==================== design 1
### Register map, names as in the netlist, design 1

Other sequential cells in the stronger gray, the rest of the logic in the fainter gray.
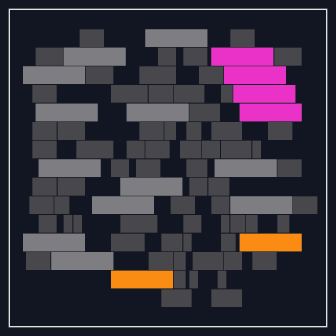

===== src/rtl/count_pwm.sv =====
// Period-aligned PWM driven by the upstream free-running count, with a
// single-entry duty update handshake applied only on counter wrap.
module count_pwm #(
   parameter int WIDTH  = 4,
   parameter bit INVERT = 1'b0
) (
   input  logic             clk,
   input  logic             reset,
   input  logic             en,
   input  logic [WIDTH-1:0] count,
   input  logic             duty_wr,
   input  logic [WIDTH-1:0] duty_in,
   output logic             duty_busy,
   output logic             duty_ovr,
   output logic             wrap_pulse,
   output logic             pwm_out
);

   typedef enum logic [1:0] {IDLE, ARMED, RUN} st_t;

   st_t              st;
   st_t              st_next;
   logic [WIDTH-1:0] count_q;
   logic [WIDTH-1:0] duty_pend;
   logic [WIDTH-1:0] duty_act;
   logic [WIDTH-1:0] duty_eff;
   logic             wrap;
   logic             raw;
   logic             apply;
   logic             accept;
   logic             pwm_next;

   // A counter parked at zero only produces a wrap on its first zero sample.
   assign wrap = (count == '0) && (count_q != '0);

   always_comb begin
      duty_eff = (wrap && duty_busy) ? duty_pend : duty_act;
      raw      = (count < duty_eff);
      apply    = wrap && duty_busy && (st != IDLE);
      accept   = duty_wr && !duty_busy;
   end

   always_comb begin
      st_next  = st;
      pwm_next = INVERT;
      case (st)
         IDLE: begin
            if (en) st_next = ARMED;
         end
         ARMED: begin
            if (!en) begin
               st_next = IDLE;
            end else if (wrap) begin
               st_next  = RUN;
               pwm_next = raw ^ INVERT;
            end
         end
         RUN: begin
            if (!en) st_next = IDLE;
            else     pwm_next = raw ^ INVERT;
         end
         default: st_next = IDLE;
      endcase
   end

   always_ff @(posedge clk or negedge reset) begin
      if (!reset) begin
         st         <= IDLE;
         count_q    <= '0;
         duty_pend  <= '0;
         duty_act   <= '0;
         duty_busy  <= 1'b0;
         duty_ovr   <= 1'b0;
         wrap_pulse <= 1'b0;
         pwm_out    <= INVERT;
      end else begin
         st         <= st_next;
         count_q    <= count;
         wrap_pulse <= wrap;
         pwm_out    <= pwm_next;
         // A write colliding with the applying wrap still sees busy=1, so it is dropped.
         if (duty_wr && duty_busy) duty_ovr <= 1'b1;
         if (apply) begin
            duty_act  <= duty_pend;
            duty_busy <= 1'b0;
         end else if (accept) begin
            duty_pend <= duty_in;
            duty_busy <= 1'b1;
         end
      end
   end

endmodule


===== config.mk =====
export PLATFORM = sky130hd
export DESIGN_NAME = count_pwm
export DESIGN_NICKNAME = d
export VERILOG_FILES = /design/src/rtl/count_pwm.sv
export SDC_FILE = /design/constraint.sdc
export NUM_CORES = 1
export LEC_CHECK = 0
export CAP_MARGIN = 20
export CORE_MARGIN = 1
export CORE_UTILIZATION = 45
export CTS_CLUSTER_SIZE = 14
export DETAILED_ROUTE_END_ITERATION = 12
export PLACE_DENSITY = 0.7
export SLEW_MARGIN = 40
export SYNTH_ARGS = -nofsm -noshare
export SYNTH_HDL_FRONTEND = slang
export SYNTH_SLANG_ARGS = --single-unit

===== constraint.sdc =====
create_clock -name clk -period 6.7 [get_ports clk]
set_input_delay 0.67 -clock clk [delete_from_list [all_inputs] [get_ports clk]]
set_output_delay 0.67 -clock clk [all_outputs]
set_load 0.02 [all_outputs]

==================== design 2
<file path="src/rtl/mul_pkg.sv">
// Shared encodings for the sequential radix-4 Booth multiplier:
// RISC-V funct3[1:0] op codes, controller states and Booth digit selections.
package mul_pkg;

    localparam logic [1:0] MUL_OP    = 2'b00;
    localparam logic [1:0] MULH_OP   = 2'b01;
    localparam logic [1:0] MULHSU_OP = 2'b10;
    localparam logic [1:0] MULHU_OP  = 2'b11;

    typedef enum logic [1:0] {
        IDLE,
        CALC,
        DONE
    } state_e;

    typedef enum logic [2:0] {
        ZERO,
        POS1,
        POS2,
        NEG1,
        NEG2
    } booth_sel_e;

    // Radix-4 Booth recoding of the triplet {b[2i+1], b[2i], b[2i-1]}.
    function automatic booth_sel_e booth_decode(input logic [2:0] triplet);
        case (triplet)
            3'b001, 3'b010: return POS1;
            3'b011:         return POS2;
            3'b100:         return NEG2;
            3'b101, 3'b110: return NEG1;
            default:        return ZERO;
        endcase
    endfunction

endpackage

</file>
<file path="src/rtl/booth_radix4_pp_gen.sv">
// Combinational radix-4 Booth partial-product selector. Negative digits are
// returned as the ones-complement plus a separate carry-in for the adder.
module booth_radix4_pp_gen
    import mul_pkg::*;
#(
    parameter int WIDTH = 32
) (
    input  logic [2:0]       triplet,
    input  logic [WIDTH+1:0] mcand,
    output logic [WIDTH+2:0] pp,
    output logic             neg
);

    booth_sel_e       sel;
    logic [WIDTH+2:0] mag;

    always_comb begin
        sel = booth_decode(triplet);
        // NOTE: every signal written here gets a default first, so no path
        // through the case can leave it unassigned and infer a latch.
        mag = '0;
        case (sel)
            POS1, NEG1: mag = {mcand[WIDTH+1], mcand};
            POS2, NEG2: mag = {mcand, 1'b0};
            default:    mag = '0;
        endcase
        neg = (sel == NEG1) || (sel == NEG2);
        pp  = neg ? ~mag : mag;
    end

endmodule

</file>
<file path="src/rtl/booth_seq_multiplier.sv">
// Iterative radix-4 Booth multiplier for MUL/MULH/MULHSU/MULHU, two multiplier
// bits per cycle. Optional MUL_ZERO_BYPASS_EN skips iteration for zero operands.
module booth_seq_multiplier
    import mul_pkg::*;
#(
    parameter int WIDTH = 32
) (
    input  logic             clk,
    input  logic             rst_n,
    input  logic             in_valid,
    output logic             in_ready,
    input  logic [1:0]       funct,
    input  logic [WIDTH-1:0] operand_1,
    input  logic [WIDTH-1:0] operand_2,
    input  logic             kill,
    output logic             out_valid,
    input  logic             out_ready,
    output logic [WIDTH-1:0] product
);

    localparam int EXT    = WIDTH + 2;
    localparam int N_ITER = WIDTH / 2 + 1;
    localparam int CW     = $clog2(N_ITER + 1);
    localparam logic [CW-1:0] LAST_ITER = CW'(N_ITER - 1);

    state_e             state_q, state_d;
    logic               in_ready_q, in_ready_d;
    logic               out_valid_q, out_valid_d;
    logic [WIDTH-1:0]   product_q, product_d;
    logic [1:0]         funct_q, funct_d;
    logic [EXT-1:0]     mcand_q, mcand_d;
    logic [2*EXT-1:0]   acc_q, acc_d;
    logic               prev_q, prev_d;
    logic [CW-1:0]      cnt_q, cnt_d;

    logic [EXT:0]       pp;
    logic               pp_neg;
    logic [EXT+1:0]     sum;
    logic [2*EXT-1:0]   acc_next;
    logic               sign_1, sign_2;

    booth_radix4_pp_gen #(.WIDTH(WIDTH)) u_pp_gen (
        .triplet (acc_q[1:0] == 2'b00 ? {2'b00, prev_q} : {acc_q[1:0], prev_q}),
        .mcand   (mcand_q),
        .pp      (pp),
        .neg     (pp_neg)
    );

    // Upper half is the running partial sum, lower half the unconsumed multiplier;
    // the two guard bits on the sum make the shift arithmetic and overflow-free.
    always_comb begin
        sum = {{2{acc_q[2*EXT-1]}}, acc_q[2*EXT-1:EXT]}
            + {pp[EXT], pp}
            + {{(EXT+1){1'b0}}, pp_neg};
        acc_next = {sum, acc_q[EXT-1:2]};
    end

    always_comb begin
        state_d   = state_q;
        product_d = product_q;
        funct_d   = funct_q;
        mcand_d   = mcand_q;
        acc_d     = acc_q;
        prev_d    = prev_q;
        cnt_d     = cnt_q;
        sign_1    = (funct != MULHU_OP);
        sign_2    = (funct == MUL_OP) || (funct == MULH_OP);

        case (state_q)
            IDLE: begin
                if (in_valid && !kill) begin
                    funct_d = funct;
                    mcand_d = {{2{sign_1 & operand_1[WIDTH-1]}}, operand_1};
                    acc_d   = {{EXT{1'b0}}, {2{sign_2 & operand_2[WIDTH-1]}}, operand_2};
                    prev_d  = 1'b0;
                    cnt_d   = '0;
                    state_d = CALC;
`ifdef MUL_ZERO_BYPASS_EN
                    if ((operand_1 == '0) || (operand_2 == '0)) begin
                        product_d = '0;
                        state_d   = DONE;
                    end
`endif
                end
            end
            CALC: begin
                acc_d  = acc_next;
                prev_d = acc_q[1];
                cnt_d  = cnt_q + 1'b1;
                if (cnt_q == LAST_ITER) begin
                    product_d = (funct_q == MUL_OP) ? acc_next[WIDTH-1:0]
                                                    : acc_next[2*WIDTH-1:WIDTH];
                    state_d   = DONE;
                end
            end
            DONE: begin
                if (out_ready) state_d = IDLE;
            end
            default: state_d = IDLE;
        endcase

        if (kill) state_d = IDLE;

        in_ready_d  = (state_d == IDLE);
        out_valid_d = (state_d == DONE);
    end

    // NOTE: state is updated only with non-blocking assignments so every flop
    // samples the pre-edge values computed above, independent of block order.
    always_ff @(posedge clk or negedge rst_n) begin
        if (!rst_n) begin
            state_q     <= IDLE;
            in_ready_q  <= 1'b1;
            out_valid_q <= 1'b0;
            product_q   <= '0;
            funct_q     <= MUL_OP;
            mcand_q     <= '0;
            acc_q       <= '0;
            prev_q      <= 1'b0;
            cnt_q       <= '0;
        end else begin
            state_q     <= state_d;
            in_ready_q  <= in_ready_d;
            out_valid_q <= out_valid_d;
            product_q   <= product_d;
            funct_q     <= funct_d;
            mcand_q     <= mcand_d;
            acc_q       <= acc_d;
            prev_q      <= prev_d;
            cnt_q       <= cnt_d;
        end
    end

    assign in_ready  = in_ready_q;
    assign out_valid = out_valid_q;
    assign product   = product_q;

endmodule

</file>
<file path="config.mk">
export PLATFORM = sky130hd
export DESIGN_NAME = booth_seq_multiplier
export DESIGN_NICKNAME = d
export VERILOG_FILES = /design/src/rtl/mul_pkg.sv /design/src/rtl/booth_radix4_pp_gen.sv /design/src/rtl/booth_seq_multiplier.sv
export SDC_FILE = /design/constraint.sdc
export NUM_CORES = 1
export LEC_CHECK = 0
export ABC_AREA = 1
export CORE_ASPECT_RATIO = 2
export CORE_MARGIN = 2
export CORE_UTILIZATION = 57
export CTS_CLUSTER_SIZE = 16
export DETAILED_ROUTE_END_ITERATION = 7
export MAX_ROUTING_LAYER = met4
export PLACE_DENSITY = 0.81
export SLEW_MARGIN = 30
export SYNTH_ARGS = -nofsm -noshare
export SYNTH_HDL_FRONTEND = slang
export SYNTH_SLANG_ARGS = --single-unit
</file>
<file path="constraint.sdc">
create_clock -name clk -period 3.6 [get_ports clk]
set_clock_uncertainty 0.15 [all_clocks]
set_input_delay 0.36 -clock clk [delete_from_list [all_inputs] [get_ports clk]]
set_output_delay 0.36 -clock clk [all_outputs]
set_load 0.05 [all_outputs]
</file>
### Logic cells by family, design 1

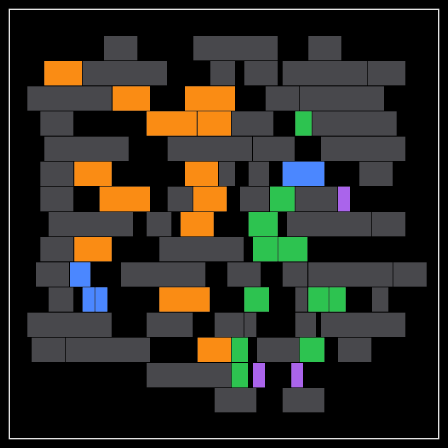
Key: NOR gates = blue [cells 4, most used nor2_1]; multiplexers = orange [cells 13, most used mux2i_1]; inverting AOI/OAI gates = green [cells 11]; inverters = purple [cells 3, most used inv_1]
Top cell excl fill/tap: dfrtp_1
final std cells w/o fill: 110
fraction of area in multi-input gates: 0.3776

Notes on 'Register map, names as in the netlist' of design 1 above:
Key: st = orange [placed flops 2]; count_q = magenta [placed flops 4, where upper right]
Another 12 sequential cells are not colored.

==> flow_metrics.py, design 1 <==
# Auto-generated metrics
metrics = {
    "status": {
        "status": "finished, final reports clean",
    },
    "worst_setup_path": {
        "cp_num_cells": 8,
        "crit_type": "in -> reg",
        "crit_path_start_kind": "input port",
    },
    "route": {
        "met1_length_um": 682,
        "wl_met2_um": 678,
        "route.detailed.vias_per_inst": 5.391,
    },
    "synth": {
        "syn_area_um2": 882.1,
        "top_area_cell": "dfrtp_1",
        "synth_async_sr_flop_share": 1.000,
    },
    "cts": {
        "root_buffer": "clkbuf_4",
        "clock_latency_ns": 0.29,
        "clk_pin_slew_worst_paths_ns": 0.10,
    },
    "global_route": {
        "grtUsageTotal": 0.1654,
        "top_usage_layer": "met2",
    },
    "cells_and_area": {
        "comb.multi_input.count": 45,
        "final_cell_area_um2": 1084,
        "drive_gt1_frac": 0.1882,
        "buffer_area_frac": 0.1339,
    },
    "timing": {
        "hold_viol": 0,
        "drv_slew": 0,
        "finalClockSkew_ns": 0.004678,
        "finalCritPeriodShare": 0.4205,
    },
    "pwr": {
        "p_clk_uw": 65.6,
        "peakVddDrop_mv": 0.1911,
    },
}
[design 1: final timing paths]
check | startpoint | to | slack, ns
worst max-delay path | count[0] | pwm_out | 3.88
worst min-delay path | reset | st[1] | 0.28
worst max register to register | count_q[1] | pwm_out | 4.38
worst min register to register | duty_ovr | duty_ovr | 0.47
max in group asynchronous | reset | duty_pend[3] | 6.13
min in group clk | duty_ovr | duty_ovr | 0.47
[design 1: kinds of logic after synthesis]
logic type	synth area share
AND-OR/OR-AND	0.1022
adder cells (fa/ha/maj)	0.08510
buffers and inverters	0.02553
flip-flops	0.5106
multiplexers	0.1759
AND/OR/NAND/NOR	0.1007
### Layout detail, design 2

Region (0, 110) to (50, 160) µm. Cells in gray, sequential cells in the stronger gray; small squares are vias.
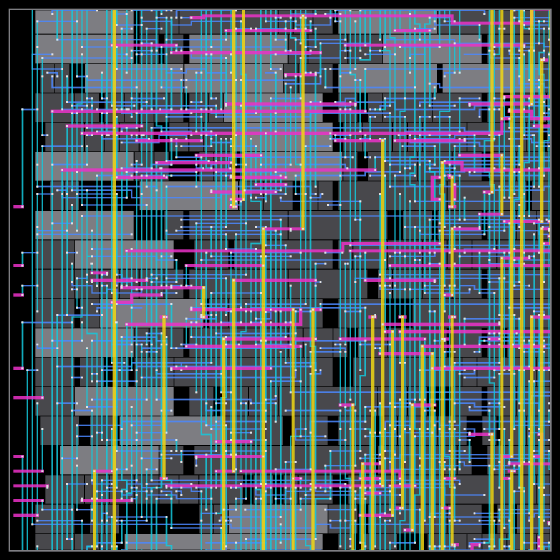
Key: metal 3 = magenta; metal 2 = cyan; metal 4 = yellow; metal 1 = blue
Netlist names of flops here include acc_q (15), product (7). Sequential cells in the window: 24. Most frequent: nand2_1 (28), dfrtp_1 (22), buf_4 (19). 222 logic cells have their middle in the window.

==> flow_metrics.py, design 2 <==
# Auto-generated metrics
metrics = {
    "synth": {
        "aoi_share": 0.1931,
        "synth-edff-count": 0,
        "synth_flop_count": 145,
        "top_logic_kind": "simple AND/OR/NAND/NOR gates",
        "topCellsByArea": "dfrtp_1, nand2_1, inv_1",
    },
    "cells_and_area": {
        "final_cell_area_um2": 12860,
        "sh_comb_area": 0.4334,
        "drive_gt1_frac": 0.2760,
        "lay_top_count": "nand2_1",
    },
    "pwr": {
        "pg_seq_mw": 2.19,
        "leakage_nw": 6.061,
    },
    "timing": {
        "finalSetupViolCount": 38,
        "finalWorstSetupSlack_ns": -0.2208,
        "relSlewSlack": 0.3549,
    },
    "cts": {
        "cts_max_level": 4,
        "clk_pin_slew_worst_paths_ns": 0.07,
        "root_buffer": "clkbuf_16",
    },
    "worst_setup_path": {
        "crit_path_top_delay_cell": "dfrtp_2",
        "cp.buffers_inverters": 4,
        "reg2reg_slack_ns": -0.22,
    },
    "floorplan": {
        "chipArea_um2": 16550,
    },
    "global_route": {
        "grt_max_degree": 75,
    },
    "status": {
        "status": "finished with violations",
        "violations": "setup timing",
    },
}
==> design 2: what timing repair did <==
action                     4_1_cts  5_1_grt
pin swaps                       31       75
cloned                           3        5
buffers inserted                22       21
setup endpoints to repair       44       54
gates resized                   93      181
hold endpoints to repair        71        0
hold buffers                     1        0
==> design 2: state kept, by name, indices dropped and copies added (netlist names) <==
register   flops
acc_q         68
mcand_q       33
product       32
cnt_q          5
funct_q        2
state_q        2
in_ready       1
out_valid      1
prev_q         1

==> screenshots <==
PDN straps and rails.
Pins as bars on the die edge.
Plate I
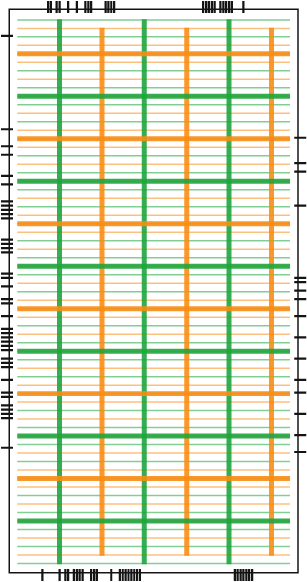
Plate II
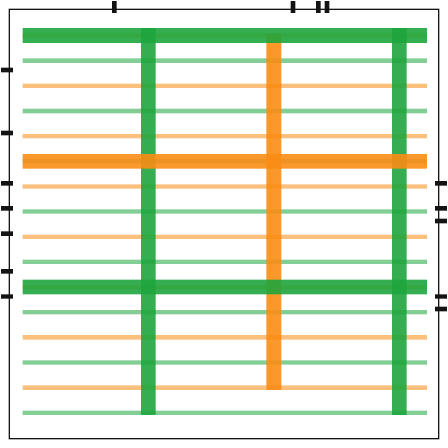
The one with the largest die is Plate I.
The one with the most pins is Plate I.
| picture | from |
|---|---|
| Plate II | design 1 |
| Plate I | design 2 |

Key to Plate I:
Key: VSS = green; VDD = orange
The core has 64 rows. 12 straps on met5. 6 straps on met4.


==================== design 3
### Logic cells by family, design 3

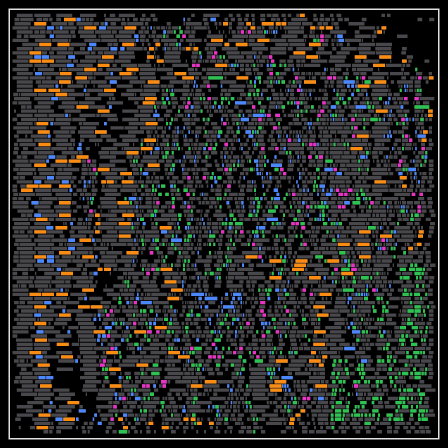

`src/rtl/lsu_pkg.sv`:
```
// Shared definitions for the load/store front-end: access format codes,
// the store-queue entry layout and a byte-count helper.
package lsu_pkg;

  localparam int LSU_ADDR_W = 64;
  localparam int LSU_DATA_W = 64;

  // Store access sizes as driven on st_format / store_format
  localparam logic [1:0] ST_BYTE   = 2'b00;
  localparam logic [1:0] ST_HALF   = 2'b01;
  localparam logic [1:0] ST_WORD   = 2'b10;
  localparam logic [1:0] ST_DOUBLE = 2'b11;

  // Load access sizes as driven on ld_format / load_format
  localparam logic [2:0] LD_BYTE   = 3'b000;
  localparam logic [2:0] LD_HALF   = 3'b001;
  localparam logic [2:0] LD_WORD   = 3'b010;
  localparam logic [2:0] LD_DOUBLE = 3'b101;

  // One buffered store; sized by the package widths above
  typedef struct packed {
    logic [LSU_ADDR_W-1:0] addr;
    logic [LSU_DATA_W-1:0] data;
    logic [1:0]            fmt;
  } st_entry_t;

  // Byte count of an access. Store codes are passed zero-extended to three
  // bits, so 3'b011 is a store double and 3'b101 is a load double.
  function automatic logic [3:0] fmt_bytes(input logic [2:0] fmt);
    case (fmt)
      LD_BYTE:                  fmt_bytes = 4'd1;
      LD_HALF:                  fmt_bytes = 4'd2;
      LD_WORD:                  fmt_bytes = 4'd4;
      {1'b0, ST_DOUBLE}, LD_DOUBLE: fmt_bytes = 4'd8;
      default:                  fmt_bytes = 4'd1;
    endcase
  endfunction

endpackage

```
`src/rtl/lsu_load_extend.sv`:
```
// Size-dependent sign/zero extension of raw load data returned by
// data_memory. Doubles and unknown codes pass the data through untouched.
module lsu_load_extend
  import lsu_pkg::*;
#(
  parameter int DATA_W = LSU_DATA_W
) (
  input  logic [2:0]        fmt,
  input  logic              is_unsigned,
  input  logic [DATA_W-1:0] raw,
  output logic [DATA_W-1:0] ext
);

  // Pick the sign bit from the top of the accessed bytes and fill upward
  always_comb begin
    ext = raw;
    case (fmt)
      LD_BYTE: ext = is_unsigned ? {{(DATA_W-8){1'b0}}, raw[7:0]}
                                 : {{(DATA_W-8){raw[7]}}, raw[7:0]};
      LD_HALF: ext = is_unsigned ? {{(DATA_W-16){1'b0}}, raw[15:0]}
                                 : {{(DATA_W-16){raw[15]}}, raw[15:0]};
      LD_WORD: ext = is_unsigned ? {{(DATA_W-32){1'b0}}, raw[31:0]}
                                 : {{(DATA_W-32){raw[31]}}, raw[31:0]};
      default: ext = raw;
    endcase
  end

endmodule

```
`src/rtl/lsu_store_queue.sv`:
```
// Load/store front-end in front of data_memory. Committed stores sit in an
// in-order FIFO and drain one per cycle; loads share the single memory port
// and are held off while their bytes overlap any older pending store, which
// keeps read-after-write order without store-to-load forwarding.
module lsu_store_queue
  import lsu_pkg::*;
#(
  parameter int DEPTH  = 4,
  parameter int ADDR_W = LSU_ADDR_W,
  parameter int DATA_W = LSU_DATA_W
) (
  input  logic              clk,
  input  logic              rst,
  input  logic              st_valid,
  output logic              st_ready,
  input  logic [ADDR_W-1:0] st_addr,
  input  logic [DATA_W-1:0] st_data,
  input  logic [1:0]        st_format,
  input  logic              ld_valid,
  output logic              ld_ready,
  input  logic [ADDR_W-1:0] ld_addr,
  input  logic [2:0]        ld_format,
  input  logic              ld_unsigned,
  output logic              ld_resp_valid,
  output logic [DATA_W-1:0] ld_resp_data,
  output logic              mem_write_en,
  output logic              mem_read_en,
  output logic [ADDR_W-1:0] mem_addr,
  output logic [DATA_W-1:0] mem_data_input,
  output logic [1:0]        store_format,
  output logic [2:0]        load_format,
  input  logic [DATA_W-1:0] mem_data_output
);

  localparam int PTR_W = $clog2(DEPTH);
  localparam int CNT_W = PTR_W + 1;

  st_entry_t         queue [DEPTH];
  st_entry_t         head_entry;
  logic [PTR_W-1:0]  head;
  logic [PTR_W-1:0]  tail;
  logic [CNT_W-1:0]  count;
  logic [PTR_W-1:0]  entry_off [DEPTH];
  logic [DEPTH-1:0]  entry_live;
  logic              full;
  logic              enq;
  logic              conflict;
  logic              do_drain;
  logic              do_load;
  logic [DATA_W-1:0] ext_data;

  // Half-open byte ranges [addr, addr+bytes) compared one bit wider than the
  // address so a range ending at the top of the address space cannot wrap to 0
  function automatic logic ranges_overlap(input logic [ADDR_W-1:0] a_addr,
                                          input logic [3:0]        a_bytes,
                                          input logic [ADDR_W-1:0] b_addr,
                                          input logic [3:0]        b_bytes);
    logic [ADDR_W:0] a_lo, a_hi, b_lo, b_hi;
    a_lo = {1'b0, a_addr};
    a_hi = a_lo + {{(ADDR_W-3){1'b0}}, a_bytes};
    b_lo = {1'b0, b_addr};
    b_hi = b_lo + {{(ADDR_W-3){1'b0}}, b_bytes};
    ranges_overlap = (a_lo < b_hi) && (b_lo < a_hi);
  endfunction

  assign full       = (count == CNT_W'(DEPTH));
  assign st_ready   = !full;
  assign enq        = st_valid && st_ready;
  assign head_entry = queue[head];
  assign ld_ready   = do_load;

  // A slot holds a pending store when its distance from head is below count
  always_comb begin
    for (int i = 0; i < DEPTH; i++) begin
      entry_off[i]  = PTR_W'(i) - head;
      entry_live[i] = ({1'b0, entry_off[i]} < count);
    end
  end

  // The load conflicts with any pending store or with a store being
  // enqueued this same cycle, which is treated as older than the load
  always_comb begin
    conflict = 1'b0;
    for (int i = 0; i < DEPTH; i++) begin
      if (entry_live[i] &&
          ranges_overlap(queue[i].addr, fmt_bytes({1'b0, queue[i].fmt}),
                         ld_addr, fmt_bytes(ld_format)))
        conflict = 1'b1;
    end
    if (enq && ranges_overlap(st_addr, fmt_bytes({1'b0, st_format}),
                              ld_addr, fmt_bytes(ld_format)))
      conflict = 1'b1;
  end

  // Port arbitration: a full queue must drain, otherwise a clean load wins,
  // otherwise drain whatever is pending. Nothing reaches memory during reset
  // so a store caught mid-drain is discarded rather than written.
  always_comb begin
    do_drain = 1'b0;
    do_load  = 1'b0;
    if (!rst) begin
      if (full)
        do_drain = 1'b1;
      else if (ld_valid && !conflict)
        do_load = 1'b1;
      else if (count != '0)
        do_drain = 1'b1;
    end
  end

  // Memory-side request; idle and drain cycles keep the load format at byte
  always_comb begin
    mem_write_en   = do_drain;
    mem_read_en    = do_load;
    mem_addr       = '0;
    mem_data_input = '0;
    store_format   = ST_BYTE;
    load_format    = LD_BYTE;
    if (do_drain) begin
      mem_addr       = head_entry.addr;
      mem_data_input = head_entry.data;
      store_format   = head_entry.fmt;
    end else if (do_load) begin
      mem_addr    = ld_addr;
      load_format = ld_format;
    end
  end

  // Pointer and occupancy bookkeeping; enqueue and drain together keep count
  always_ff @(posedge clk) begin
    if (rst) begin
      head  <= '0;
      tail  <= '0;
      count <= '0;
    end else begin
      if (enq)
        tail <= tail + 1'b1;
      if (do_drain)
        head <= head + 1'b1;
      case ({enq, do_drain})
        2'b10:   count <= count + 1'b1;
        2'b01:   count <= count - 1'b1;
        default: count <= count;
      endcase
    end
  end

  // Queue storage needs no reset because liveness comes from count
  always_ff @(posedge clk) begin
    if (enq && !rst)
      queue[tail] <= '{addr: st_addr, data: st_data, fmt: st_format};
  end

  lsu_load_extend #(.DATA_W(DATA_W)) u_extend (
    .fmt         (ld_format),
    .is_unsigned (ld_unsigned),
    .raw         (mem_data_output),
    .ext         (ext_data)
  );

  // Load response is a one-cycle pulse carrying the extended read data
  always_ff @(posedge clk) begin
    if (rst) begin
      ld_resp_valid <= 1'b0;
      ld_resp_data  <= '0;
    end else begin
      ld_resp_valid <= do_load;
      if (do_load)
        ld_resp_data <= ext_data;
    end
  end

endmodule

```
`config.mk`:
```
export PLATFORM = sky130hd
export DESIGN_NAME = lsu_store_queue
export DESIGN_NICKNAME = d
export VERILOG_FILES = /design/src/rtl/lsu_pkg.sv /design/src/rtl/lsu_load_extend.sv /design/src/rtl/lsu_store_queue.sv
export SDC_FILE = /design/constraint.sdc
export NUM_CORES = 2
export LEC_CHECK = 0
export CAP_MARGIN = 20
export CORE_UTILIZATION = 59
export DETAILED_ROUTE_END_ITERATION = 12
export GPL_ROUTABILITY_DRIVEN = 0
export GPL_TIMING_DRIVEN = 0
export PLACE_DENSITY_LB_ADDON = 0.12
export SLEW_MARGIN = 20
export SYNTH_ARGS = -nofsm -noshare
export SYNTH_HDL_FRONTEND = slang
export SYNTH_SLANG_ARGS = --single-unit
```
`constraint.sdc`:
```
create_clock -name clk -period 10.15 [get_ports clk]
set_input_delay 2.03 -clock clk [delete_from_list [all_inputs] [get_ports clk]]
set_output_delay 2.03 -clock clk [all_outputs]
set_load 0.02 [all_outputs]
```
==================== design 4
$ cat src/rtl/pm_pkg.sv
// pm_pkg: shared definitions for the parking-meter timer credit scheduler.
// It holds the FSM state encoding, the credit each coin type is worth, the
// number of credit lamps and a thermometer-code helper for those lamps.
package pm_pkg;

    typedef enum logic [2:0] {
        ST_IDLE     = 3'd0,
        ST_START    = 3'd1,
        ST_WAIT_ACK = 3'd2,
        ST_RUN      = 3'd3,
        ST_DONE     = 3'd4,
        ST_FAULT    = 3'd5
    } pm_state_t;

    localparam int COIN_H_CREDIT = 1;  // 50c coin buys one timer cycle
    localparam int COIN_D_CREDIT = 2;  // 100c coin buys two timer cycles
    localparam int LAMP_N        = 4;  // lamps on the credit bar

    // Thermometer code: lamp i is lit while credit exceeds i.
    function automatic logic [LAMP_N-1:0] lamp_code(input int unsigned credit_val);
        logic [LAMP_N-1:0] lamps;
        lamps = '0;
        for (int unsigned i = 0; i < LAMP_N; i++) begin
            lamps[i] = (credit_val > i);
        end
        return lamps;
    endfunction

endpackage

$ cat src/rtl/pm_coin_edge.sv
// pm_coin_edge: rising-edge detector for the two coin sensors.
// A coin counts once, on the clock where its sensor goes from 0 to 1, and
// only if the Start button is held (i_s=1) and the scheduler accepts coins.
// Ports:
//   clk, rst_n  clock, asynchronous active-low reset
//   i_s         Start button level (coins gated by it)
//   i_en        coin acceptance enable (low while the scheduler is faulted)
//   i_h, i_d    50c / 100c coin sensor levels
//   o_add       credit to add this clock, 0..3
module pm_coin_edge
    import pm_pkg::*;
(
    input  logic       clk,
    input  logic       rst_n,
    input  logic       i_s,
    input  logic       i_en,
    input  logic       i_h,
    input  logic       i_d,
    output logic [1:0] o_add
);

    logic r_h_q;
    logic r_d_q;
    logic w_h_rise;
    logic w_d_rise;

    // Sensor history keeps tracking even while coins are not accepted, so a
    // sensor already high when acceptance resumes is not counted again.
    always_ff @(posedge clk or negedge rst_n) begin
        if (!rst_n) begin
            r_h_q <= 1'b0;
            r_d_q <= 1'b0;
        end else begin
            r_h_q <= i_h;
            r_d_q <= i_d;
        end
    end

    assign w_h_rise = i_h & ~r_h_q & i_s & i_en;
    assign w_d_rise = i_d & ~r_d_q & i_s & i_en;

    assign o_add = (w_h_rise ? 2'(COIN_H_CREDIT) : 2'd0)
                 + (w_d_rise ? 2'(COIN_D_CREDIT) : 2'd0);

endmodule

$ cat src/rtl/pm_timer_sched.sv
// pm_timer_sched: credit scheduler for the parking meter's external timer.
// Coins build up credit; once Start is released each credit is spent on one
// run of the shared countdown timer, and runs are chained back to back
// until the credit is gone.
// Ports:
//   clk, rst_n  clock, asynchronous active-low reset
//   s           Start button level; coins accepted only while s=1
//   h, d        50c / 100c coin sensor levels
//   t           timer busy, active low (idles 1, 0 while running)
//   ct          one-clock timer start strobe
//   p           paid: credit left or a timer run in progress
//   rej         one-clock pulse when an accepted coin hits the credit limit
//   fault       sticky: timer never acknowledged a start strobe
//   L           credit lamps, thermometer code
//   credit      current credit count
//   state       encoded FSM state (pm_state_t)
//
// Timer handshake: ct is a single-clock request. The timer acknowledges by
// pulling t low; the run ends when t returns high. A request that sees no
// low t within ACK_TIMEOUT clocks locks the block in FAULT until reset.
// t is only looked at while waiting for the acknowledge or for the end of
// the run, so low glitches in any other state are ignored.
module pm_timer_sched
    import pm_pkg::*;
#(
    parameter int MAX_CREDIT  = 8,
    parameter int ACK_TIMEOUT = 8,
    parameter int CNT_W       = 4
) (
    input  logic              clk,
    input  logic              rst_n,
    input  logic              s,
    input  logic              h,
    input  logic              d,
    input  logic              t,
    output logic              ct,
    output logic              p,
    output logic              rej,
    output logic              fault,
    output logic [LAMP_N-1:0] L,
    output logic [CNT_W-1:0]  credit,
    output logic [2:0]        state
);

    localparam int ACK_W = $clog2(ACK_TIMEOUT + 1);
    localparam int SUM_W = CNT_W + 1;

    pm_state_t        r_state;
    pm_state_t        w_state_nxt;
    logic [ACK_W-1:0] r_ack_cnt;
    logic [ACK_W-1:0] w_ack_cnt_nxt;
    logic [CNT_W-1:0] r_credit;
    logic [CNT_W-1:0] w_credit_nxt;
    logic             r_ct;
    logic             r_rej;
    logic             w_dec;
    logic [1:0]       w_add;
    logic [SUM_W-1:0] w_sum;
    logic             w_over;
    logic             w_rej_nxt;
    logic             w_coin_en;

    // Coins are ignored once the block has faulted.
    assign w_coin_en = (r_state != ST_FAULT);

    pm_coin_edge u_coin_edge (
        .clk   (clk),
        .rst_n (rst_n),
        .i_s   (s),
        .i_en  (w_coin_en),
        .i_h   (h),
        .i_d   (d),
        .o_add (w_add)
    );

    // Next state; w_dec marks the clocks that spend one credit on a start.
    always_comb begin
        w_state_nxt   = r_state;
        w_ack_cnt_nxt = r_ack_cnt;
        w_dec         = 1'b0;
        case (r_state)
            ST_IDLE: begin
                // Nothing is dispensed while Start is still held.
                if (r_credit != '0 && !s) begin
                    w_state_nxt = ST_START;
                    w_dec       = 1'b1;
                end
            end
            ST_START: begin
                w_state_nxt   = ST_WAIT_ACK;
                w_ack_cnt_nxt = '0;
            end
            ST_WAIT_ACK: begin
                if (!t) begin
                    w_state_nxt = ST_RUN;
                end else if (r_ack_cnt == ACK_W'(ACK_TIMEOUT - 1)) begin
                    w_state_nxt = ST_FAULT;
                end else begin
                    w_ack_cnt_nxt = r_ack_cnt + 1'b1;
                end
            end
            ST_RUN: begin
                if (t) begin
                    w_state_nxt = ST_DONE;
                end
            end
            ST_DONE: begin
                // Chained runs do not wait for Start to be released again.
                if (r_credit != '0) begin
                    w_state_nxt = ST_START;
                    w_dec       = 1'b1;
                end else begin
                    w_state_nxt = ST_IDLE;
                end
            end
            ST_FAULT: begin
                w_state_nxt = ST_FAULT;
            end
            default: begin
                w_state_nxt = ST_IDLE;
            end
        endcase
    end

    // One spare bit so credit + 3 cannot wrap before the saturation test.
    // w_dec is only set with credit > 0, so the subtraction never borrows.
    assign w_sum        = {1'b0, r_credit} + SUM_W'(w_add) - SUM_W'(w_dec);
    assign w_over       = (w_sum > SUM_W'(MAX_CREDIT));
    assign w_credit_nxt = w_over ? CNT_W'(MAX_CREDIT) : w_sum[CNT_W-1:0];
    assign w_rej_nxt    = w_over & (w_add != 2'd0);

    always_ff @(posedge clk or negedge rst_n) begin
        if (!rst_n) begin
            r_state   <= ST_IDLE;
            r_ack_cnt <= '0;
            r_credit  <= '0;
            r_ct      <= 1'b0;
            r_rej     <= 1'b0;
        end else begin
            r_state   <= w_state_nxt;
            r_ack_cnt <= w_ack_cnt_nxt;
            r_credit  <= w_credit_nxt;
            // Strobe is registered off START, so it shows one clock later.
            r_ct      <= (r_state == ST_START);
            r_rej     <= w_rej_nxt;
        end
    end

    assign ct     = r_ct;
    assign rej    = r_rej;
    assign fault  = (r_state == ST_FAULT);
    assign p      = (r_credit != '0)
                  | (r_state inside {ST_START, ST_WAIT_ACK, ST_RUN, ST_DONE});
    assign L      = lamp_code(32'(r_credit));
    assign credit = r_credit;
    assign state  = r_state;

endmodule

$ cat config.mk
export PLATFORM = sky130hd
export DESIGN_NAME = pm_timer_sched
export DESIGN_NICKNAME = d
export VERILOG_FILES = /design/src/rtl/pm_pkg.sv /design/src/rtl/pm_coin_edge.sv /design/src/rtl/pm_timer_sched.sv
export SDC_FILE = /design/constraint.sdc
export NUM_CORES = 1
export LEC_CHECK = 0
export CAP_MARGIN = 40
export CORE_MARGIN = 8
export CORE_UTILIZATION = 30
export DETAILED_ROUTE_END_ITERATION = 12
export DONT_BUFFER_PORTS = 1
export HOLD_SLACK_MARGIN = 0.02
export PLACE_DENSITY = 0.55
export SLEW_MARGIN = 30
export SYNTH_ARGS = -nofsm -noshare
export SYNTH_HDL_FRONTEND = slang
export SYNTH_SLANG_ARGS = --single-unit
export TNS_END_PERCENT = 30
$ cat constraint.sdc
create_clock -name clk -period 3.1 [get_ports clk]
set_input_delay 0.465 -clock clk [delete_from_list [all_inputs] [get_ports clk]]
set_output_delay 0.465 -clock clk [all_outputs]
set_load 0.01 [all_outputs]
### Logic cells by family, design 4

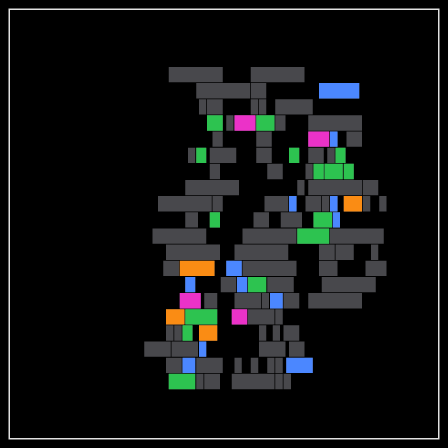
Key: inverting AOI/OAI gates = green [cells 15, most used a21oi_1]; AND-OR and OR-AND gates = magenta [cells 4, most used a32o_1, where center]; NOR gates = blue [cells 12, most used nor2_1]; XOR/XNOR gates = orange [cells 4, most used xnor2_1]

### Placed cells, one color a class, design 4

Bar = 20 µm. Fill, decap, tap and diode cells in gray.
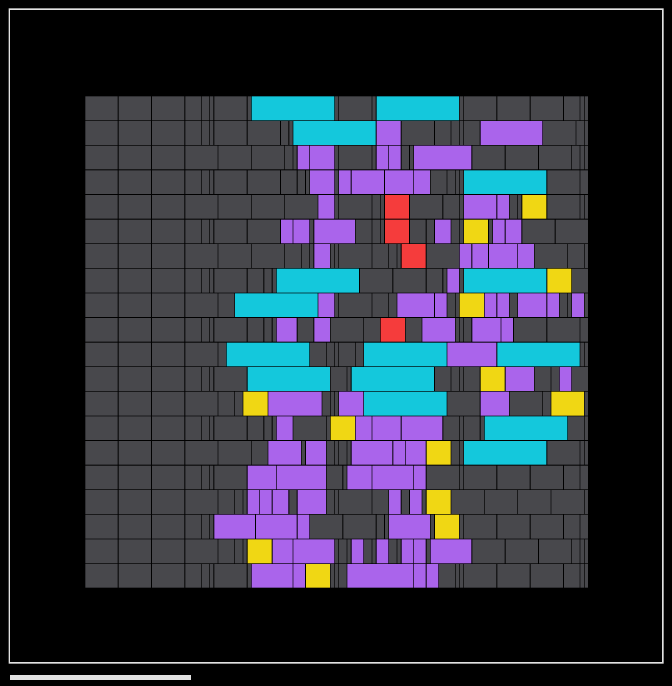
Key: other buffers and delay cells = yellow [cells 13, share of their area 9.1%]; clock drivers and dummy loads = red [cells 4, share of their area 2.7%]; flops = cyan [cells 15, share of their area 34%]; combinational and other logic = purple [cells 82, share of their area 54%]
fin util: 0.3826
cell area after layout: 1159 µm²
core region area: 3028 µm²
num rows: 20
Seq area share: 0.3240

==> flow_metrics.py, design 4 <==
# Auto-generated metrics
metrics = {
    "cells_and_area": {
        "register_area_um2": 375.4,
    },
    "synth": {
        "synth_flop_count": 15,
        "synth_async_sr_flop_share": 1.000,
        "mux_share": 0,
        "top_cell_area_share": 0.3979,
    },
    "route": {
        "drcViolationCount": 0,
        "wl_met2_um": 1023,
    },
    "timing": {
        "fin_tns_setup_ns": 0,
        "min_period_ns": 2.895,
    },
    "pwr": {
        "p_clk_uw": 115,
        "leakage_nw": 0.5409,
    },
    "status": {
        "status": "finished, final reports clean",
    },
    "cts": {
        "clk_pin_slew_worst_paths_ns": 0.10,
        "clock-sinks": 15,
    },
    "global_route": {
        "antenna_found_initial": 0,
        "grtUsageTotal": 0.08400,
    },
    "worst_setup_path": {
        "critPathRequiredTime_ns": 3.31,
    },
}
[design 4: worst paths after layout]
kind,start,end,slack (ns),cells after the start
worst max-delay path,credit[2],rej,0.20,13
worst min-delay path,h,u_coin_edge.r_h_q,0.20,0
worst max register to register,credit[2],rej,0.20,13
worst min register to register,r_ack_cnt[0],r_ack_cnt[0],0.56,1
max in group asynchronous,rst_n,state[0],2.01,1
min in group asynchronous,rst_n,rej,0.66,1
### The clock network, design 3

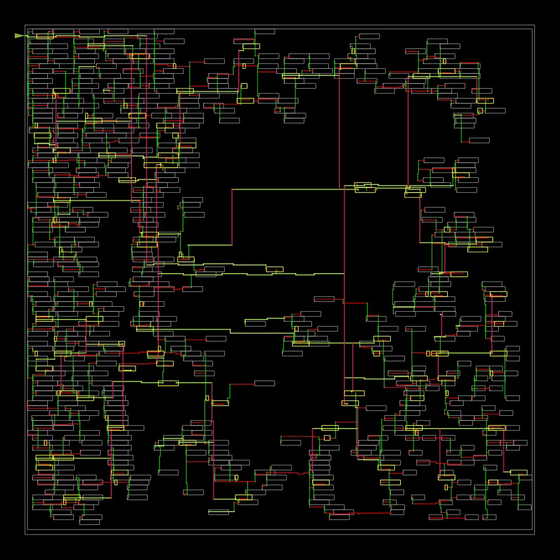
Clock Skews: 0.04009 ns
clock sinks: 594
CTS Buf Count: 67
Clk Latency, worst-skew pair: 0.65 ns

### PDN straps and rails, design 3

Pins as bars on the die edge.
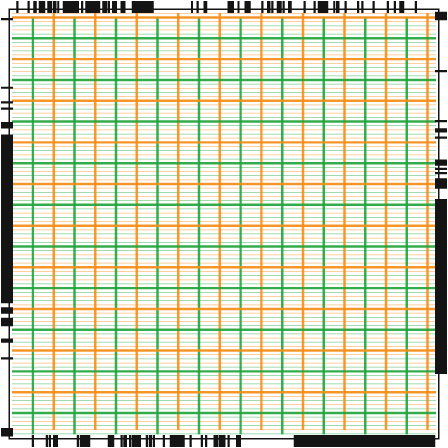
Key: VSS = green; VDD = orange
The core has 101 rows. 20 straps on met4. 468 signal pins sit on the boundary. 20 straps on met5. 102 met1 rails follow the rows.

About 'Logic cells by family' of design 3:
Key: inverting AOI/OAI gates = green [cells 643, most used a21oi_1]; multiplexers = orange [cells 195, most used mux4_2, where spread over the die]; AND-OR and OR-AND gates = magenta [cells 134, most used a21o_1]; NOR gates = blue [cells 436, most used nor2_1, where spread over the die]
Top cell excl fill/tap: ha_1
fraction of area in multi-input gates: 0.5146
final std cells w/o fill: 5904

==> flow_metrics.py, design 3 <==
# Auto-generated metrics
metrics = {
    "status": {
        "violations": "setup timing",
        "status": "finished with violations",
    },
    "pwr": {
        "total_power_mw": 9.399,
        "clkPwrFrac": 0.260,
        "pwr-share-seq": 0.322,
        "internal_power_mw": 6.041,
    },
    "floorplan": {
        "die_w_um": 279.6,
    },
    "cts": {
        "clk_pin_slew_worst_paths_ns": 0.06,
    },
    "cells_and_area": {
        "nClkBuffers": 86,
        "top_register": "queue",
        "comb.multi_input.count": 3383,
    },
    "worst_setup_path": {
        "crit_path_top_delay_cell": "nor2_1",
        "cp.buffers_inverters": 5,
        "critPathRequiredTime_ns": 8.12,
        "crit_type": "reg -> out",
    },
    "place": {
        "hpwl_um": 116300,
        "dpl_cell_area_um2": 51740,
    },
    "timing": {
        "finalWorstSetupSlack_ns": -0.3770,
        "finalSetupViolCount": 178,
        "rsz0062_at_grt": "true",
        "hold_slack_ns": 0.4740,
    },
    "synth": {
        "mux_share": 0.07870,
        "top_cell_area_share": 0.3434,
        "ys_sh_xor": 0.07262,
        "synth-main-ff-cell": "edfxtp_1",
    },
    "global_route": {
        "grt_max_degree": 50,
    },
    "flow_run": {
        "warning_count": 32,
    },
    "route": {
        "drt_iter0_markers": 4172,
    },
}
-- design 3: per-layer routing --
metal / up-vias / routed length (µm) / global-route usage
met5: - / 102 / 0
li1: 17440 / - / -
met3: 574 / 17590 / 0.09625
met4: 16 / 10040 / 0.2225
met1: 18750 / 59090 / 0.5004
met2: 2304 / 69980 / 0.6063
-- design 3: what timing repair did --
item	in CTS	in global routing
cloned	3	6
endpoints found under the setup margin	208	204
pin swaps	59	31
buffers inserted	74	32
gates resized	831	359
hold endpoints to repair	0	0

==> screenshots <==
Register map, names as in the netlist.
Other sequential cells in the stronger gray, the rest of the logic in the fainter gray.
image #1
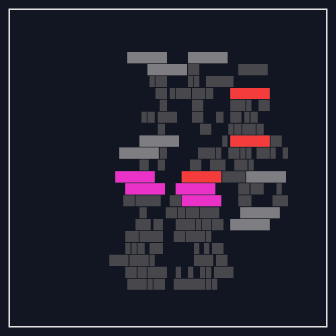
image #2
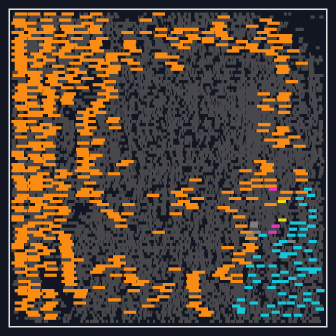
- image #1 = design 4
- image #2 = design 3
Of these, most cells: image #2

Key to image #1:
Key: state = red [placed flops 3]; credit = magenta [placed flops 4, where center]
Another 8 sequential cells are not colored.


==================== design 5
### Layout detail, design 5

Region (23, 118) to (73, 168) µm. Cells in gray, sequential cells in the stronger gray; small squares are vias.
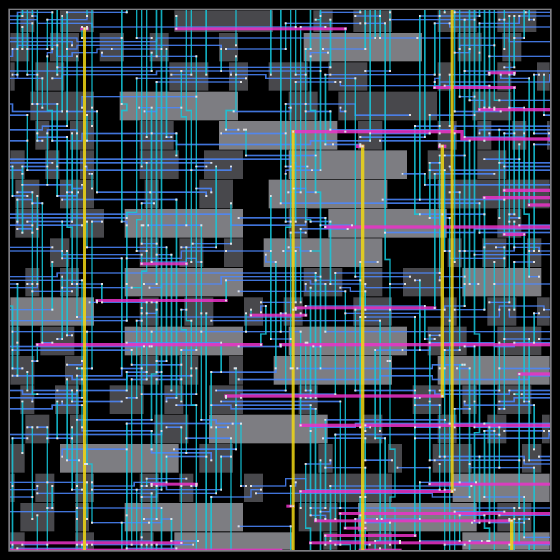

File: src/rtl/muldiv_pkg.sv
// muldiv_pkg: shared types for the iterative mul/div sequencer.
// Op and state encodings plus the datapath width.
package muldiv_pkg;
  localparam int WIDTH = 32;
  localparam int CW = $clog2(WIDTH);

  typedef enum logic [1:0] {
    MUL   = 2'b00,
    MULHU = 2'b01,
    UDIV  = 2'b10,
    SDIV  = 2'b11
  } md_op_t;

  typedef enum logic [1:0] {
    IDLE,
    BUSY,
    DONE
  } md_state_t;

  function automatic logic is_div(md_op_t op);
    return op[1];
  endfunction
endpackage

File: src/rtl/muldiv_if.sv
// muldiv_if: Execute-stage request/result bundle for the sequencer.
// master = Execute side, slave = muldiv_seq.
interface muldiv_if import muldiv_pkg::*; ();
  logic             startE;
  md_op_t           opE;
  logic [WIDTH-1:0] srcAE;
  logic [WIDTH-1:0] srcBE;
  logic             abort;
  logic             StallMD;
  logic             busy;
  logic             result_valid;
  logic [WIDTH-1:0] result;

  modport master (
    output startE, opE, srcAE, srcBE, abort,
    input  StallMD, busy, result_valid, result
  );

  modport slave (
    input  startE, opE, srcAE, srcBE, abort,
    output StallMD, busy, result_valid, result
  );
endinterface

File: src/rtl/muldiv_core.sv
// muldiv_core: shift-add multiply / restoring divide datapath.
// One step per 'step' pulse; no control state of its own.
module muldiv_core import muldiv_pkg::*; (
  input  logic             clk,
  input  logic             load,
  input  logic             step,
  input  md_op_t           op,
  input  logic [WIDTH-1:0] src_a,
  input  logic [WIDTH-1:0] src_b,
  output logic [WIDTH-1:0] res
);
  md_op_t             op_q;
  logic [WIDTH-1:0]   d_q;
  logic [2*WIDTH-1:0] p_q;
  logic [2*WIDTH-1:0] p_nxt;
  logic               neg_q;
  logic               dz_q;
  logic               sgn;
  logic [WIDTH-1:0]   abs_a;
  logic [WIDTH-1:0]   abs_b;
  logic [WIDTH:0]     add_s;
  logic [WIDTH:0]     rem_sh;
  logic [WIDTH:0]     sub_s;

  assign sgn   = (op == SDIV);
  assign abs_a = (sgn & src_a[WIDTH-1]) ? -src_a : src_a;
  assign abs_b = (sgn & src_b[WIDTH-1]) ? -src_b : src_b;

  // Remainder is < divisor, so the shifted value fits in WIDTH+1 bits
  // and sub_s[WIDTH] is a clean borrow flag.
  always_comb begin
    add_s  = {1'b0, p_q[2*WIDTH-1:WIDTH]}
           + {1'b0, {WIDTH{p_q[0]}} & d_q};
    rem_sh = p_q[2*WIDTH-1:WIDTH-1];
    sub_s  = rem_sh - {1'b0, d_q};
    if (is_div(op_q)) begin
      if (sub_s[WIDTH])
        p_nxt = {rem_sh[WIDTH-1:0], p_q[WIDTH-2:0], 1'b0};
      else
        p_nxt = {sub_s[WIDTH-1:0], p_q[WIDTH-2:0], 1'b1};
    end else begin
      p_nxt = {add_s, p_q[WIDTH-1:1]};
    end
  end

  always_ff @(posedge clk) begin
    if (load) begin
      op_q  <= op;
      d_q   <= is_div(op) ? abs_b : src_a;
      p_q   <= {{WIDTH{1'b0}}, is_div(op) ? abs_a : src_b};
      neg_q <= sgn & (src_a[WIDTH-1] ^ src_b[WIDTH-1]);
      dz_q  <= is_div(op) & (src_b == '0);
    end else if (step) begin
      p_q <= p_nxt;
    end
  end

  always_comb begin
    res = p_q[WIDTH-1:0];
    if (dz_q) begin
      res = '0;
    end else begin
      case (op_q)
        MULHU:   res = p_q[2*WIDTH-1:WIDTH];
        SDIV:    res = neg_q ? -p_q[WIDTH-1:0] : p_q[WIDTH-1:0];
        default: res = p_q[WIDTH-1:0];
      endcase
    end
  end
endmodule

File: src/rtl/muldiv_seq.sv
// muldiv_seq: FSM, step counter, stall and abort control around
// muldiv_core for Execute slot A.
module muldiv_seq import muldiv_pkg::*; (
  input  logic     clk,
  input  logic     reset,
  muldiv_if.slave  md
);
  md_state_t        state_q;
  md_state_t        state_d;
  logic [CW-1:0]    cnt_q;
  logic [WIDTH-1:0] res_q;
  logic [WIDTH-1:0] core_res;
  logic             take;
  logic             load;
  logic             step;

  assign take = md.startE & ~md.abort;

  always_comb begin
    state_d = state_q;
    load    = 1'b0;
    step    = 1'b0;
    unique case (state_q)
      IDLE: begin
        if (take) begin
          load = 1'b1;
          if (is_div(md.opE) && md.srcBE == '0)
            state_d = DONE;
          else
            state_d = BUSY;
        end
      end
      BUSY: begin
        step = 1'b1;
        if (cnt_q == CW'(WIDTH-1))
          state_d = DONE;
      end
      DONE: state_d = IDLE;
      default: state_d = IDLE;
    endcase
    if (md.abort) begin
      state_d = IDLE;
      load    = 1'b0;
      step    = 1'b0;
    end
  end

  always_ff @(posedge clk) begin
    if (!reset) begin
      state_q <= IDLE;
      cnt_q   <= '0;
      res_q   <= '0;
    end else begin
      state_q <= state_d;
      if (load)
        cnt_q <= '0;
      else if (step)
        cnt_q <= cnt_q + 1'b1;
      // Keep the delivered result visible until the next one lands.
      if (state_q == DONE && !md.abort)
        res_q <= core_res;
    end
  end

  muldiv_core u_core (
    .clk   (clk),
    .load  (load),
    .step  (step),
    .op    (md.opE),
    .src_a (md.srcAE),
    .src_b (md.srcBE),
    .res   (core_res)
  );

  assign md.busy         = (state_q == BUSY);
  assign md.result_valid = (state_q == DONE) & ~md.abort;
  assign md.result       = md.result_valid ? core_res : res_q;
  assign md.StallMD      = ((state_q == IDLE) & take)
                         | (state_q == BUSY);
endmodule

File: src/flat_wrapper.sv
// flat-port wrapper written by rule: the top's interface ports become plain ports
module muldiv_seq_flat import muldiv_pkg::*;
  (clk, reset, md_startE, md_opE, md_srcAE, md_srcBE, md_abort, md_StallMD, md_busy, md_result_valid, md_result);
  muldiv_if md_i ();
  input  logic clk;
  input  logic reset;
  input wire logic [$bits(md_i.startE)-1:0] md_startE;
  input wire logic [$bits(md_i.opE)-1:0] md_opE;
  input wire logic [$bits(md_i.srcAE)-1:0] md_srcAE;
  input wire logic [$bits(md_i.srcBE)-1:0] md_srcBE;
  input wire logic [$bits(md_i.abort)-1:0] md_abort;
  output wire logic [$bits(md_i.StallMD)-1:0] md_StallMD;
  output wire logic [$bits(md_i.busy)-1:0] md_busy;
  output wire logic [$bits(md_i.result_valid)-1:0] md_result_valid;
  output wire logic [$bits(md_i.result)-1:0] md_result;
  assign md_i.startE = md_startE;
  assign md_i.opE = md_opE;
  assign md_i.srcAE = md_srcAE;
  assign md_i.srcBE = md_srcBE;
  assign md_i.abort = md_abort;
  assign md_StallMD = md_i.StallMD;
  assign md_busy = md_i.busy;
  assign md_result_valid = md_i.result_valid;
  assign md_result = md_i.result;
  muldiv_seq u_core (.clk(clk), .reset(reset), .md(md_i));
endmodule
File: config.mk
export PLATFORM = sky130hd
export DESIGN_NAME = muldiv_seq_flat
export DESIGN_NICKNAME = d
export VERILOG_FILES = /design/src/rtl/muldiv_pkg.sv /design/src/rtl/muldiv_if.sv /design/src/rtl/muldiv_core.sv /design/src/rtl/muldiv_seq.sv /design/src/flat_wrapper.sv
export SDC_FILE = /design/constraint.sdc
export NUM_CORES = 1
export LEC_CHECK = 0
export ABC_CLOCK_PERIOD_IN_PS = 10190
export CELL_PAD_IN_SITES_DETAIL_PLACEMENT = 2
export CELL_PAD_IN_SITES_GLOBAL_PLACEMENT = 2
export CORE_MARGIN = 5
export CORE_UTILIZATION = 38
export CTS_CLUSTER_DIAMETER = 120
export DETAILED_ROUTE_END_ITERATION = 7
export PLACE_DENSITY_LB_ADDON = 0.3
export REMOVE_ABC_BUFFERS = 1
export SLEW_MARGIN = 40
export SYNTH_ARGS = -nofsm -noshare
export SYNTH_HDL_FRONTEND = slang
export SYNTH_SLANG_ARGS = --single-unit
export TNS_END_PERCENT = 100
File: constraint.sdc
create_clock -name clk -period 10.19 [get_ports clk]
set_input_delay 1.019 -clock clk [delete_from_list [all_inputs] [get_ports clk]]
set_output_delay 1.019 -clock clk [all_outputs]
set_load 0.1 [all_outputs]
==================== design 6
`config.mk`:
```
export PLATFORM = sky130hd
export DESIGN_NAME = ddr_local_wb_bridge
export DESIGN_NICKNAME = d
export VERILOG_FILES = /design/src/rtl/ddr_local_wb_bridge.sv
export SDC_FILE = /design/constraint.sdc
export NUM_CORES = 1
export LEC_CHECK = 0
export ABC_AREA = 1
export CORE_MARGIN = 2
export CORE_UTILIZATION = 46
export CTS_BUF_LIST = sky130_fd_sc_hd__clkbuf_2
export CTS_CLUSTER_SIZE = 10
export DETAILED_ROUTE_END_ITERATION = 8
export GPL_TIMING_DRIVEN = 0
export PLACE_DENSITY = 0.95
export SLEW_MARGIN = 5
export SYNTH_ARGS = -nofsm -noshare
export SYNTH_HDL_FRONTEND = slang
export SYNTH_SLANG_ARGS = --single-unit
```
`constraint.sdc`:
```
create_clock -name clk -period 4.2 [get_ports clk]
set_input_delay 1.05 -clock clk [delete_from_list [all_inputs] [get_ports clk]]
set_output_delay 1.05 -clock clk [all_outputs]
set_load 0.005 [all_outputs]
```
`src/rtl/ddr_local_wb_bridge.sv`:
```
`default_nettype none
// ============================================================================
// Module      : ddr_local_wb_bridge
// Description : Wishbone slave to DDR controller local (Avalon-style) port
//               bridge. Issues one single-beat local request per Wishbone
//               cycle, decodes the byte address into row/bank/col, and
//               times out reads that never return data.
// Ports       : clk, reset_n            - clock, async active-low reset
//               wb_*                    - Wishbone slave (adr/dat/sel/we/
//                                         cyc/stb in, dat/ack/err out)
//               local_ready/rdata/
//               rdata_valid/init_done   - controller status and read data
//               local_*_req, burstbegin,
//               size, addresses, wdata,
//               be, autopch_req         - controller request outputs
// Revision    : 1.0 - initial release
// ============================================================================
module ddr_local_wb_bridge #(
    parameter int unsigned RD_TIMEOUT = 255
) (
    input  logic        clk,
    input  logic        reset_n,
    input  logic [31:0] wb_adr_i,
    input  logic [31:0] wb_dat_i,
    input  logic [3:0]  wb_sel_i,
    input  logic        wb_we_i,
    input  logic        wb_cyc_i,
    input  logic        wb_stb_i,
    output logic [31:0] wb_dat_o,
    output logic        wb_ack_o,
    output logic        wb_err_o,
    input  logic        local_ready,
    input  logic [31:0] local_rdata,
    input  logic        local_rdata_valid,
    input  logic        local_init_done,
    output logic        local_read_req,
    output logic        local_write_req,
    output logic        local_burstbegin,
    output logic [1:0]  local_size,
    output logic        local_cs_addr,
    output logic [12:0] local_row_addr,
    output logic [1:0]  local_bank_addr,
    output logic [7:0]  local_col_addr,
    output logic [31:0] local_wdata,
    output logic [3:0]  local_be,
    output logic        local_autopch_req
);

    typedef enum logic [2:0] {
        ST_IDLE    = 3'd0,
        ST_WR_REQ  = 3'd1,
        ST_RD_REQ  = 3'd2,
        ST_RD_WAIT = 3'd3,
        ST_ACK     = 3'd4
    } state_t;

    localparam logic [7:0] c_rd_timeout = 8'(RD_TIMEOUT);

    state_t     r_state;
    logic [7:0] r_rd_cnt;
    logic       r_discard;   // a timed-out read beat is still owed by the controller
    logic       r_abort;     // master abandoned the cycle; finish locally, answer nothing

    logic       w_launch;
    logic       w_cyc_lost;
    logic       w_drop_beat;
    logic       w_own_beat;
    logic [7:0] w_cnt_next;
    logic       w_unused;

    // No launch while an error is on the bus: the master only sees it at the
    // end of that cycle, so its strobe is still up for one more edge.
    assign w_launch    = wb_cyc_i & wb_stb_i & local_init_done & ~wb_err_o;
    assign w_cyc_lost  = r_abort | ~wb_cyc_i;
    assign w_drop_beat = local_rdata_valid & r_discard;
    assign w_own_beat  = local_rdata_valid & ~r_discard;
    assign w_cnt_next  = r_rd_cnt + 8'd1;

    assign local_size        = 2'd1;
    assign local_cs_addr     = 1'b0;
    assign local_autopch_req = 1'b0;

    assign w_unused = ^{wb_adr_i[31:25], wb_adr_i[1:0]};

    always_ff @(posedge clk or negedge reset_n) begin
        if (!reset_n) begin
            r_state          <= ST_IDLE;
            r_rd_cnt         <= 8'd0;
            r_discard        <= 1'b0;
            r_abort          <= 1'b0;
            wb_dat_o         <= 32'd0;
            wb_ack_o         <= 1'b0;
            wb_err_o         <= 1'b0;
            local_read_req   <= 1'b0;
            local_write_req  <= 1'b0;
            local_burstbegin <= 1'b0;
            local_row_addr   <= 13'd0;
            local_bank_addr  <= 2'd0;
            local_col_addr   <= 8'd0;
            local_wdata      <= 32'd0;
            local_be         <= 4'd0;
        end else begin
            // Pulses default low; burstbegin only survives its entry cycle.
            local_burstbegin <= 1'b0;
            wb_ack_o         <= 1'b0;
            wb_err_o         <= 1'b0;

            // The stale beat is absorbed in whatever state it shows up.
            if (w_drop_beat) begin
                r_discard <= 1'b0;
            end

            if (r_state == ST_IDLE) begin
                r_abort <= 1'b0;
            end else if (!wb_cyc_i) begin
                r_abort <= 1'b1;
            end

            case (r_state)
                ST_IDLE: begin
                    if (w_launch) begin
                        local_col_addr   <= wb_adr_i[9:2];
                        local_bank_addr  <= wb_adr_i[11:10];
                        local_row_addr   <= wb_adr_i[24:12];
                        local_wdata      <= wb_dat_i;
                        local_be         <= wb_sel_i;
                        local_burstbegin <= 1'b1;
                        if (wb_we_i) begin
                            local_write_req <= 1'b1;
                            r_state         <= ST_WR_REQ;
                        end else begin
                            local_read_req <= 1'b1;
                            r_state        <= ST_RD_REQ;
                        end
                    end
                end

                ST_WR_REQ: begin
                    if (local_ready) begin
                        local_write_req <= 1'b0;
                        if (w_cyc_lost) begin
                            r_state <= ST_IDLE;
                        end else begin
                            wb_ack_o <= 1'b1;
                            r_state  <= ST_ACK;
                        end
                    end
                end

                ST_RD_REQ: begin
                    if (local_ready) begin
                        local_read_req <= 1'b0;
                        r_rd_cnt       <= 8'd0;
                        r_state        <= ST_RD_WAIT;
                    end
                end

                ST_RD_WAIT: begin
                    if (w_own_beat) begin
                        if (w_cyc_lost) begin
                            r_state <= ST_IDLE;
                        end else begin
                            wb_dat_o <= local_rdata;
                            wb_ack_o <= 1'b1;
                            r_state  <= ST_ACK;
                        end
                    end else if (w_cnt_next == c_rd_timeout) begin
                        // Overrides a same-cycle clear: this read's beat is now owed.
                        r_discard <= 1'b1;
                        wb_err_o  <= ~w_cyc_lost;
                        r_state   <= ST_IDLE;
                    end else begin
                        r_rd_cnt <= w_cnt_next;
                    end
                end

                ST_ACK: begin
                    r_state <= ST_IDLE;
                end

                default: begin
                    r_state <= ST_IDLE;
                end
            endcase
        end
    end

endmodule
`default_nettype wire

```
### The clock network, design 5

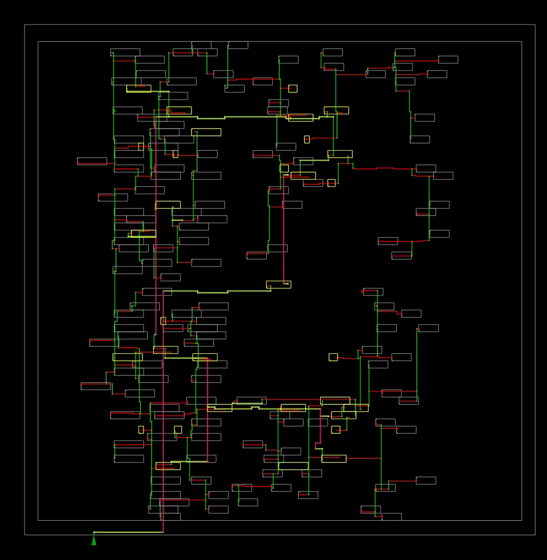
Clk Latency, worst-skew pair: 0.45 ns
clock sinks: 139
CTS Buf Count: 17
clkbuf count: 17
Clock Skews: 0.02594 ns

### PDN straps and rails, design 5

Pins as bars on the die edge.
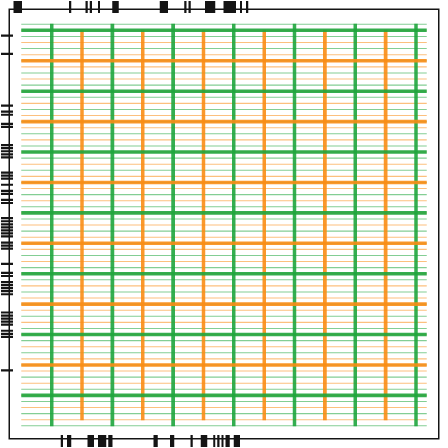
Key: VSS = green; VDD = orange
13 straps on met5. 13 straps on met4. 67 met1 rails follow the rows.

## Picture notes: 'Layout detail' of design 5
Key: metal 4 = yellow; metal 3 = magenta; metal 2 = cyan; metal 1 = blue
134 logic cells have their middle in the window. Most frequent: edfxtp_1 (21), o21ai_0 (15). Netlist names of flops here include u_core.u_core.p_q (12), u_core.u_core.d_q (8). Sequential cells in the window: 22.

==> flow_metrics.py, design 5 <==
# Auto-generated metrics
metrics = {
    "pwr": {
        "power.switching_uw": 593.4,
        "p_clk_uw": 690,
        "p_comb_frac": 0.243,
        "switching_share": 0.3321,
        "peakVddDrop_mv": 0.1141,
    },
    "worst_setup_path": {
        "cp_top_family": "AND-OR/OR-AND gates",
        "crit_path_top_delay_cell": "a2111oi_0",
        "worstSetupStartpoint": "u_core.u_core.p_q[0]",
        "cp_slowest_stage_delay_ns": 0.80,
    },
    "cells_and_area": {
        "clk_share": 0.04321,
        "final_cells": 2097,
        "inv_count": 64,
        "flops": 139,
        "num_antenna_cells": 0,
        "comb.multi_input.count": 1298,
        "lay_top_count": "nand2_1",
        "sh_comb_area": 0.5905,
    },
    "timing": {
        "worstMarginPinSlew_ns": 0.8432,
        "drv_slew": 0,
        "finalWorstSetupSlack_ns": 4.600,
    },
    "synth": {
        "yosysCellCount": 1592,
        "mux_share": 0.04076,
        "top_cell_area_share": 0.1634,
        "synth-main-ff-cell": "dfxtp_1",
        "synthSimpleGateAreaFrac": 0.1952,
        "aoi_share": 0.2887,
        "top_logic_kind": "AND-OR/OR-AND gates",
    },
    "floorplan": {
        "initial_core_util": 0.3840,
    },
    "place": {
        "hpwl_um": 37470,
        "finalWeightedCongestion": 0.8881,
    },
    "route": {
        "route.vias.total": 12850,
        "drcViolationCount": 0,
        "first_pass_iters": 5,
    },
    "min_path": {
        "hold_path_class": "reg -> reg",
        "hold_depth": 2,
    },
    "cts": {
        "cts_hold_buf": 0,
    },
    "status": {
        "status": "finished, final reports clean",
    },
    "global_route": {
        "grt_max_degree": 94,
    },
}
-- design 5: cells in the mapped netlist (25+ instances only) --
library cell  instances
o211ai_1             33
clkbuf_1             76
dfxtp_1              71
nor3_1               25
inv_1                63
xnor2_1              74
and2_1               42
a21o_1               71
xor2_1               39
o21ai_0             124
nor2_1              149
ha_1                 69
mux2i_1              43
edfxtp_1             68
nand2_1             155
a21oi_1             151
### The clock network, design 6

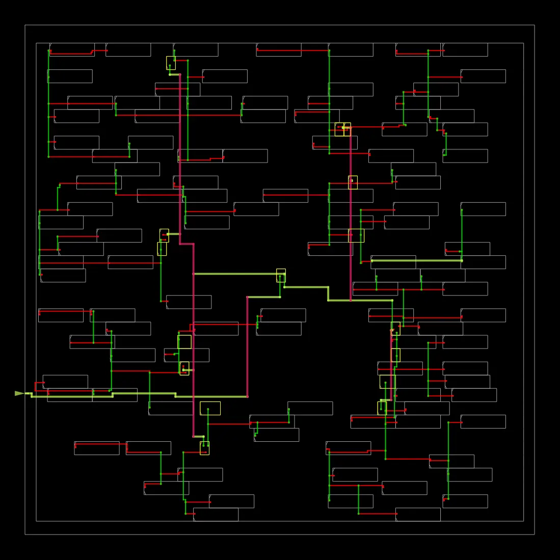
Clk Latency, worst-skew pair: 0.59 ns
clock sinks: 109
clkbuf count: 9

==> flow_metrics.py, design 6 <==
# Auto-generated metrics
metrics = {
    "cells_and_area": {
        "num_antenna_cells": 0,
        "drive_gt1_frac": 0.1150,
        "combGateArea_um2": 1709,
        "flops": 109,
        "fillCellCount": 710,
    },
    "pwr": {
        "power-top-group": "combinational cells",
    },
    "synth": {
        "mux_share": 0.1021,
        "yosysWarningCount": 0,
        "syn_inst": 465,
        "top_area_cell": "dfrtp_1",
    },
    "route": {
        "route.vias.total": 3933,
    },
    "flow_run": {
        "warning_count": 36,
    },
    "timing": {
        "worstMarginPinSlew_ns": 0.6366,
    },
    "min_path": {
        "hold_path_class": "in -> async",
    },
    "status": {
        "status": "finished, final reports clean",
    },
    "worst_setup_path": {
        "critPathCapture": "local_wdata[13]",
    },
    "global_route": {
        "antenna_found_initial": 0,
    },
    "floorplan": {
        "chipArea_um2": 10890,
    },
}
-- design 6: stage by stage --
step / instances / TNS [ns] / utilization / hold WS (ns) / setup slack, ns
6_report: 811 / 0 / 0.7026 / 0.4264 / 1.576
3_3_place_gp: 794 / -207.81 / 0.6903 / 0.4178 / -1.912
3_5_place_dp: 795 / 0 / 0.6929 / 0.4246 / 1.390
2_1_floorplan: 467 / 0 / - / 0.4104 / 2.201
5_1_grt: 811 / 0 / 0.7026 / 0.4081 / 1.496
4_1_cts: 811 / 0 / 0.7026 / 0.3975 / 1.520

==================== design 7
### The clock network, design 7

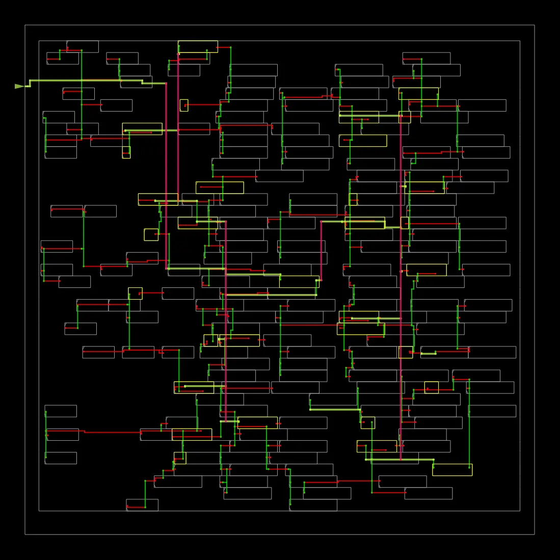

--- src/rtl/uart_pkg.sv ---
// Shared types and constants for the UART packet parser: FSM state encoding,
// error codes reported on err_code, and the default start-of-packet marker.
package uart_pkg;

   typedef enum logic [2:0] {
      IDLE    = 3'd0,
      CMD     = 3'd1,
      LEN     = 3'd2,
      PAYLOAD = 3'd3,
      CHK     = 3'd4,
      DONE    = 3'd5
   } state_t;

   localparam logic [1:0] ERR_LEN     = 2'b01;
   localparam logic [1:0] ERR_CHK     = 2'b10;
   localparam logic [1:0] ERR_TIMEOUT = 2'b11;

   localparam logic [7:0] DEFAULT_SYNC_BYTE = 8'hA5;

endpackage

--- src/rtl/uart_payload_buf.sv ---
// Payload storage for the packet parser: DEPTH x 8 register file with a
// synchronous write port and an asynchronous read port; contents are never reset.
module uart_payload_buf #(
   parameter int DEPTH = 16,
   parameter int AW    = 4
) (
   input  logic          i_clk,
   input  logic          i_we,
   input  logic [AW-1:0] i_wr_addr,
   input  logic [7:0]    i_wr_data,
   input  logic [AW-1:0] i_rd_addr,
   output logic [7:0]    o_rd_data
);

   logic [7:0] r_mem [DEPTH];

   always_ff @(posedge i_clk) begin
      if (i_we) begin
         r_mem[i_wr_addr] <= i_wr_data;
      end
   end

   assign o_rd_data = r_mem[i_rd_addr];

endmodule

--- src/rtl/uart_packet_parser.sv ---
// Frames SYNC/CMD/LEN/PAYLOAD/CHK byte packets from the UART receive path and holds
// a validated packet until acked. Define UART_PARSER_TIMEOUT_EN for the inter-byte timeout.
module uart_packet_parser
   import uart_pkg::*;
#(
   parameter logic [7:0] SYNC_BYTE      = DEFAULT_SYNC_BYTE,
   parameter int         MAX_LEN        = 16,
   parameter int         TIMEOUT_CYCLES = 1_000_000
) (
   input  logic                       clk,
   input  logic                       reset,
   input  logic [7:0]                 rx_data,
   input  logic                       data_ready,
   output logic                       pkt_valid,
   input  logic                       pkt_ack,
   output logic [7:0]                 pkt_cmd,
   output logic [7:0]                 pkt_len,
   input  logic [$clog2(MAX_LEN)-1:0] rd_addr,
   output logic [7:0]                 rd_data,
   output logic                       pkt_err,
   output logic [1:0]                 err_code,
   output logic                       overrun,
   output logic [2:0]                 dbg_state
);

   localparam int         AW        = $clog2(MAX_LEN);
   localparam logic [7:0] LEN_LIMIT = 8'(MAX_LEN);

   state_t     r_state, w_state_nxt;
   logic [7:0] r_chk, w_chk_nxt;
   logic [7:0] r_cnt, w_cnt_nxt;
   logic [7:0] r_cmd, w_cmd_nxt;
   logic [7:0] r_len, w_len_nxt;
   logic [1:0] r_err_code, w_err_code_nxt;
   logic       r_pkt_err, w_err;
   logic       r_overrun, w_ovr;
   logic       w_we;
   logic       w_tmo_hit;

`ifdef UART_PARSER_TIMEOUT_EN
   localparam int            TW       = $clog2(TIMEOUT_CYCLES + 1);
   localparam logic [TW-1:0] TMO_LAST = TW'(TIMEOUT_CYCLES - 1);

   logic [TW-1:0] r_tmo;
   logic          w_in_pkt;

   assign w_in_pkt  = (r_state == CMD) || (r_state == LEN) ||
                      (r_state == PAYLOAD) || (r_state == CHK);
   // A byte arriving on the limit cycle takes priority over the timeout.
   assign w_tmo_hit = w_in_pkt && !data_ready && (r_tmo == TMO_LAST);

   always_ff @(posedge clk) begin
      if (reset || data_ready || !w_in_pkt || w_tmo_hit) begin
         r_tmo <= '0;
      end else begin
         r_tmo <= r_tmo + TW'(1);
      end
   end
`else
   logic w_unused_tmo;
   assign w_unused_tmo = ^32'(TIMEOUT_CYCLES);
   assign w_tmo_hit    = 1'b0;
`endif

   always_comb begin
      w_state_nxt    = r_state;
      w_chk_nxt      = r_chk;
      w_cnt_nxt      = r_cnt;
      w_cmd_nxt      = r_cmd;
      w_len_nxt      = r_len;
      w_err_code_nxt = r_err_code;
      w_err          = 1'b0;
      w_ovr          = 1'b0;
      w_we           = 1'b0;
      if (r_state == DONE) begin
         // Bytes arriving while the packet is held are dropped, even on the ack cycle.
         w_ovr = data_ready;
         if (pkt_ack) begin
            w_state_nxt = IDLE;
         end
      end else if (data_ready) begin
         case (r_state)
            IDLE: begin
               if (rx_data == SYNC_BYTE) begin
                  w_state_nxt = CMD;
               end
            end
            CMD: begin
               w_cmd_nxt   = rx_data;
               w_chk_nxt   = rx_data;
               w_state_nxt = LEN;
            end
            LEN: begin
               w_chk_nxt = r_chk ^ rx_data;
               if (rx_data > LEN_LIMIT) begin
                  w_err          = 1'b1;
                  w_err_code_nxt = ERR_LEN;
                  w_state_nxt    = IDLE;
               end else if (rx_data == 8'd0) begin
                  w_len_nxt   = 8'd0;
                  w_state_nxt = CHK;
               end else begin
                  w_len_nxt   = rx_data;
                  w_cnt_nxt   = 8'd0;
                  w_state_nxt = PAYLOAD;
               end
            end
            PAYLOAD: begin
               w_we      = 1'b1;
               w_chk_nxt = r_chk ^ rx_data;
               w_cnt_nxt = r_cnt + 8'd1;
               if (r_cnt == r_len - 8'd1) begin
                  w_state_nxt = CHK;
               end
            end
            CHK: begin
               if (rx_data == r_chk) begin
                  w_state_nxt = DONE;
               end else begin
                  w_err          = 1'b1;
                  w_err_code_nxt = ERR_CHK;
                  w_state_nxt    = IDLE;
               end
            end
            default: w_state_nxt = IDLE;
         endcase
      end else if (w_tmo_hit) begin
         w_err          = 1'b1;
         w_err_code_nxt = ERR_TIMEOUT;
         w_state_nxt    = IDLE;
      end
   end

   always_ff @(posedge clk) begin
      if (reset) begin
         r_state    <= IDLE;
         r_chk      <= 8'd0;
         r_cnt      <= 8'd0;
         r_cmd      <= 8'd0;
         r_len      <= 8'd0;
         r_err_code <= 2'b00;
         r_pkt_err  <= 1'b0;
         r_overrun  <= 1'b0;
      end else begin
         r_state    <= w_state_nxt;
         r_chk      <= w_chk_nxt;
         r_cnt      <= w_cnt_nxt;
         r_cmd      <= w_cmd_nxt;
         r_len      <= w_len_nxt;
         r_err_code <= w_err_code_nxt;
         r_pkt_err  <= w_err;
         r_overrun  <= w_ovr;
      end
   end

   uart_payload_buf #(
      .DEPTH (MAX_LEN),
      .AW    (AW)
   ) u_buf (
      .i_clk     (clk),
      .i_we      (w_we & ~reset),
      .i_wr_addr (r_cnt[AW-1:0]),
      .i_wr_data (rx_data),
      .i_rd_addr (rd_addr),
      .o_rd_data (rd_data)
   );

   assign pkt_valid = (r_state == DONE);
   assign pkt_cmd   = r_cmd;
   assign pkt_len   = r_len;
   assign pkt_err   = r_pkt_err;
   assign err_code  = r_err_code;
   assign overrun   = r_overrun;
   assign dbg_state = r_state;

endmodule

--- config.mk ---
export PLATFORM = sky130hd
export DESIGN_NAME = uart_packet_parser
export DESIGN_NICKNAME = d
export VERILOG_FILES = /design/src/rtl/uart_pkg.sv /design/src/rtl/uart_payload_buf.sv /design/src/rtl/uart_packet_parser.sv
export SDC_FILE = /design/constraint.sdc
export NUM_CORES = 1
export LEC_CHECK = 0
export ABC_AREA = 1
export CORE_MARGIN = 3
export CORE_UTILIZATION = 59
export DETAILED_ROUTE_END_ITERATION = 6
export PLACE_DENSITY = 0.77
export REMOVE_ABC_BUFFERS = 1
export SLEW_MARGIN = 20
export SYNTH_ARGS = -nofsm -noshare
export SYNTH_HDL_FRONTEND = slang
export SYNTH_SLANG_ARGS = --single-unit
--- constraint.sdc ---
create_clock -name clk -period 4 [get_ports clk]
set_clock_uncertainty 0.05 [all_clocks]
set_input_delay 0.6 -clock clk [delete_from_list [all_inputs] [get_ports clk]]
set_output_delay 0.6 -clock clk [all_outputs]
set_load 0.02 [all_outputs]
==================== design 8
**config.mk**
```make
export PLATFORM = sky130hd
export DESIGN_NAME = ifu_f
export DESIGN_NICKNAME = d
export VERILOG_FILES = /design/src/rtl/ifu_f.sv
export SDC_FILE = /design/constraint.sdc
export NUM_CORES = 1
export LEC_CHECK = 0
export ABC_AREA = 1
export CAP_MARGIN = 0
export CORE_UTILIZATION = 49
export CTS_BUF_LIST = sky130_fd_sc_hd__clkbuf_8
export DETAILED_ROUTE_END_ITERATION = 8
export PLACE_DENSITY = 0.82
export SLEW_MARGIN = 0
export SYNTH_ARGS = -nofsm -noshare
export SYNTH_HDL_FRONTEND = slang
export SYNTH_SLANG_ARGS = --single-unit
```
**constraint.sdc**
```tcl
create_clock -name clk -period 2.6 [get_ports clk]
set_input_delay 0.52 -clock clk [delete_from_list [all_inputs] [get_ports clk]]
set_output_delay 0.52 -clock clk [all_outputs]
set_load 0.01 [all_outputs]
```
**src/rtl/ifu_f.sv**
```systemverilog
// ifu_f: instruction fetch stage with F/D pipeline register.
//
// Holds the fetch PC and selects the next PC. The next PC can be sequential,
// a taken branch, a j/jal, or a jr/jalr. Control transfers have one delay
// slot: the redirect comes from the instruction currently in D.
// Checks each fetch address against the instruction-memory window and flags
// any fetch outside it.
//
// Ports
//   clk        system clock, rising edge
//   reset      synchronous active-low reset
//   stall      1 = hold pc_F and the F/D register
//   clr_D      1 = load a nop bubble into F/D (stall has priority)
//   npc_sel    next-PC source: 00 seq, 01 branch, 10 j/jal, 11 jr/jalr
//   br_taken   branch condition, used when npc_sel = 01
//   imm16_D    branch offset of the D-stage instruction
//   idx26_D    jump index of the D-stage instruction
//   jr_target  forwarded register value for jr/jalr
//   im_addr    word address to instruction memory (pc_F[11:2])
//   im_instr   instruction word from memory (combinational)
//   pc_F       current fetch PC
//   instr_D    instruction in D
//   pc_D       PC of instr_D
//   pc8_D      pc_D + 8 (link address)
//   ferr_D     fetch error flag for instr_D
module ifu_f #(
    parameter logic [31:0] PC_INIT  = 32'h0000_3000,
    parameter int          IM_WORDS = 1024
) (
    input  logic        clk,
    input  logic        reset,
    input  logic        stall,
    input  logic        clr_D,
    input  logic [1:0]  npc_sel,
    input  logic        br_taken,
    input  logic [15:0] imm16_D,
    input  logic [25:0] idx26_D,
    input  logic [31:0] jr_target,
    output logic [9:0]  im_addr,
    input  logic [31:0] im_instr,
    output logic [31:0] pc_F,
    output logic [31:0] instr_D,
    output logic [31:0] pc_D,
    output logic [31:0] pc8_D,
    output logic        ferr_D
);

    // The window end is computed with 33 bits so that a window touching
    // 2^32 does not wrap to a small value.
    localparam logic [32:0] IM_END = {1'b0, PC_INIT} + 33'(4 * IM_WORDS);

    logic [31:0] pc_f_q, pc_f_d;
    logic [31:0] fd_instr_q, fd_instr_d;
    logic [31:0] fd_pc_q, fd_pc_d;
    logic        fd_ferr_q, fd_ferr_d;

    logic [31:0] pc_seq;
    logic [31:0] br_off;
    logic [31:0] npc;
    logic        fetch_err;

    always_comb begin
        pc_seq = pc_f_q + 32'd4;
        br_off = {{14{imm16_D[15]}}, imm16_D, 2'b00};
        npc    = pc_seq;
        case (npc_sel)
            2'b00: npc = pc_seq;
            2'b01: npc = br_taken ? (fd_pc_q + 32'd4 + br_off) : pc_seq;
            2'b10: npc = {fd_pc_q[31:28], idx26_D, 2'b00};
            2'b11: npc = jr_target;
            default: npc = pc_seq;
        endcase
    end

    always_comb begin
        fetch_err = (pc_f_q[1:0] != 2'b00)
                 || (pc_f_q < PC_INIT)
                 || ({1'b0, pc_f_q} >= IM_END);
    end

    always_comb begin
        pc_f_d     = pc_f_q;
        fd_instr_d = fd_instr_q;
        fd_pc_d    = fd_pc_q;
        fd_ferr_d  = fd_ferr_q;
        if (!stall) begin
            pc_f_d = npc;
            if (clr_D) begin
                fd_instr_d = 32'd0;
                fd_pc_d    = 32'd0;
                fd_ferr_d  = 1'b0;
            end else if (fetch_err) begin
                // A bad fetch becomes a nop but keeps its PC so the
                // fault can be attributed later.
                fd_instr_d = 32'd0;
                fd_pc_d    = pc_f_q;
                fd_ferr_d  = 1'b1;
            end else begin
                fd_instr_d = im_instr;
                fd_pc_d    = pc_f_q;
                fd_ferr_d  = 1'b0;
            end
        end
    end

    always_ff @(posedge clk) begin
        if (!reset) begin
            pc_f_q     <= PC_INIT;
            fd_instr_q <= 32'd0;
            fd_pc_q    <= 32'd0;
            fd_ferr_q  <= 1'b0;
        end else begin
            pc_f_q     <= pc_f_d;
            fd_instr_q <= fd_instr_d;
            fd_pc_q    <= fd_pc_d;
            fd_ferr_q  <= fd_ferr_d;
        end
    end

    assign im_addr = pc_f_q[11:2];
    assign pc_F    = pc_f_q;
    assign instr_D = fd_instr_q;
    assign pc_D    = fd_pc_q;
    assign pc8_D   = fd_pc_q + 32'd8;
    assign ferr_D  = fd_ferr_q;

endmodule

```
==================== design 9
**config.mk**
```make
export PLATFORM = sky130hd
export DESIGN_NAME = int2fp_pipe
export DESIGN_NICKNAME = d
export VERILOG_FILES = /design/src/rtl/int2fp_pkg.sv /design/src/rtl/int2fp_lzc.sv /design/src/rtl/int2fp_pipe.sv
export SDC_FILE = /design/constraint.sdc
export NUM_CORES = 1
export LEC_CHECK = 0
export CORE_MARGIN = 1.5
export CORE_UTILIZATION = 59
export CTS_CLUSTER_DIAMETER = 120
export DETAILED_ROUTE_END_ITERATION = 12
export PLACE_DENSITY = 0.77
export SETUP_SLACK_MARGIN = 0.4
export SYNTH_ARGS = -nofsm -noshare
export SYNTH_HDL_FRONTEND = slang
export SYNTH_SLANG_ARGS = --single-unit
export TNS_END_PERCENT = 30
```
**constraint.sdc**
```tcl
create_clock -name clk -period 4.9 [get_ports clk]
set_input_delay 0.98 -clock clk [delete_from_list [all_inputs] [get_ports clk]]
set_output_delay 0.98 -clock clk [all_outputs]
set_load 0.01 [all_outputs]
```
**src/rtl/int2fp_pkg.sv**
```systemverilog
// Shared constants for the int2fp converter: rounding-mode encodings and exponent sizing helpers.
package int2fp_pkg;

  localparam logic [1:0] RM_RNE = 2'b00;
  localparam logic [1:0] RM_RTZ = 2'b01;
  localparam logic [1:0] RM_RDN = 2'b10;
  localparam logic [1:0] RM_RUP = 2'b11;

  function automatic int fp_bias(input int exp_w);
    return (1 << (exp_w - 1)) - 1;
  endfunction

  // Holds IN_W-1 + bias plus a rounding carry without wrapping.
  function automatic int int_exp_w(input int exp_w, input int in_w);
    int lw;
    lw = $clog2(in_w);
    return ((exp_w > lw) ? exp_w : lw) + 2;
  endfunction

endpackage

```
**src/rtl/int2fp_lzc.sv**
```systemverilog
// Combinational leading-zero counter, log-depth pairwise tree; an all-zero input returns W.
module int2fp_lzc #(
  parameter int W = 33
) (
  input  logic [W-1:0]       value,
  output logic [$clog2(W):0] count
);

  localparam int L  = $clog2(W);
  localparam int P  = 1 << L;
  localparam int CW = L + 1;

  logic [P-1:0] pad;
  logic [L:0]   cnt [L+1][P];
  logic         hit [L+1][P];

  always_comb begin
    for (int s = 0; s <= L; s++) begin
      for (int i = 0; i < P; i++) begin
        cnt[s][i] = '0;
        hit[s][i] = 1'b0;
      end
    end
    // Ones below the operand keep the count exact for any nonzero input.
    pad = '1;
    pad[P-1 -: W] = value;
    for (int i = 0; i < P; i++) hit[0][i] = pad[i];
    for (int s = 1; s <= L; s++) begin
      for (int i = 0; i < (P >> s); i++) begin
        hit[s][i] = hit[s-1][2*i+1] | hit[s-1][2*i];
        if (hit[s-1][2*i+1]) begin
          cnt[s][i] = cnt[s-1][2*i+1];
        end else begin
          cnt[s][i] = cnt[s-1][2*i];
          cnt[s][i][s-1] = 1'b1;
        end
      end
    end
    count = hit[L][0] ? cnt[L][0] : CW'(P);
  end

endmodule

```
**src/rtl/int2fp_pipe.sv**
```systemverilog
// Pipelined integer to IEEE-754 converter: result 3 cycles after acceptance.
// One global advance stalls every stage while out_valid & ~out_ready; bubbles are kept.
module int2fp_pipe
  import int2fp_pkg::*;
#(
  parameter int IN_W  = 32,
  parameter int EXP_W = 8,
  parameter int MAN_W = 23,
  parameter int TAG_W = 4
) (
  input  logic                   clk,
  input  logic                   rst_n,
  input  logic                   in_valid,
  output logic                   in_ready,
  input  logic [IN_W-1:0]        in_data,
  input  logic                   in_signed,
  input  logic [1:0]             in_rm,
  input  logic [TAG_W-1:0]       in_tag,
  output logic                   out_valid,
  input  logic                   out_ready,
  output logic [EXP_W+MAN_W:0]   out_data,
  output logic                   out_inexact,
  output logic                   out_overflow,
  output logic [TAG_W-1:0]       out_tag
);

  localparam int W       = IN_W + 1;
  localparam int LW      = $clog2(W) + 1;
  localparam int XW      = int_exp_w(EXP_W, IN_W);
  localparam int BIAS    = fp_bias(EXP_W);
  localparam int NW      = (W > MAN_W + 3) ? W : MAN_W + 3;
  localparam int EXP_MAX = (1 << EXP_W) - 1;

  logic adv;
  assign adv      = ~out_valid | out_ready;
  assign in_ready = adv;

  logic             p0_vld, p0_signed;
  logic [IN_W-1:0]  p0_data;
  logic [1:0]       p0_rm;
  logic [TAG_W-1:0] p0_tag;

  logic             s1_vld, s1_sign;
  logic [W-1:0]     s1_abs;
  logic [1:0]       s1_rm;
  logic [TAG_W-1:0] s1_tag;

  logic             s2_vld, s2_sign;
  logic [W-1:0]     s2_norm;
  logic [XW-1:0]    s2_exp;
  logic [1:0]       s2_rm;
  logic [TAG_W-1:0] s2_tag;

  // S1: sign and magnitude one bit wider than the operand so the most negative value fits.
  logic         neg;
  logic [W-1:0] ext, mag;
  assign neg = p0_signed & p0_data[IN_W-1];
  assign ext = {neg, p0_data};
  assign mag = neg ? -ext : ext;

  // S2: normalise so the leading one lands in the top bit.
  logic [LW-1:0] lzc;
  int2fp_lzc #(.W(W)) u_lzc (
    .value (s1_abs),
    .count (lzc)
  );

  // S3: round, renormalise, overflow and pack.
  logic [NW-1:0]      wide;
  logic [MAN_W-1:0]   stored;
  logic               nz, guard, sticky, inc, to_inf, ovf;
  logic [MAN_W:0]     rnd;
  logic [XW-1:0]      bexp;
  logic [EXP_W+MAN_W:0] pack;
  logic               res_inx, res_ovf;

  always_comb begin
    wide = '0;
    wide[NW-1 -: W] = s2_norm;
    nz     = wide[NW-1];
    stored = wide[NW-2 -: MAN_W];
    guard  = wide[NW-MAN_W-2];
    sticky = |wide[NW-MAN_W-3:0];
    case (s2_rm)
      RM_RNE:  inc = guard & (sticky | stored[0]);
      RM_RTZ:  inc = 1'b0;
      RM_RDN:  inc = s2_sign & (guard | sticky);
      default: inc = ~s2_sign & (guard | sticky);
    endcase
    rnd    = {1'b0, stored} + (MAN_W+1)'(inc);
    bexp   = s2_exp + XW'(BIAS) + XW'(rnd[MAN_W]);
    ovf    = bexp >= XW'(EXP_MAX);
    to_inf = (s2_rm == RM_RNE) | ((s2_rm == RM_RDN) & s2_sign) | ((s2_rm == RM_RUP) & ~s2_sign);
    pack    = '0;
    res_inx = 1'b0;
    res_ovf = 1'b0;
    if (nz) begin
      if (ovf) begin
        res_inx = 1'b1;
        res_ovf = 1'b1;
        pack    = to_inf ? {s2_sign, {EXP_W{1'b1}}, {MAN_W{1'b0}}}
                         : {s2_sign, EXP_W'(EXP_MAX - 1), {MAN_W{1'b1}}};
      end else begin
        res_inx = guard | sticky;
        pack    = {s2_sign, bexp[EXP_W-1:0], rnd[MAN_W-1:0]};
      end
    end
  end

  always_ff @(posedge clk) begin
    if (!rst_n) begin
      p0_vld       <= 1'b0;
      p0_signed    <= 1'b0;
      p0_data      <= '0;
      p0_rm        <= '0;
      p0_tag       <= '0;
      s1_vld       <= 1'b0;
      s1_sign      <= 1'b0;
      s1_abs       <= '0;
      s1_rm        <= '0;
      s1_tag       <= '0;
      s2_vld       <= 1'b0;
      s2_sign      <= 1'b0;
      s2_norm      <= '0;
      s2_exp       <= '0;
      s2_rm        <= '0;
      s2_tag       <= '0;
      out_valid    <= 1'b0;
      out_data     <= '0;
      out_inexact  <= 1'b0;
      out_overflow <= 1'b0;
      out_tag      <= '0;
    end else if (adv) begin
      p0_vld       <= in_valid;
      p0_signed    <= in_signed;
      p0_data      <= in_data;
      p0_rm        <= in_rm;
      p0_tag       <= in_tag;
      s1_vld       <= p0_vld;
      s1_sign      <= neg;
      s1_abs       <= mag;
      s1_rm        <= p0_rm;
      s1_tag       <= p0_tag;
      s2_vld       <= s1_vld;
      s2_sign      <= s1_sign;
      s2_norm      <= s1_abs << lzc;
      s2_exp       <= XW'(W - 1) - XW'(lzc);
      s2_rm        <= s1_rm;
      s2_tag       <= s1_tag;
      out_valid    <= s2_vld;
      out_data     <= pack;
      out_inexact  <= res_inx;
      out_overflow <= res_ovf;
      out_tag      <= s2_tag;
    end
  end

endmodule

```
==================== design 10
### config.mk
export PLATFORM = sky130hd
export DESIGN_NAME = mem_access_ctrl
export DESIGN_NICKNAME = d
export VERILOG_FILES = /design/src/rtl/mem_access_ctrl.sv
export SDC_FILE = /design/constraint.sdc
export NUM_CORES = 1
export LEC_CHECK = 0
export CAP_MARGIN = 20
export CORE_MARGIN = 3
export CORE_UTILIZATION = 49
export CTS_CLUSTER_DIAMETER = 80
export CTS_CLUSTER_SIZE = 25
export DETAILED_ROUTE_END_ITERATION = 12
export PLACE_DENSITY = 0.87
export SETUP_SLACK_MARGIN = 0.5
export SYNTH_ARGS = -nofsm -noshare
export SYNTH_HDL_FRONTEND = slang
export SYNTH_SLANG_ARGS = --single-unit
export TNS_END_PERCENT = 1
### constraint.sdc
create_clock -name clk -period 4.75 [get_ports clk]
set_input_delay 0.95 -clock clk [delete_from_list [all_inputs] [get_ports clk]]
set_output_delay 0.95 -clock clk [all_outputs]
set_load 0.005 [all_outputs]
### src/rtl/mem_access_ctrl.sv
// mem_access_ctrl: MEM-stage data-memory sequencer.
// Decodes MIPS load/store opcodes, checks alignment, runs a req/ack
// handshake with a bounded wait, and delivers extended load data while
// holding the pipeline in stall for the duration of the access.
module mem_access_ctrl #(
    parameter int TIMEOUT_CYC = 64
) (
    input  logic        clk,
    input  logic        reset,
    input  logic        req_valid,
    input  logic [5:0]  opcode,
    input  logic [31:0] addr,
    input  logic [31:0] store_data,
    output logic        stall,
    output logic [31:0] load_data,
    output logic        load_valid,
    output logic        misaligned,
    output logic        bus_error,
    output logic        mem_req,
    output logic        mem_we,
    output logic [31:0] mem_addr,
    output logic [3:0]  mem_be,
    output logic [31:0] mem_wdata,
    input  logic [31:0] mem_rdata,
    input  logic        mem_ack
);

    // Counter just wide enough to reach TIMEOUT_CYC-1
    localparam int CNT_W = (TIMEOUT_CYC > 2) ? $clog2(TIMEOUT_CYC) : 1;
    localparam logic [CNT_W-1:0] CNT_MAX = CNT_W'(TIMEOUT_CYC - 1);

    typedef enum logic [1:0] {
        IDLE,
        ACCESS,
        DONE
    } state_t;

    typedef enum logic [1:0] {
        SZ_BYTE,
        SZ_HALF,
        SZ_WORD
    } size_t;

    state_t            state;
    state_t            state_next;
    logic [CNT_W-1:0]  cnt;

    // Decoded view of the incoming instruction
    logic              op_is_mem;
    logic              op_is_load;
    logic              op_signed;
    size_t             op_size;
    logic              addr_misaligned;
    logic              accept;
    logic              reject;
    logic [3:0]        be_next;
    logic [31:0]       wdata_next;

    // Captured access, held stable for the whole handshake
    logic              we_q;
    logic [29:0]       word_addr_q;
    logic [3:0]        be_q;
    logic [31:0]       wdata_q;
    logic              load_q;
    logic              signed_q;
    size_t             size_q;
    logic [1:0]        lane_q;
    logic              timed_out_q;

    logic [7:0]        byte_sel;
    logic [15:0]       half_sel;
    logic [31:0]       load_ext;

    // Opcode decode: access size, direction and signedness
    always_comb begin
        op_is_mem  = 1'b1;
        op_is_load = 1'b0;
        op_signed  = 1'b0;
        op_size    = SZ_WORD;
        case (opcode)
            6'b100000: begin op_is_load = 1'b1; op_signed = 1'b1; op_size = SZ_BYTE; end
            6'b100001: begin op_is_load = 1'b1; op_signed = 1'b1; op_size = SZ_HALF; end
            6'b100011: begin op_is_load = 1'b1; op_size = SZ_WORD; end
            6'b100100: begin op_is_load = 1'b1; op_size = SZ_BYTE; end
            6'b100101: begin op_is_load = 1'b1; op_size = SZ_HALF; end
            6'b100111: begin op_is_load = 1'b1; op_size = SZ_WORD; end
            6'b101000: op_size = SZ_BYTE;
            6'b101001: op_size = SZ_HALF;
            6'b101011: op_size = SZ_WORD;
            default:   op_is_mem = 1'b0;
        endcase
    end

    // Alignment check and acceptance; reset gates acceptance so stall is quiet in reset
    always_comb begin
        addr_misaligned = 1'b0;
        if (op_size == SZ_HALF) begin
            addr_misaligned = addr[0];
        end else if (op_size == SZ_WORD) begin
            addr_misaligned = (addr[1:0] != 2'b00);
        end
        accept = reset && (state == IDLE) && req_valid && op_is_mem && !addr_misaligned;
        reject = (state == IDLE) && req_valid && op_is_mem && addr_misaligned;
    end

    // Store byte enables and lane-replicated write data; loads read the full word
    always_comb begin
        be_next    = 4'b1111;
        wdata_next = 32'h0;
        if (!op_is_load) begin
            case (op_size)
                SZ_BYTE: begin
                    be_next    = 4'b0001 << addr[1:0];
                    wdata_next = {4{store_data[7:0]}};
                end
                SZ_HALF: begin
                    be_next    = addr[1] ? 4'b1100 : 4'b0011;
                    wdata_next = {2{store_data[15:0]}};
                end
                default: begin
                    be_next    = 4'b1111;
                    wdata_next = store_data;
                end
            endcase
        end
    end

    // Select and extend the addressed byte/halfword of the returned word
    always_comb begin
        case (lane_q)
            2'd0:    byte_sel = mem_rdata[7:0];
            2'd1:    byte_sel = mem_rdata[15:8];
            2'd2:    byte_sel = mem_rdata[23:16];
            default: byte_sel = mem_rdata[31:24];
        endcase
        half_sel = lane_q[1] ? mem_rdata[31:16] : mem_rdata[15:0];
        case (size_q)
            SZ_BYTE: load_ext = signed_q ? {{24{byte_sel[7]}}, byte_sel} : {24'h0, byte_sel};
            SZ_HALF: load_ext = signed_q ? {{16{half_sel[15]}}, half_sel} : {16'h0, half_sel};
            default: load_ext = mem_rdata;
        endcase
    end

    // State register
    always_ff @(posedge clk or negedge reset) begin
        if (!reset) begin
            state <= IDLE;
        end else begin
            state <= state_next;
        end
    end

    // Next-state and handshake/pipeline control outputs
    always_comb begin
        state_next = state;
        stall      = 1'b0;
        mem_req    = 1'b0;
        load_valid = 1'b0;
        bus_error  = 1'b0;
        case (state)
            IDLE: begin
                stall = accept;
                if (accept) begin
                    state_next = ACCESS;
                end
            end
            ACCESS: begin
                stall   = 1'b1;
                mem_req = 1'b1;
                if (mem_ack || (cnt == CNT_MAX)) begin
                    state_next = DONE;
                end
            end
            DONE: begin
                load_valid = load_q && !timed_out_q;
                bus_error  = timed_out_q;
                state_next = IDLE;
            end
            default: state_next = IDLE;
        endcase
    end

    // Access capture, wait counter, load result and misalignment pulse
    always_ff @(posedge clk or negedge reset) begin
        if (!reset) begin
            cnt         <= '0;
            we_q        <= 1'b0;
            word_addr_q <= '0;
            be_q        <= 4'b0;
            wdata_q     <= 32'h0;
            load_q      <= 1'b0;
            signed_q    <= 1'b0;
            size_q      <= SZ_BYTE;
            lane_q      <= 2'b0;
            timed_out_q <= 1'b0;
            load_data   <= 32'h0;
            misaligned  <= 1'b0;
        end else begin
            misaligned <= reject;
            if (accept) begin
                cnt         <= '0;
                we_q        <= !op_is_load;
                word_addr_q <= addr[31:2];
                be_q        <= be_next;
                wdata_q     <= wdata_next;
                load_q      <= op_is_load;
                signed_q    <= op_signed;
                size_q      <= op_size;
                lane_q      <= addr[1:0];
                timed_out_q <= 1'b0;
            end else if (state == ACCESS) begin
                if (mem_ack) begin
                    if (load_q) begin
                        load_data <= load_ext;
                    end
                end else if (cnt == CNT_MAX) begin
                    timed_out_q <= 1'b1;
                    if (load_q) begin
                        load_data <= 32'h0;
                    end
                end else begin
                    cnt <= cnt + 1'b1;
                end
            end
        end
    end

    // Bus-side signals are driven only while a request is outstanding
    always_comb begin
        mem_we    = (state == ACCESS) && we_q;
        mem_addr  = (state == ACCESS) ? {word_addr_q, 2'b00} : 32'h0;
        mem_be    = (state == ACCESS) ? be_q : 4'b0;
        mem_wdata = (state == ACCESS) ? wdata_q : 32'h0;
    end

endmodule


## Gallery

Logic cells by family.
shot_01.png
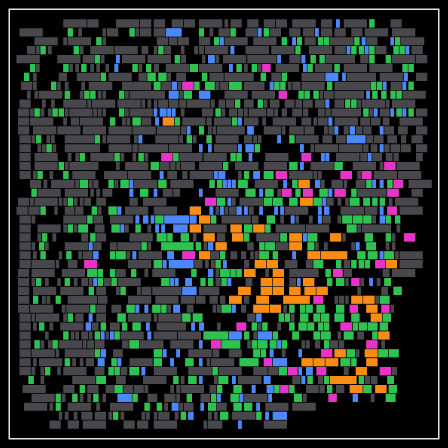
shot_02.png
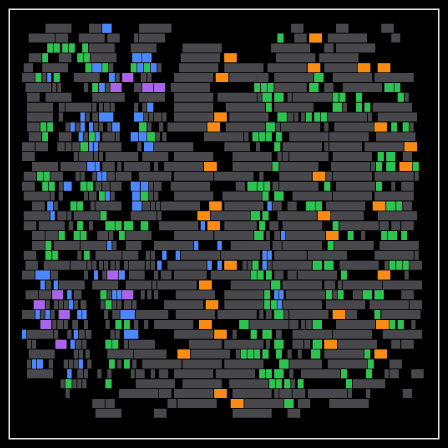
shot_03.png
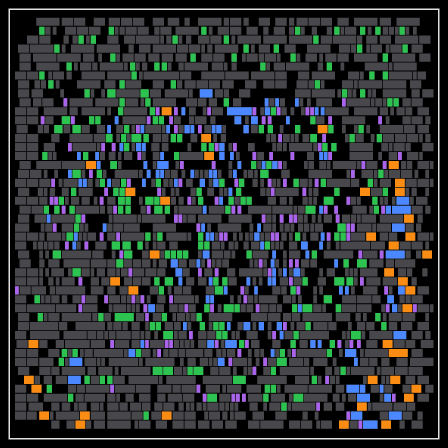
shot_04.png
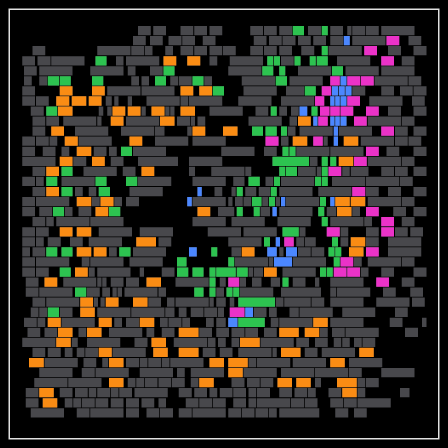
shot_03.png is design 8.
shot_01.png is design 9.
shot_02.png is design 7.
shot_04.png is design 10.
Of these, most cells: shot_03.png

Key to shot_03.png:
Key: inverting AOI/OAI gates = green [cells 218, most used a21oi_1, where spread over the die]; XOR/XNOR gates = orange [cells 39, most used xor2_1]; inverters = purple [cells 149, most used inv_1]; NOR gates = blue [cells 129, most used nor2_1]

### Layout detail, design 7

Region (4, 63) to (54, 113) µm. Cells in gray, sequential cells in the stronger gray; small squares are vias.
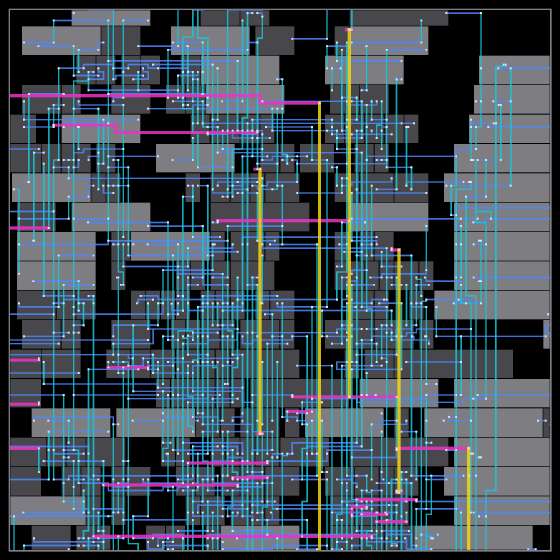
Key: metal 3 = magenta; metal 4 = yellow; metal 2 = cyan; metal 1 = blue
203 logic cells have their middle in the window. Sequential cells in the window: 36. Netlist names of flops here include u_buf.r_mem (15), pkt_cmd (8), r_chk (7). Most frequent: nand2_1 (30), dfxtp_1 (21), inv_1 (18).

## Picture notes: 'The clock network' of design 7
clock sinks: 167
Clk Latency, worst-skew pair: 0.43 ns

==> flow_metrics.py, design 7 <==
# Auto-generated metrics
metrics = {
    "cts": {
        "root_buffer": "clkbuf_16",
        "post_cts.repair.setup_buffers": 0,
        "clockBufferDepth": 2,
    },
    "floorplan": {
        "dieHeight_um": 117.9,
        "core_area_um2": 12110,
        "placementRows": 40,
        "initial_core_util": 0.6099,
        "ioPinCount": 48,
    },
    "timing": {
        "finalSetupViolCount": 0,
        "hold_viol": 0,
        "finalCritPeriodShare": 0.8623,
        "min_period_ns": 3.449,
    },
    "worst_setup_path": {
        "reg2regPathDepth": 7,
        "cp_top_family": "buffers and inverters",
        "crit_type": "in -> out",
        "critPathRequiredTime_ns": 3.35,
        "r2r_end": "u_buf.r_mem[13][0]",
    },
    "cells_and_area": {
        "seq_area_frac": 0.5313,
        "drive_gt1_frac": 0.1016,
        "comb.multi_input.count": 406,
        "final_cell_mix": "edfxtp_1, nand2_1, inv_1",
        "buffer_area_frac": 0.07503,
        "dominant_cells": "registers",
    },
    "route": {
        "ant_nets": 0,
        "drt_iter0_markers": 418,
        "route.vias.total": 5178,
    },
    "status": {
        "status": "finished, final reports clean",
    },
    "synth": {
        "yosys.cell_types.count": 33,
        "yosysWarningCount": 0,
        "syn_area_um2": 7387,
        "ys_sh_xor": 0.01304,
    },
    "min_path": {
        "whs_endpoint": "err_code[1]",
    },
    "place": {
        "port_buffers": 47,
    },
    "pwr": {
        "p_comb_frac": 0.139,
        "peakVddDrop_mv": 0.3646,
    },
}
-- design 7: layer usage --
layer	GRT usage	up-vias	wire length [µm]
met4	0.1121	0	391
met1	0.2807	2462	6610
met2	0.4254	150	8320
met3	0.05094	37	697
li1	-	2529	-
met5	0	-	0
-- design 7: registers in the layout (all words and copies together) (netlist names) --
name	flops
pkt_cmd	8
dbg_state	3
r_chk	8
pkt_err	1
pkt_len	8
r_cnt	8
u_buf.r_mem	128
overrun	1
err_code	2
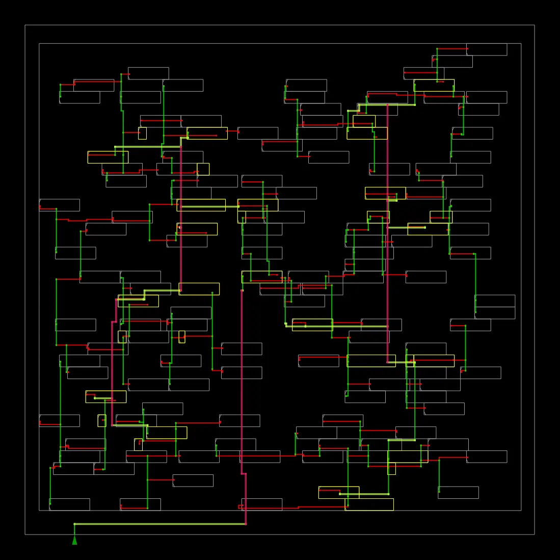
*The clock network, design 10*
Clock Skews: 0.006289 ns
Clk Latency, worst-skew pair: 0.42 ns
clock sinks: 115
CTS Buf Count: 17
clkbuf count: 21

==> flow_metrics.py, design 10 <==
# Auto-generated metrics
metrics = {
    "status": {
        "status": "finished, final reports clean",
    },
    "place": {
        "place_ws_ns": 0.8044,
        "finalWeightedCongestion": 0.8659,
        "port_buffers": 209,
    },
    "cells_and_area": {
        "num_antenna_cells": 0,
        "final_cells": 874,
        "final_util": 0.7456,
        "final_cell_mix": "clkdlybuf4s50_1, dfrtp_1, and2_1",
        "reg_top3": "load_data: 32 flops, wdata_q: 32 flops, word_addr_q: 30 flops",
        "final_cell_area_um2": 8660,
        "drive_gt1_frac": 0.1053,
    },
    "synth": {
        "synth_async_sr_flop_share": 1.000,
        "aoi_share": 0.1639,
        "synth_flop_count": 115,
        "synthSimpleGateAreaFrac": 0.1345,
        "ys_seq_share": 0.4878,
        "top_logic_kind": "AND-OR/OR-AND gates",
        "synth-edff-count": 0,
    },
    "min_path": {
        "hold_path_class": "reg -> reg",
    },
    "worst_setup_path": {
        "path_cells": "clkdlybuf4s50_1 > nand2b_1 > a221oi_2 > nand2_1 > nand2b_1 > clkdlybuf4s50_1",
        "crit_path_top_delay_cell": "clkdlybuf4s50_1",
        "worstReg2RegStart": "state[1]",
        "cp_num_cells": 6,
    },
    "route": {
        "routed.top_layer": "met4",
        "wl_per_cell_um": 19.73,
        "drt_iter0_markers": 327,
    },
    "global_route": {
        "use_met3": 0.07415,
    },
    "flow_run": {
        "warning_count": 26,
    },
    "timing": {
        "finalWorstSetupSlack_ns": 0.7709,
        "hold_slack_ns": 0.4755,
    },
    "cts": {
        "root_buffer": "clkbuf_16",
        "cts_max_level": 4,
    },
    "floorplan": {
        "dieHeight_um": 115.7,
    },
}
==> design 10: area by class of cell <==
cell class / count / share of cell area
clock buffer: 21 / 0.05433
clock inverter: 11 / 0.01532
inverter: 16 / 0.006935
multi-input combinational: 350 / 0.3199
sequential: 115 / 0.3323
tap: 143 / 0.02066
timing repair buffer: 218 / 0.2505
==> design 10: report_power, final <==
| part | switching, mW | leakage [nW] | internal, mW |
|---|---|---|---|
| clock network | 0.443 | 0.302 | 0.858 |
| logic | 0.308 | 1.90 | 0.519 |
| registers | 0.186 | 1.46 | 1.24 |
### PDN straps and rails, design 8

Pins as bars on the die edge.
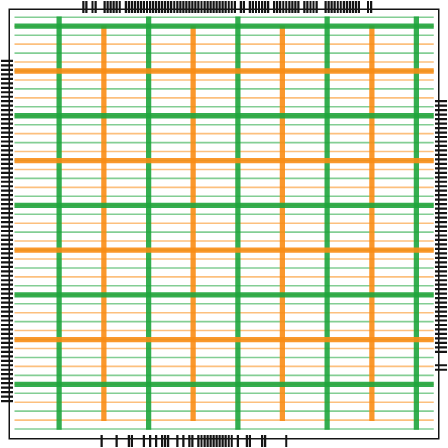
Key: VDD = orange; VSS = green
9 straps on met4. 252 signal pins sit on the boundary. 9 straps on met5. 47 met1 rails follow the rows.

### The clock network, design 8

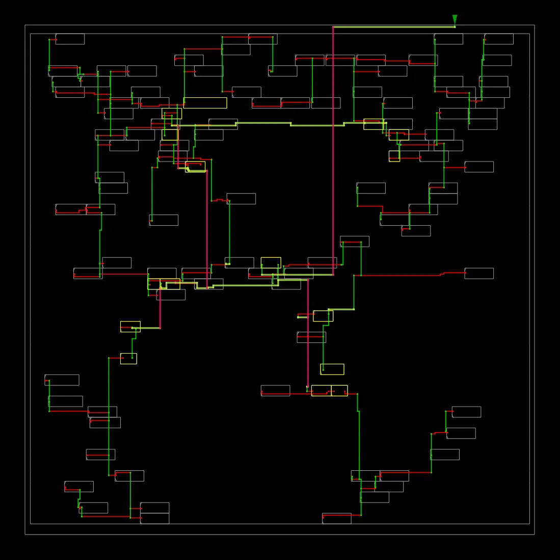
Clk Latency, worst-skew pair: 0.40 ns
clock sinks: 97
CTS Buf Count: 9
clkbuf count: 9
clock network power: 1.13 mW

==> flow_metrics.py, design 8 <==
# Auto-generated metrics
metrics = {
    "min_path": {
        "whs_endpoint": "instr_D[28]",
    },
    "pwr": {
        "pg_seq_mw": 1.64,
        "switching_share": 0.3488,
    },
    "place": {
        "port_buffers": 251,
    },
    "timing": {
        "finalSetupViolCount": 8,
        "finalWorstSetupSlack_ns": -0.1709,
        "fin_tns_setup_ns": -0.9334,
    },
    "synth": {
        "synth_area_per_cell_um2": 6.205,
    },
    "status": {
        "status": "finished with violations",
        "violations": "setup timing",
    },
    "cts": {
        "cts-resized-gates": 81,
    },
    "cells_and_area": {
        "drive_gt1_frac": 0.1803,
    },
    "route": {
        "drcViolationCount": 0,
        "ant_nets": 0,
    },
    "floorplan": {
        "dieHeight_um": 130.1,
    },
    "global_route": {
        "grt_max_degree": 72,
    },
}
==> design 8: final cells by class <==
cell class                      instances  area, µm²  share of cell area
Multi-Input combinational cell        987       5791              0.4658
Inverter                              149      559.3             0.04499
Tap cell                              216      270.3             0.02174
Clock inverter                          7      96.34            0.007750
Clock buffer                            9      123.9            0.009965
Sequential cell                        97       1952              0.1570
Timing Repair Buffer                  404       3638              0.2927
==> design 8: routing by layer <==
metal  global-route usage  vias up  share of wire
met2               0.6117      590           0.46
met5                    0        -              0
li1                     -     4964              -
met3              0.06970      106          0.091
met1               0.4838     4719           0.40
met4               0.1676        0          0.044
### PDN straps and rails, design 9

Pins as bars on the die edge.
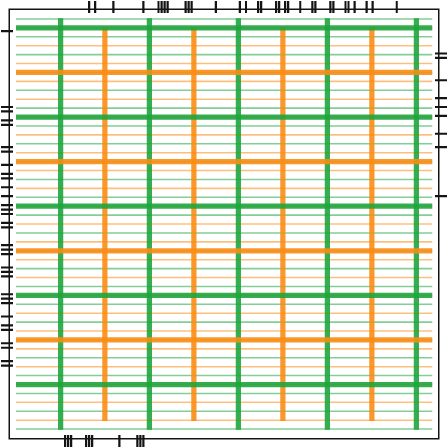
Key: VSS = green; VDD = orange
47 met1 rails follow the rows. 9 straps on met4.

### Register map, names as in the netlist, design 9

Other sequential cells in the stronger gray, the rest of the logic in the fainter gray.
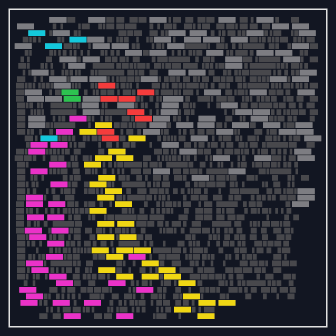
Key: p0_rm = green [placed flops 2]; p0_data = magenta [placed flops 32]; s2_exp = red [placed flops 8]; s2_tag = cyan [placed flops 4, where upper left]; s1_abs = yellow [placed flops 33]

==> flow_metrics.py, design 9 <==
# Auto-generated metrics
metrics = {
    "status": {
        "status": "finished, final reports clean",
    },
    "route": {
        "wirelength_um": 26140,
        "route.detailed.vias_per_inst": 6.203,
        "route.vias.total": 9354,
    },
    "cells_and_area": {
        "final_util": 0.7023,
        "final_cell_mix": "nand2_1, dfxtp_1, a21oi_1",
        "clk_share": 0.05495,
        "sh_comb_area": 0.5189,
        "lay_top_count": "nand2_1",
    },
    "synth": {
        "top_logic_kind": "AND-OR/OR-AND gates",
        "top_area_cell": "dfxtp_1",
        "synth-edff-count": 0,
        "ys_chip_area_um2": 9602,
        "ys_seq_share": 0.3524,
        "mux_share": 0.05877,
    },
    "timing": {
        "finalWorstSetupSlack_ns": 0.5625,
        "drv_slew": 0,
    },
    "cts": {
        "cts_buffers": 17,
        "post_cts.repair.setup_buffers": 0,
    },
    "place": {
        "dp_cells": 1471,
    },
    "floorplan": {
        "nWellTaps": 216,
        "die_w_um": 130.6,
    },
    "worst_setup_path": {
        "cp_num_cells": 23,
        "path_cells": "nor2b_1 > ha_1 > nor2_1 > nand2_1 > nand2_1 > ha_2 > and2_4 > nand3_2 > nor3_4 > nand2_2 > nor2_4 > nand4_1 > ha_2 > ha_1 > or4b_2 > nor3_2 > a21oi_2 > o21bai_2 > nand3_4 > clkbuf_16 > a21oi_1 > a21oi_1 > nor2_1",
    },
    "pwr": {
        "leakage_nw": 4.199,
    },
}
-- design 9: power by group --
| part | internal [mW] | total (mW) | switching, mW |
|---|---|---|---|
| logic | 0.507 | 1.21 | 0.707 |
| clock network | 0.814 | 1.41 | 0.594 |
| registers | 1.50 | 1.66 | 0.163 |
| total | 2.82 | 4.28 | 1.46 |
-- design 9: metal layers --
| metal | global-route usage | vias up | wire length [µm] |
|---|---|---|---|
| met1 | 0.4272 | 4342 | 11480 |
| li1 | - | 4530 | - |
| met2 | 0.4768 | 419 | 11840 |
| met4 | 0.1254 | 0 | 800 |
| met5 | 0 | - | 0 |
| met3 | 0.07003 | 63 | 2020 |

==================== design 11
### The clock network, design 11

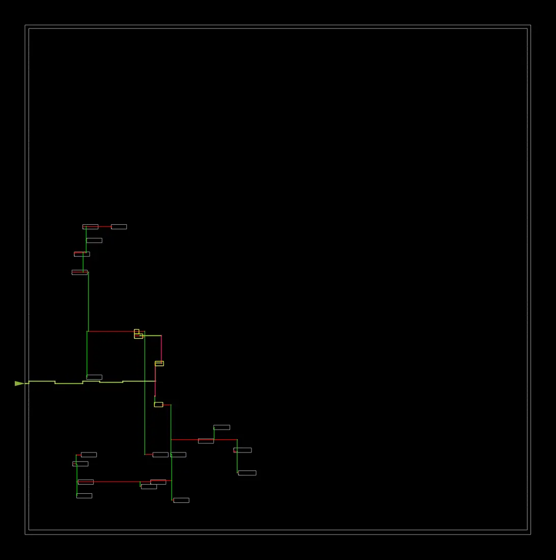
### PDN straps and rails, design 11

Pins as bars on the die edge.
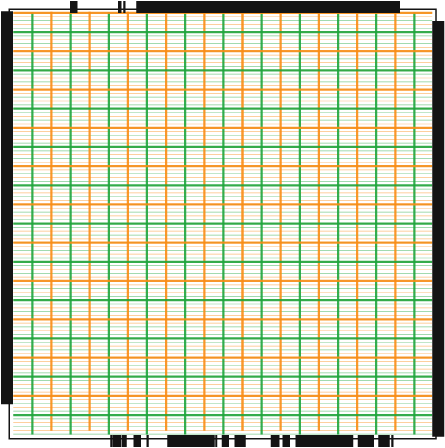
[config.mk]
export PLATFORM = sky130hd
export DESIGN_NAME = tlul_socket_1n_demux
export DESIGN_NICKNAME = d
export VERILOG_FILES = /design/src/rtl/tlul_socket_1n_demux_pkg.sv /design/src/rtl/tlul_err_resp.sv /design/src/rtl/tlul_socket_1n_demux.sv
export SDC_FILE = /design/constraint.sdc
export NUM_CORES = 1
export LEC_CHECK = 0
export ABC_AREA = 1
export CORE_AREA = 2 2 300 302
export CTS_BUF_LIST = sky130_fd_sc_hd__clkbuf_8
export CTS_CLUSTER_SIZE = 16
export DETAILED_ROUTE_END_ITERATION = 10
export DIE_AREA = 0 0 302 304
export PLACE_DENSITY = 0.31
export SYNTH_ARGS = -nofsm -noshare
export SYNTH_HDL_FRONTEND = slang
export SYNTH_SLANG_ARGS = --single-unit
[constraint.sdc]
create_clock -name clk_i -period 4.6 [get_ports clk_i]
set_input_delay 0.92 -clock clk_i [delete_from_list [all_inputs] [get_ports clk_i]]
set_output_delay 0.92 -clock clk_i [all_outputs]
set_load 0.05 [all_outputs]
[src/rtl/tlul_socket_1n_demux_pkg.sv]
// rtl/tlul_socket_1n_demux_pkg.sv - TL-UL channel types, opcodes and defaults shared by the demux slice
package tlul_socket_1n_demux_pkg;

  localparam int TL_AW  = 32;
  localparam int TL_DW  = 32;
  localparam int TL_AIW = 8;
  localparam int TL_DIW = 1;
  localparam int TL_SZW = 2;
  localparam int TL_DBW = TL_DW / 8;
  localparam int TL_AUW = 8;
  localparam int TL_DUW = 8;

  localparam logic [TL_DUW-1:0] TL_D_USER_DEFAULT = '0;

  typedef enum logic [2:0] {
    PutFullData    = 3'h0,
    PutPartialData = 3'h1,
    Get            = 3'h4
  } tl_a_op_e;

  typedef enum logic [2:0] {
    AccessAck     = 3'h0,
    AccessAckData = 3'h1
  } tl_d_op_e;

  typedef struct packed {
    logic              a_valid;
    tl_a_op_e          a_opcode;
    logic [2:0]        a_param;
    logic [TL_SZW-1:0] a_size;
    logic [TL_AIW-1:0] a_source;
    logic [TL_AW-1:0]  a_address;
    logic [TL_DBW-1:0] a_mask;
    logic [TL_DW-1:0]  a_data;
    logic [TL_AUW-1:0] a_user;
    logic              d_ready;
  } tl_h2d_t;

  typedef struct packed {
    logic              d_valid;
    tl_d_op_e          d_opcode;
    logic [2:0]        d_param;
    logic [TL_SZW-1:0] d_size;
    logic [TL_AIW-1:0] d_source;
    logic [TL_DIW-1:0] d_sink;
    logic [TL_DW-1:0]  d_data;
    logic [TL_DUW-1:0] d_user;
    logic              d_error;
    logic              a_ready;
  } tl_d2h_t;

  // Reads expect data back; everything else is acknowledged without data
  function automatic tl_d_op_e tl_ack_opcode(input tl_a_op_e op);
    return (op == Get) ? AccessAckData : AccessAck;
  endfunction

endpackage

[src/rtl/tlul_err_resp.sv]
// rtl/tlul_err_resp.sv - one-entry TL-UL device that answers every request with an error
module tlul_err_resp
  import tlul_socket_1n_demux_pkg::*;
(
  input  logic    clk_i,
  input  logic    rst_i,
  input  tl_h2d_t tl_h_i,
  output tl_d2h_t tl_h_o
);

  logic              r_pending;
  logic [TL_AIW-1:0] r_source;
  logic [TL_SZW-1:0] r_size;
  tl_d_op_e          r_opcode;
  logic              w_unused;

  // Only the fields echoed in the response are captured
  assign w_unused = ^{tl_h_i.a_param, tl_h_i.a_address, tl_h_i.a_mask,
                      tl_h_i.a_data, tl_h_i.a_user};

  // Idle accepts one request, Pending holds the error response until the host takes it
  always_ff @(posedge clk_i or posedge rst_i) begin
    if (rst_i) begin
      r_pending <= 1'b0;
      r_source  <= '0;
      r_size    <= '0;
      r_opcode  <= AccessAck;
    end else if (!r_pending) begin
      if (tl_h_i.a_valid) begin
        r_pending <= 1'b1;
        r_source  <= tl_h_i.a_source;
        r_size    <= tl_h_i.a_size;
        r_opcode  <= tl_ack_opcode(tl_h_i.a_opcode);
      end
    end else if (tl_h_i.d_ready) begin
      r_pending <= 1'b0;
    end
  end

  // Response fields are driven straight from the captured request
  always_comb begin
    tl_h_o          = '0;
    tl_h_o.a_ready  = !r_pending;
    tl_h_o.d_valid  = r_pending;
    tl_h_o.d_opcode = r_opcode;
    tl_h_o.d_param  = '0;
    tl_h_o.d_size   = r_size;
    tl_h_o.d_source = r_source;
    tl_h_o.d_sink   = '0;
    tl_h_o.d_data   = '1;
    tl_h_o.d_user   = TL_D_USER_DEFAULT;
    tl_h_o.d_error  = 1'b1;
  end

endmodule

[src/rtl/tlul_socket_1n_demux.sv]
// rtl/tlul_socket_1n_demux.sv - steers one TL-UL host to N devices plus an unmapped-address error responder
module tlul_socket_1n_demux
  import tlul_socket_1n_demux_pkg::*;
#(
  parameter int N              = 4,
  parameter int MaxOutstanding = 8,
  parameter int SelW           = $clog2(N + 1)
) (
  input  logic            clk_i,
  input  logic            rst_i,
  input  tl_h2d_t         tl_h_i,
  output tl_d2h_t         tl_h_o,
  input  logic [SelW-1:0] dev_select_i,
  output tl_h2d_t         tl_d_o [N],
  input  tl_d2h_t         tl_d_i [N]
);

  localparam int CntW = $clog2(MaxOutstanding + 1);

  logic [CntW-1:0] r_cnt;
  logic [SelW-1:0] r_cur_sel;

  logic [SelW-1:0] w_sel;
  logic            w_hold;
  logic            w_a_ready;
  logic            w_acc;
  logic            w_rsp;
  tl_d2h_t         w_tgt [N+1];
  tl_h2d_t         w_err_req;
  tl_d2h_t         w_err_rsp;

  // Out-of-range selects all fold onto the error responder
  assign w_sel = (dev_select_i > SelW'(N)) ? SelW'(N) : dev_select_i;

  // Responses must come back in order, so a new target waits until the old one drains
  assign w_hold = ((r_cnt != '0) && (w_sel != r_cur_sel)) ||
                  (r_cnt == CntW'(MaxOutstanding));

  assign w_a_ready = !w_hold && w_tgt[w_sel].a_ready;
  assign w_acc     = tl_h_i.a_valid && w_a_ready;
  assign w_rsp     = tl_h_o.d_valid && tl_h_i.d_ready;

  for (genvar gi = 0; gi < N; gi++) begin : g_dev
    // Device request: host fields pass through, valid/ready gated by selection
    always_comb begin
      tl_d_o[gi]         = tl_h_i;
      tl_d_o[gi].a_valid = tl_h_i.a_valid && (w_sel == SelW'(gi)) && !w_hold;
      tl_d_o[gi].d_ready = tl_h_i.d_ready && (r_cur_sel == SelW'(gi));
    end
    assign w_tgt[gi] = tl_d_i[gi];
  end

  assign w_tgt[N] = w_err_rsp;

  // Error responder sees the request only when the unmapped target is selected
  always_comb begin
    w_err_req         = tl_h_i;
    w_err_req.a_valid = tl_h_i.a_valid && (w_sel == SelW'(N)) && !w_hold;
    w_err_req.d_ready = tl_h_i.d_ready && (r_cur_sel == SelW'(N));
  end

  tlul_err_resp u_err_resp (
    .clk_i  (clk_i),
    .rst_i  (rst_i),
    .tl_h_i (w_err_req),
    .tl_h_o (w_err_rsp)
  );

  // Host response comes from the owning target; nothing is presented with nothing outstanding
  always_comb begin
    tl_h_o         = w_tgt[r_cur_sel];
    tl_h_o.d_valid = w_tgt[r_cur_sel].d_valid && (r_cnt != '0);
    tl_h_o.a_ready = w_a_ready;
  end

  // Outstanding counter and owner of the in-flight requests
  always_ff @(posedge clk_i or posedge rst_i) begin
    if (rst_i) begin
      r_cnt     <= '0;
      r_cur_sel <= '0;
    end else begin
      if (w_acc && !w_rsp && (r_cnt != CntW'(MaxOutstanding))) begin
        r_cnt <= r_cnt + 1'b1;
      end else if (!w_acc && w_rsp && (r_cnt != '0)) begin
        r_cnt <= r_cnt - 1'b1;
      end
      if (w_acc) begin
        r_cur_sel <= w_sel;
      end
    end
  end

endmodule

==> flow_metrics.py <==
# Auto-generated metrics
metrics = {
    "status": {
        "status": "finished, final reports clean",
    },
    "synth": {
        "adder_share": 0.007584,
        "synth_area_per_cell_um2": 6.232,
        "ys_seq_share": 0.08005,
        "syn_nets": 1295,
        "synth_flop_count": 19,
        "top_logic_kind": "buffers and inverters",
    },
    "worst_setup_path": {
        "cp_max_fo": 8,
        "path_cells": "clkdlybuf4s50_1 > inv_4 > nand2_4 > nand2_1 > nand2_1 > inv_1 > nand3_2 > nand2_1 > nand2_2 > nor4_1 > clkdlybuf4s50_1",
        "cp-end-kind": "primary output",
        "cp_slowest_stage_delay_ns": 0.85,
        "r2r_end": "r_cnt[3]",
        "crit_path_start_kind": "input port",
    },
    "cells_and_area": {
        "layout.nets": 1272,
        "largest_reg_flops": 8,
        "sh_comb_area": 0.2647,
    },
    "timing": {
        "fin_tns_setup_ns": 0,
        "hold_viol": 0,
        "finalSetupViolCount": 0,
        "rsz0062_at_grt": "false",
    },
    "floorplan": {
        "placementRows": 110,
    },
    "route": {
        "wl_met2_um": 18840,
        "wl_met3_um": 3424,
        "wirelength_um": 38300,
    },
    "pwr": {
        "comb-power_mw": 5.76,
        "p_clk_uw": 145,
        "pwr-share-seq": 0.055,
    },
    "cts": {
        "cts_hold_buf": 0,
        "root_buffer": "clkbuf_8",
        "cts_tree": "yes",
    },
    "min_path": {
        "hold_path_class": "reg -> reg",
    },
    "global_route": {
        "use_met3": 0.02277,
    },
    "place": {
        "dpl_cell_area_um2": 8808,
    },
}
Notes on 'The clock network' of design 11 above:
clock sinks: 19
Clock Skews: 0.006689 ns

Notes on 'PDN straps and rails' of design 11 above:
Key: VSS = green; VDD = orange
22 straps on met5. 21 straps on met4. 775 signal pins sit on the boundary.

## worst max-delay path by stage
| stage | endpoint | depth (start not counted) |
|---|---|---|
| 3_3_place_gp | tl_d_o[375] | 11 |
| 4_1_cts | tl_d_o[375] | 11 |
| 2_1_floorplan | tl_d_o[375] | 9 |
| 6_report | tl_d_o[375] | 11 |
| 3_5_place_dp | tl_d_o[375] | 11 |
| 5_1_grt | tl_d_o[375] | 11 |


==> layout pictures side by side <==
Logic cells by family.
panel A
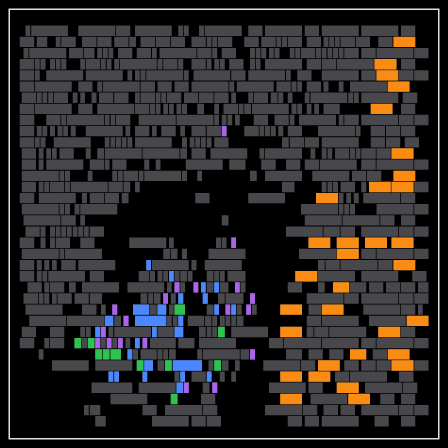
panel B
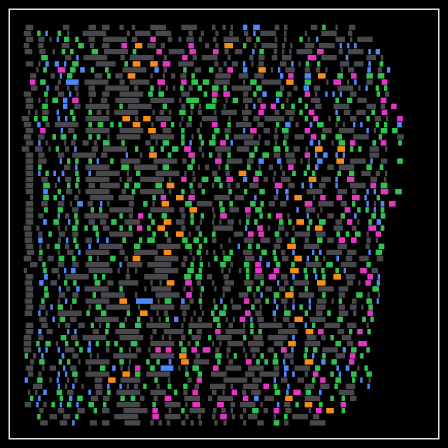
panel C
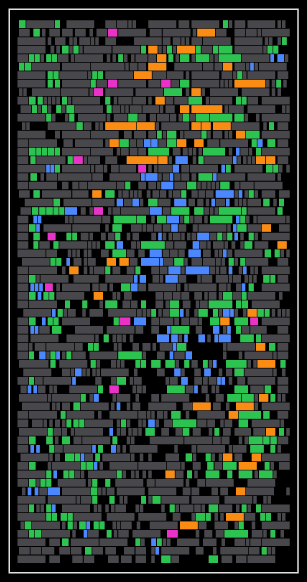
panel D
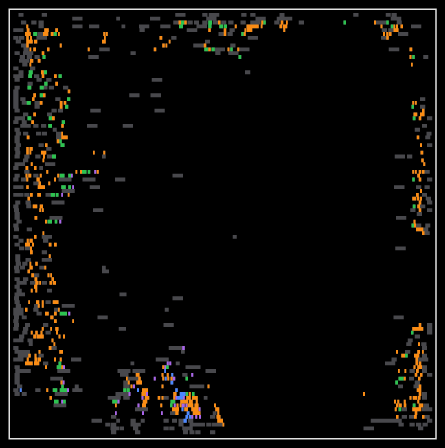
Design 6 is panel A.
Design 2 is panel C.
Design 5 is panel B.
Design 11 is panel D.
Of these, fewest cells: panel A

Key to panel D:
Key: NOR gates = blue [cells 14, most used nor2_1, where bottom center]; inverting AOI/OAI gates = green [cells 79, most used o21ai_0, where spread over the die]; NAND gates = orange [cells 381, most used nand2_1, where spread over the die]; inverters = purple [cells 35, most used inv_1]


==> layout pictures side by side <==
PDN straps and rails.
Pins as bars on the die edge.
(a)
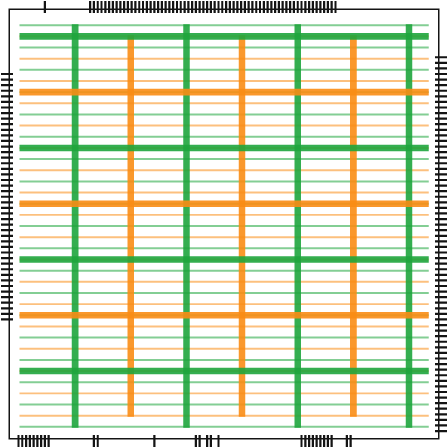
(b)
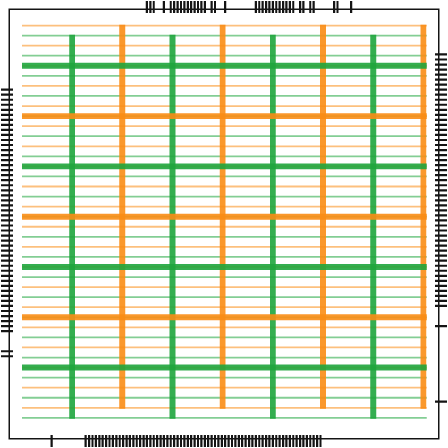
(c)
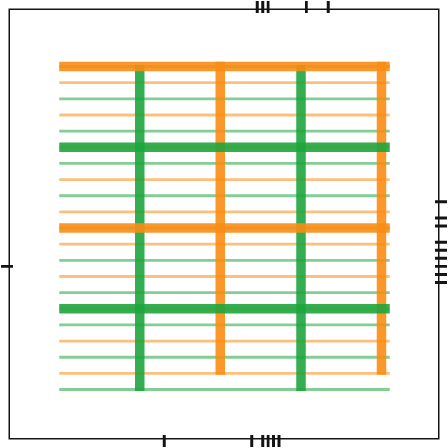
(d)
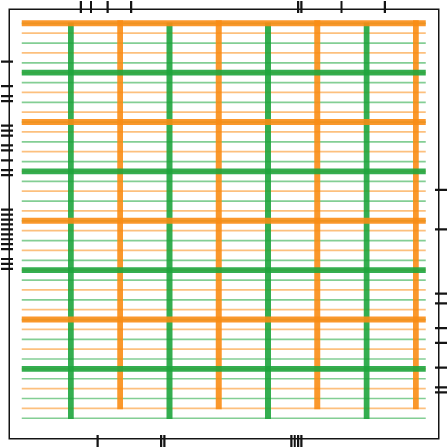
- (b) = design 10
- (a) = design 6
- (c) = design 4
- (d) = design 7

No activity file was given, so power comes from the tool's default toggle rates.
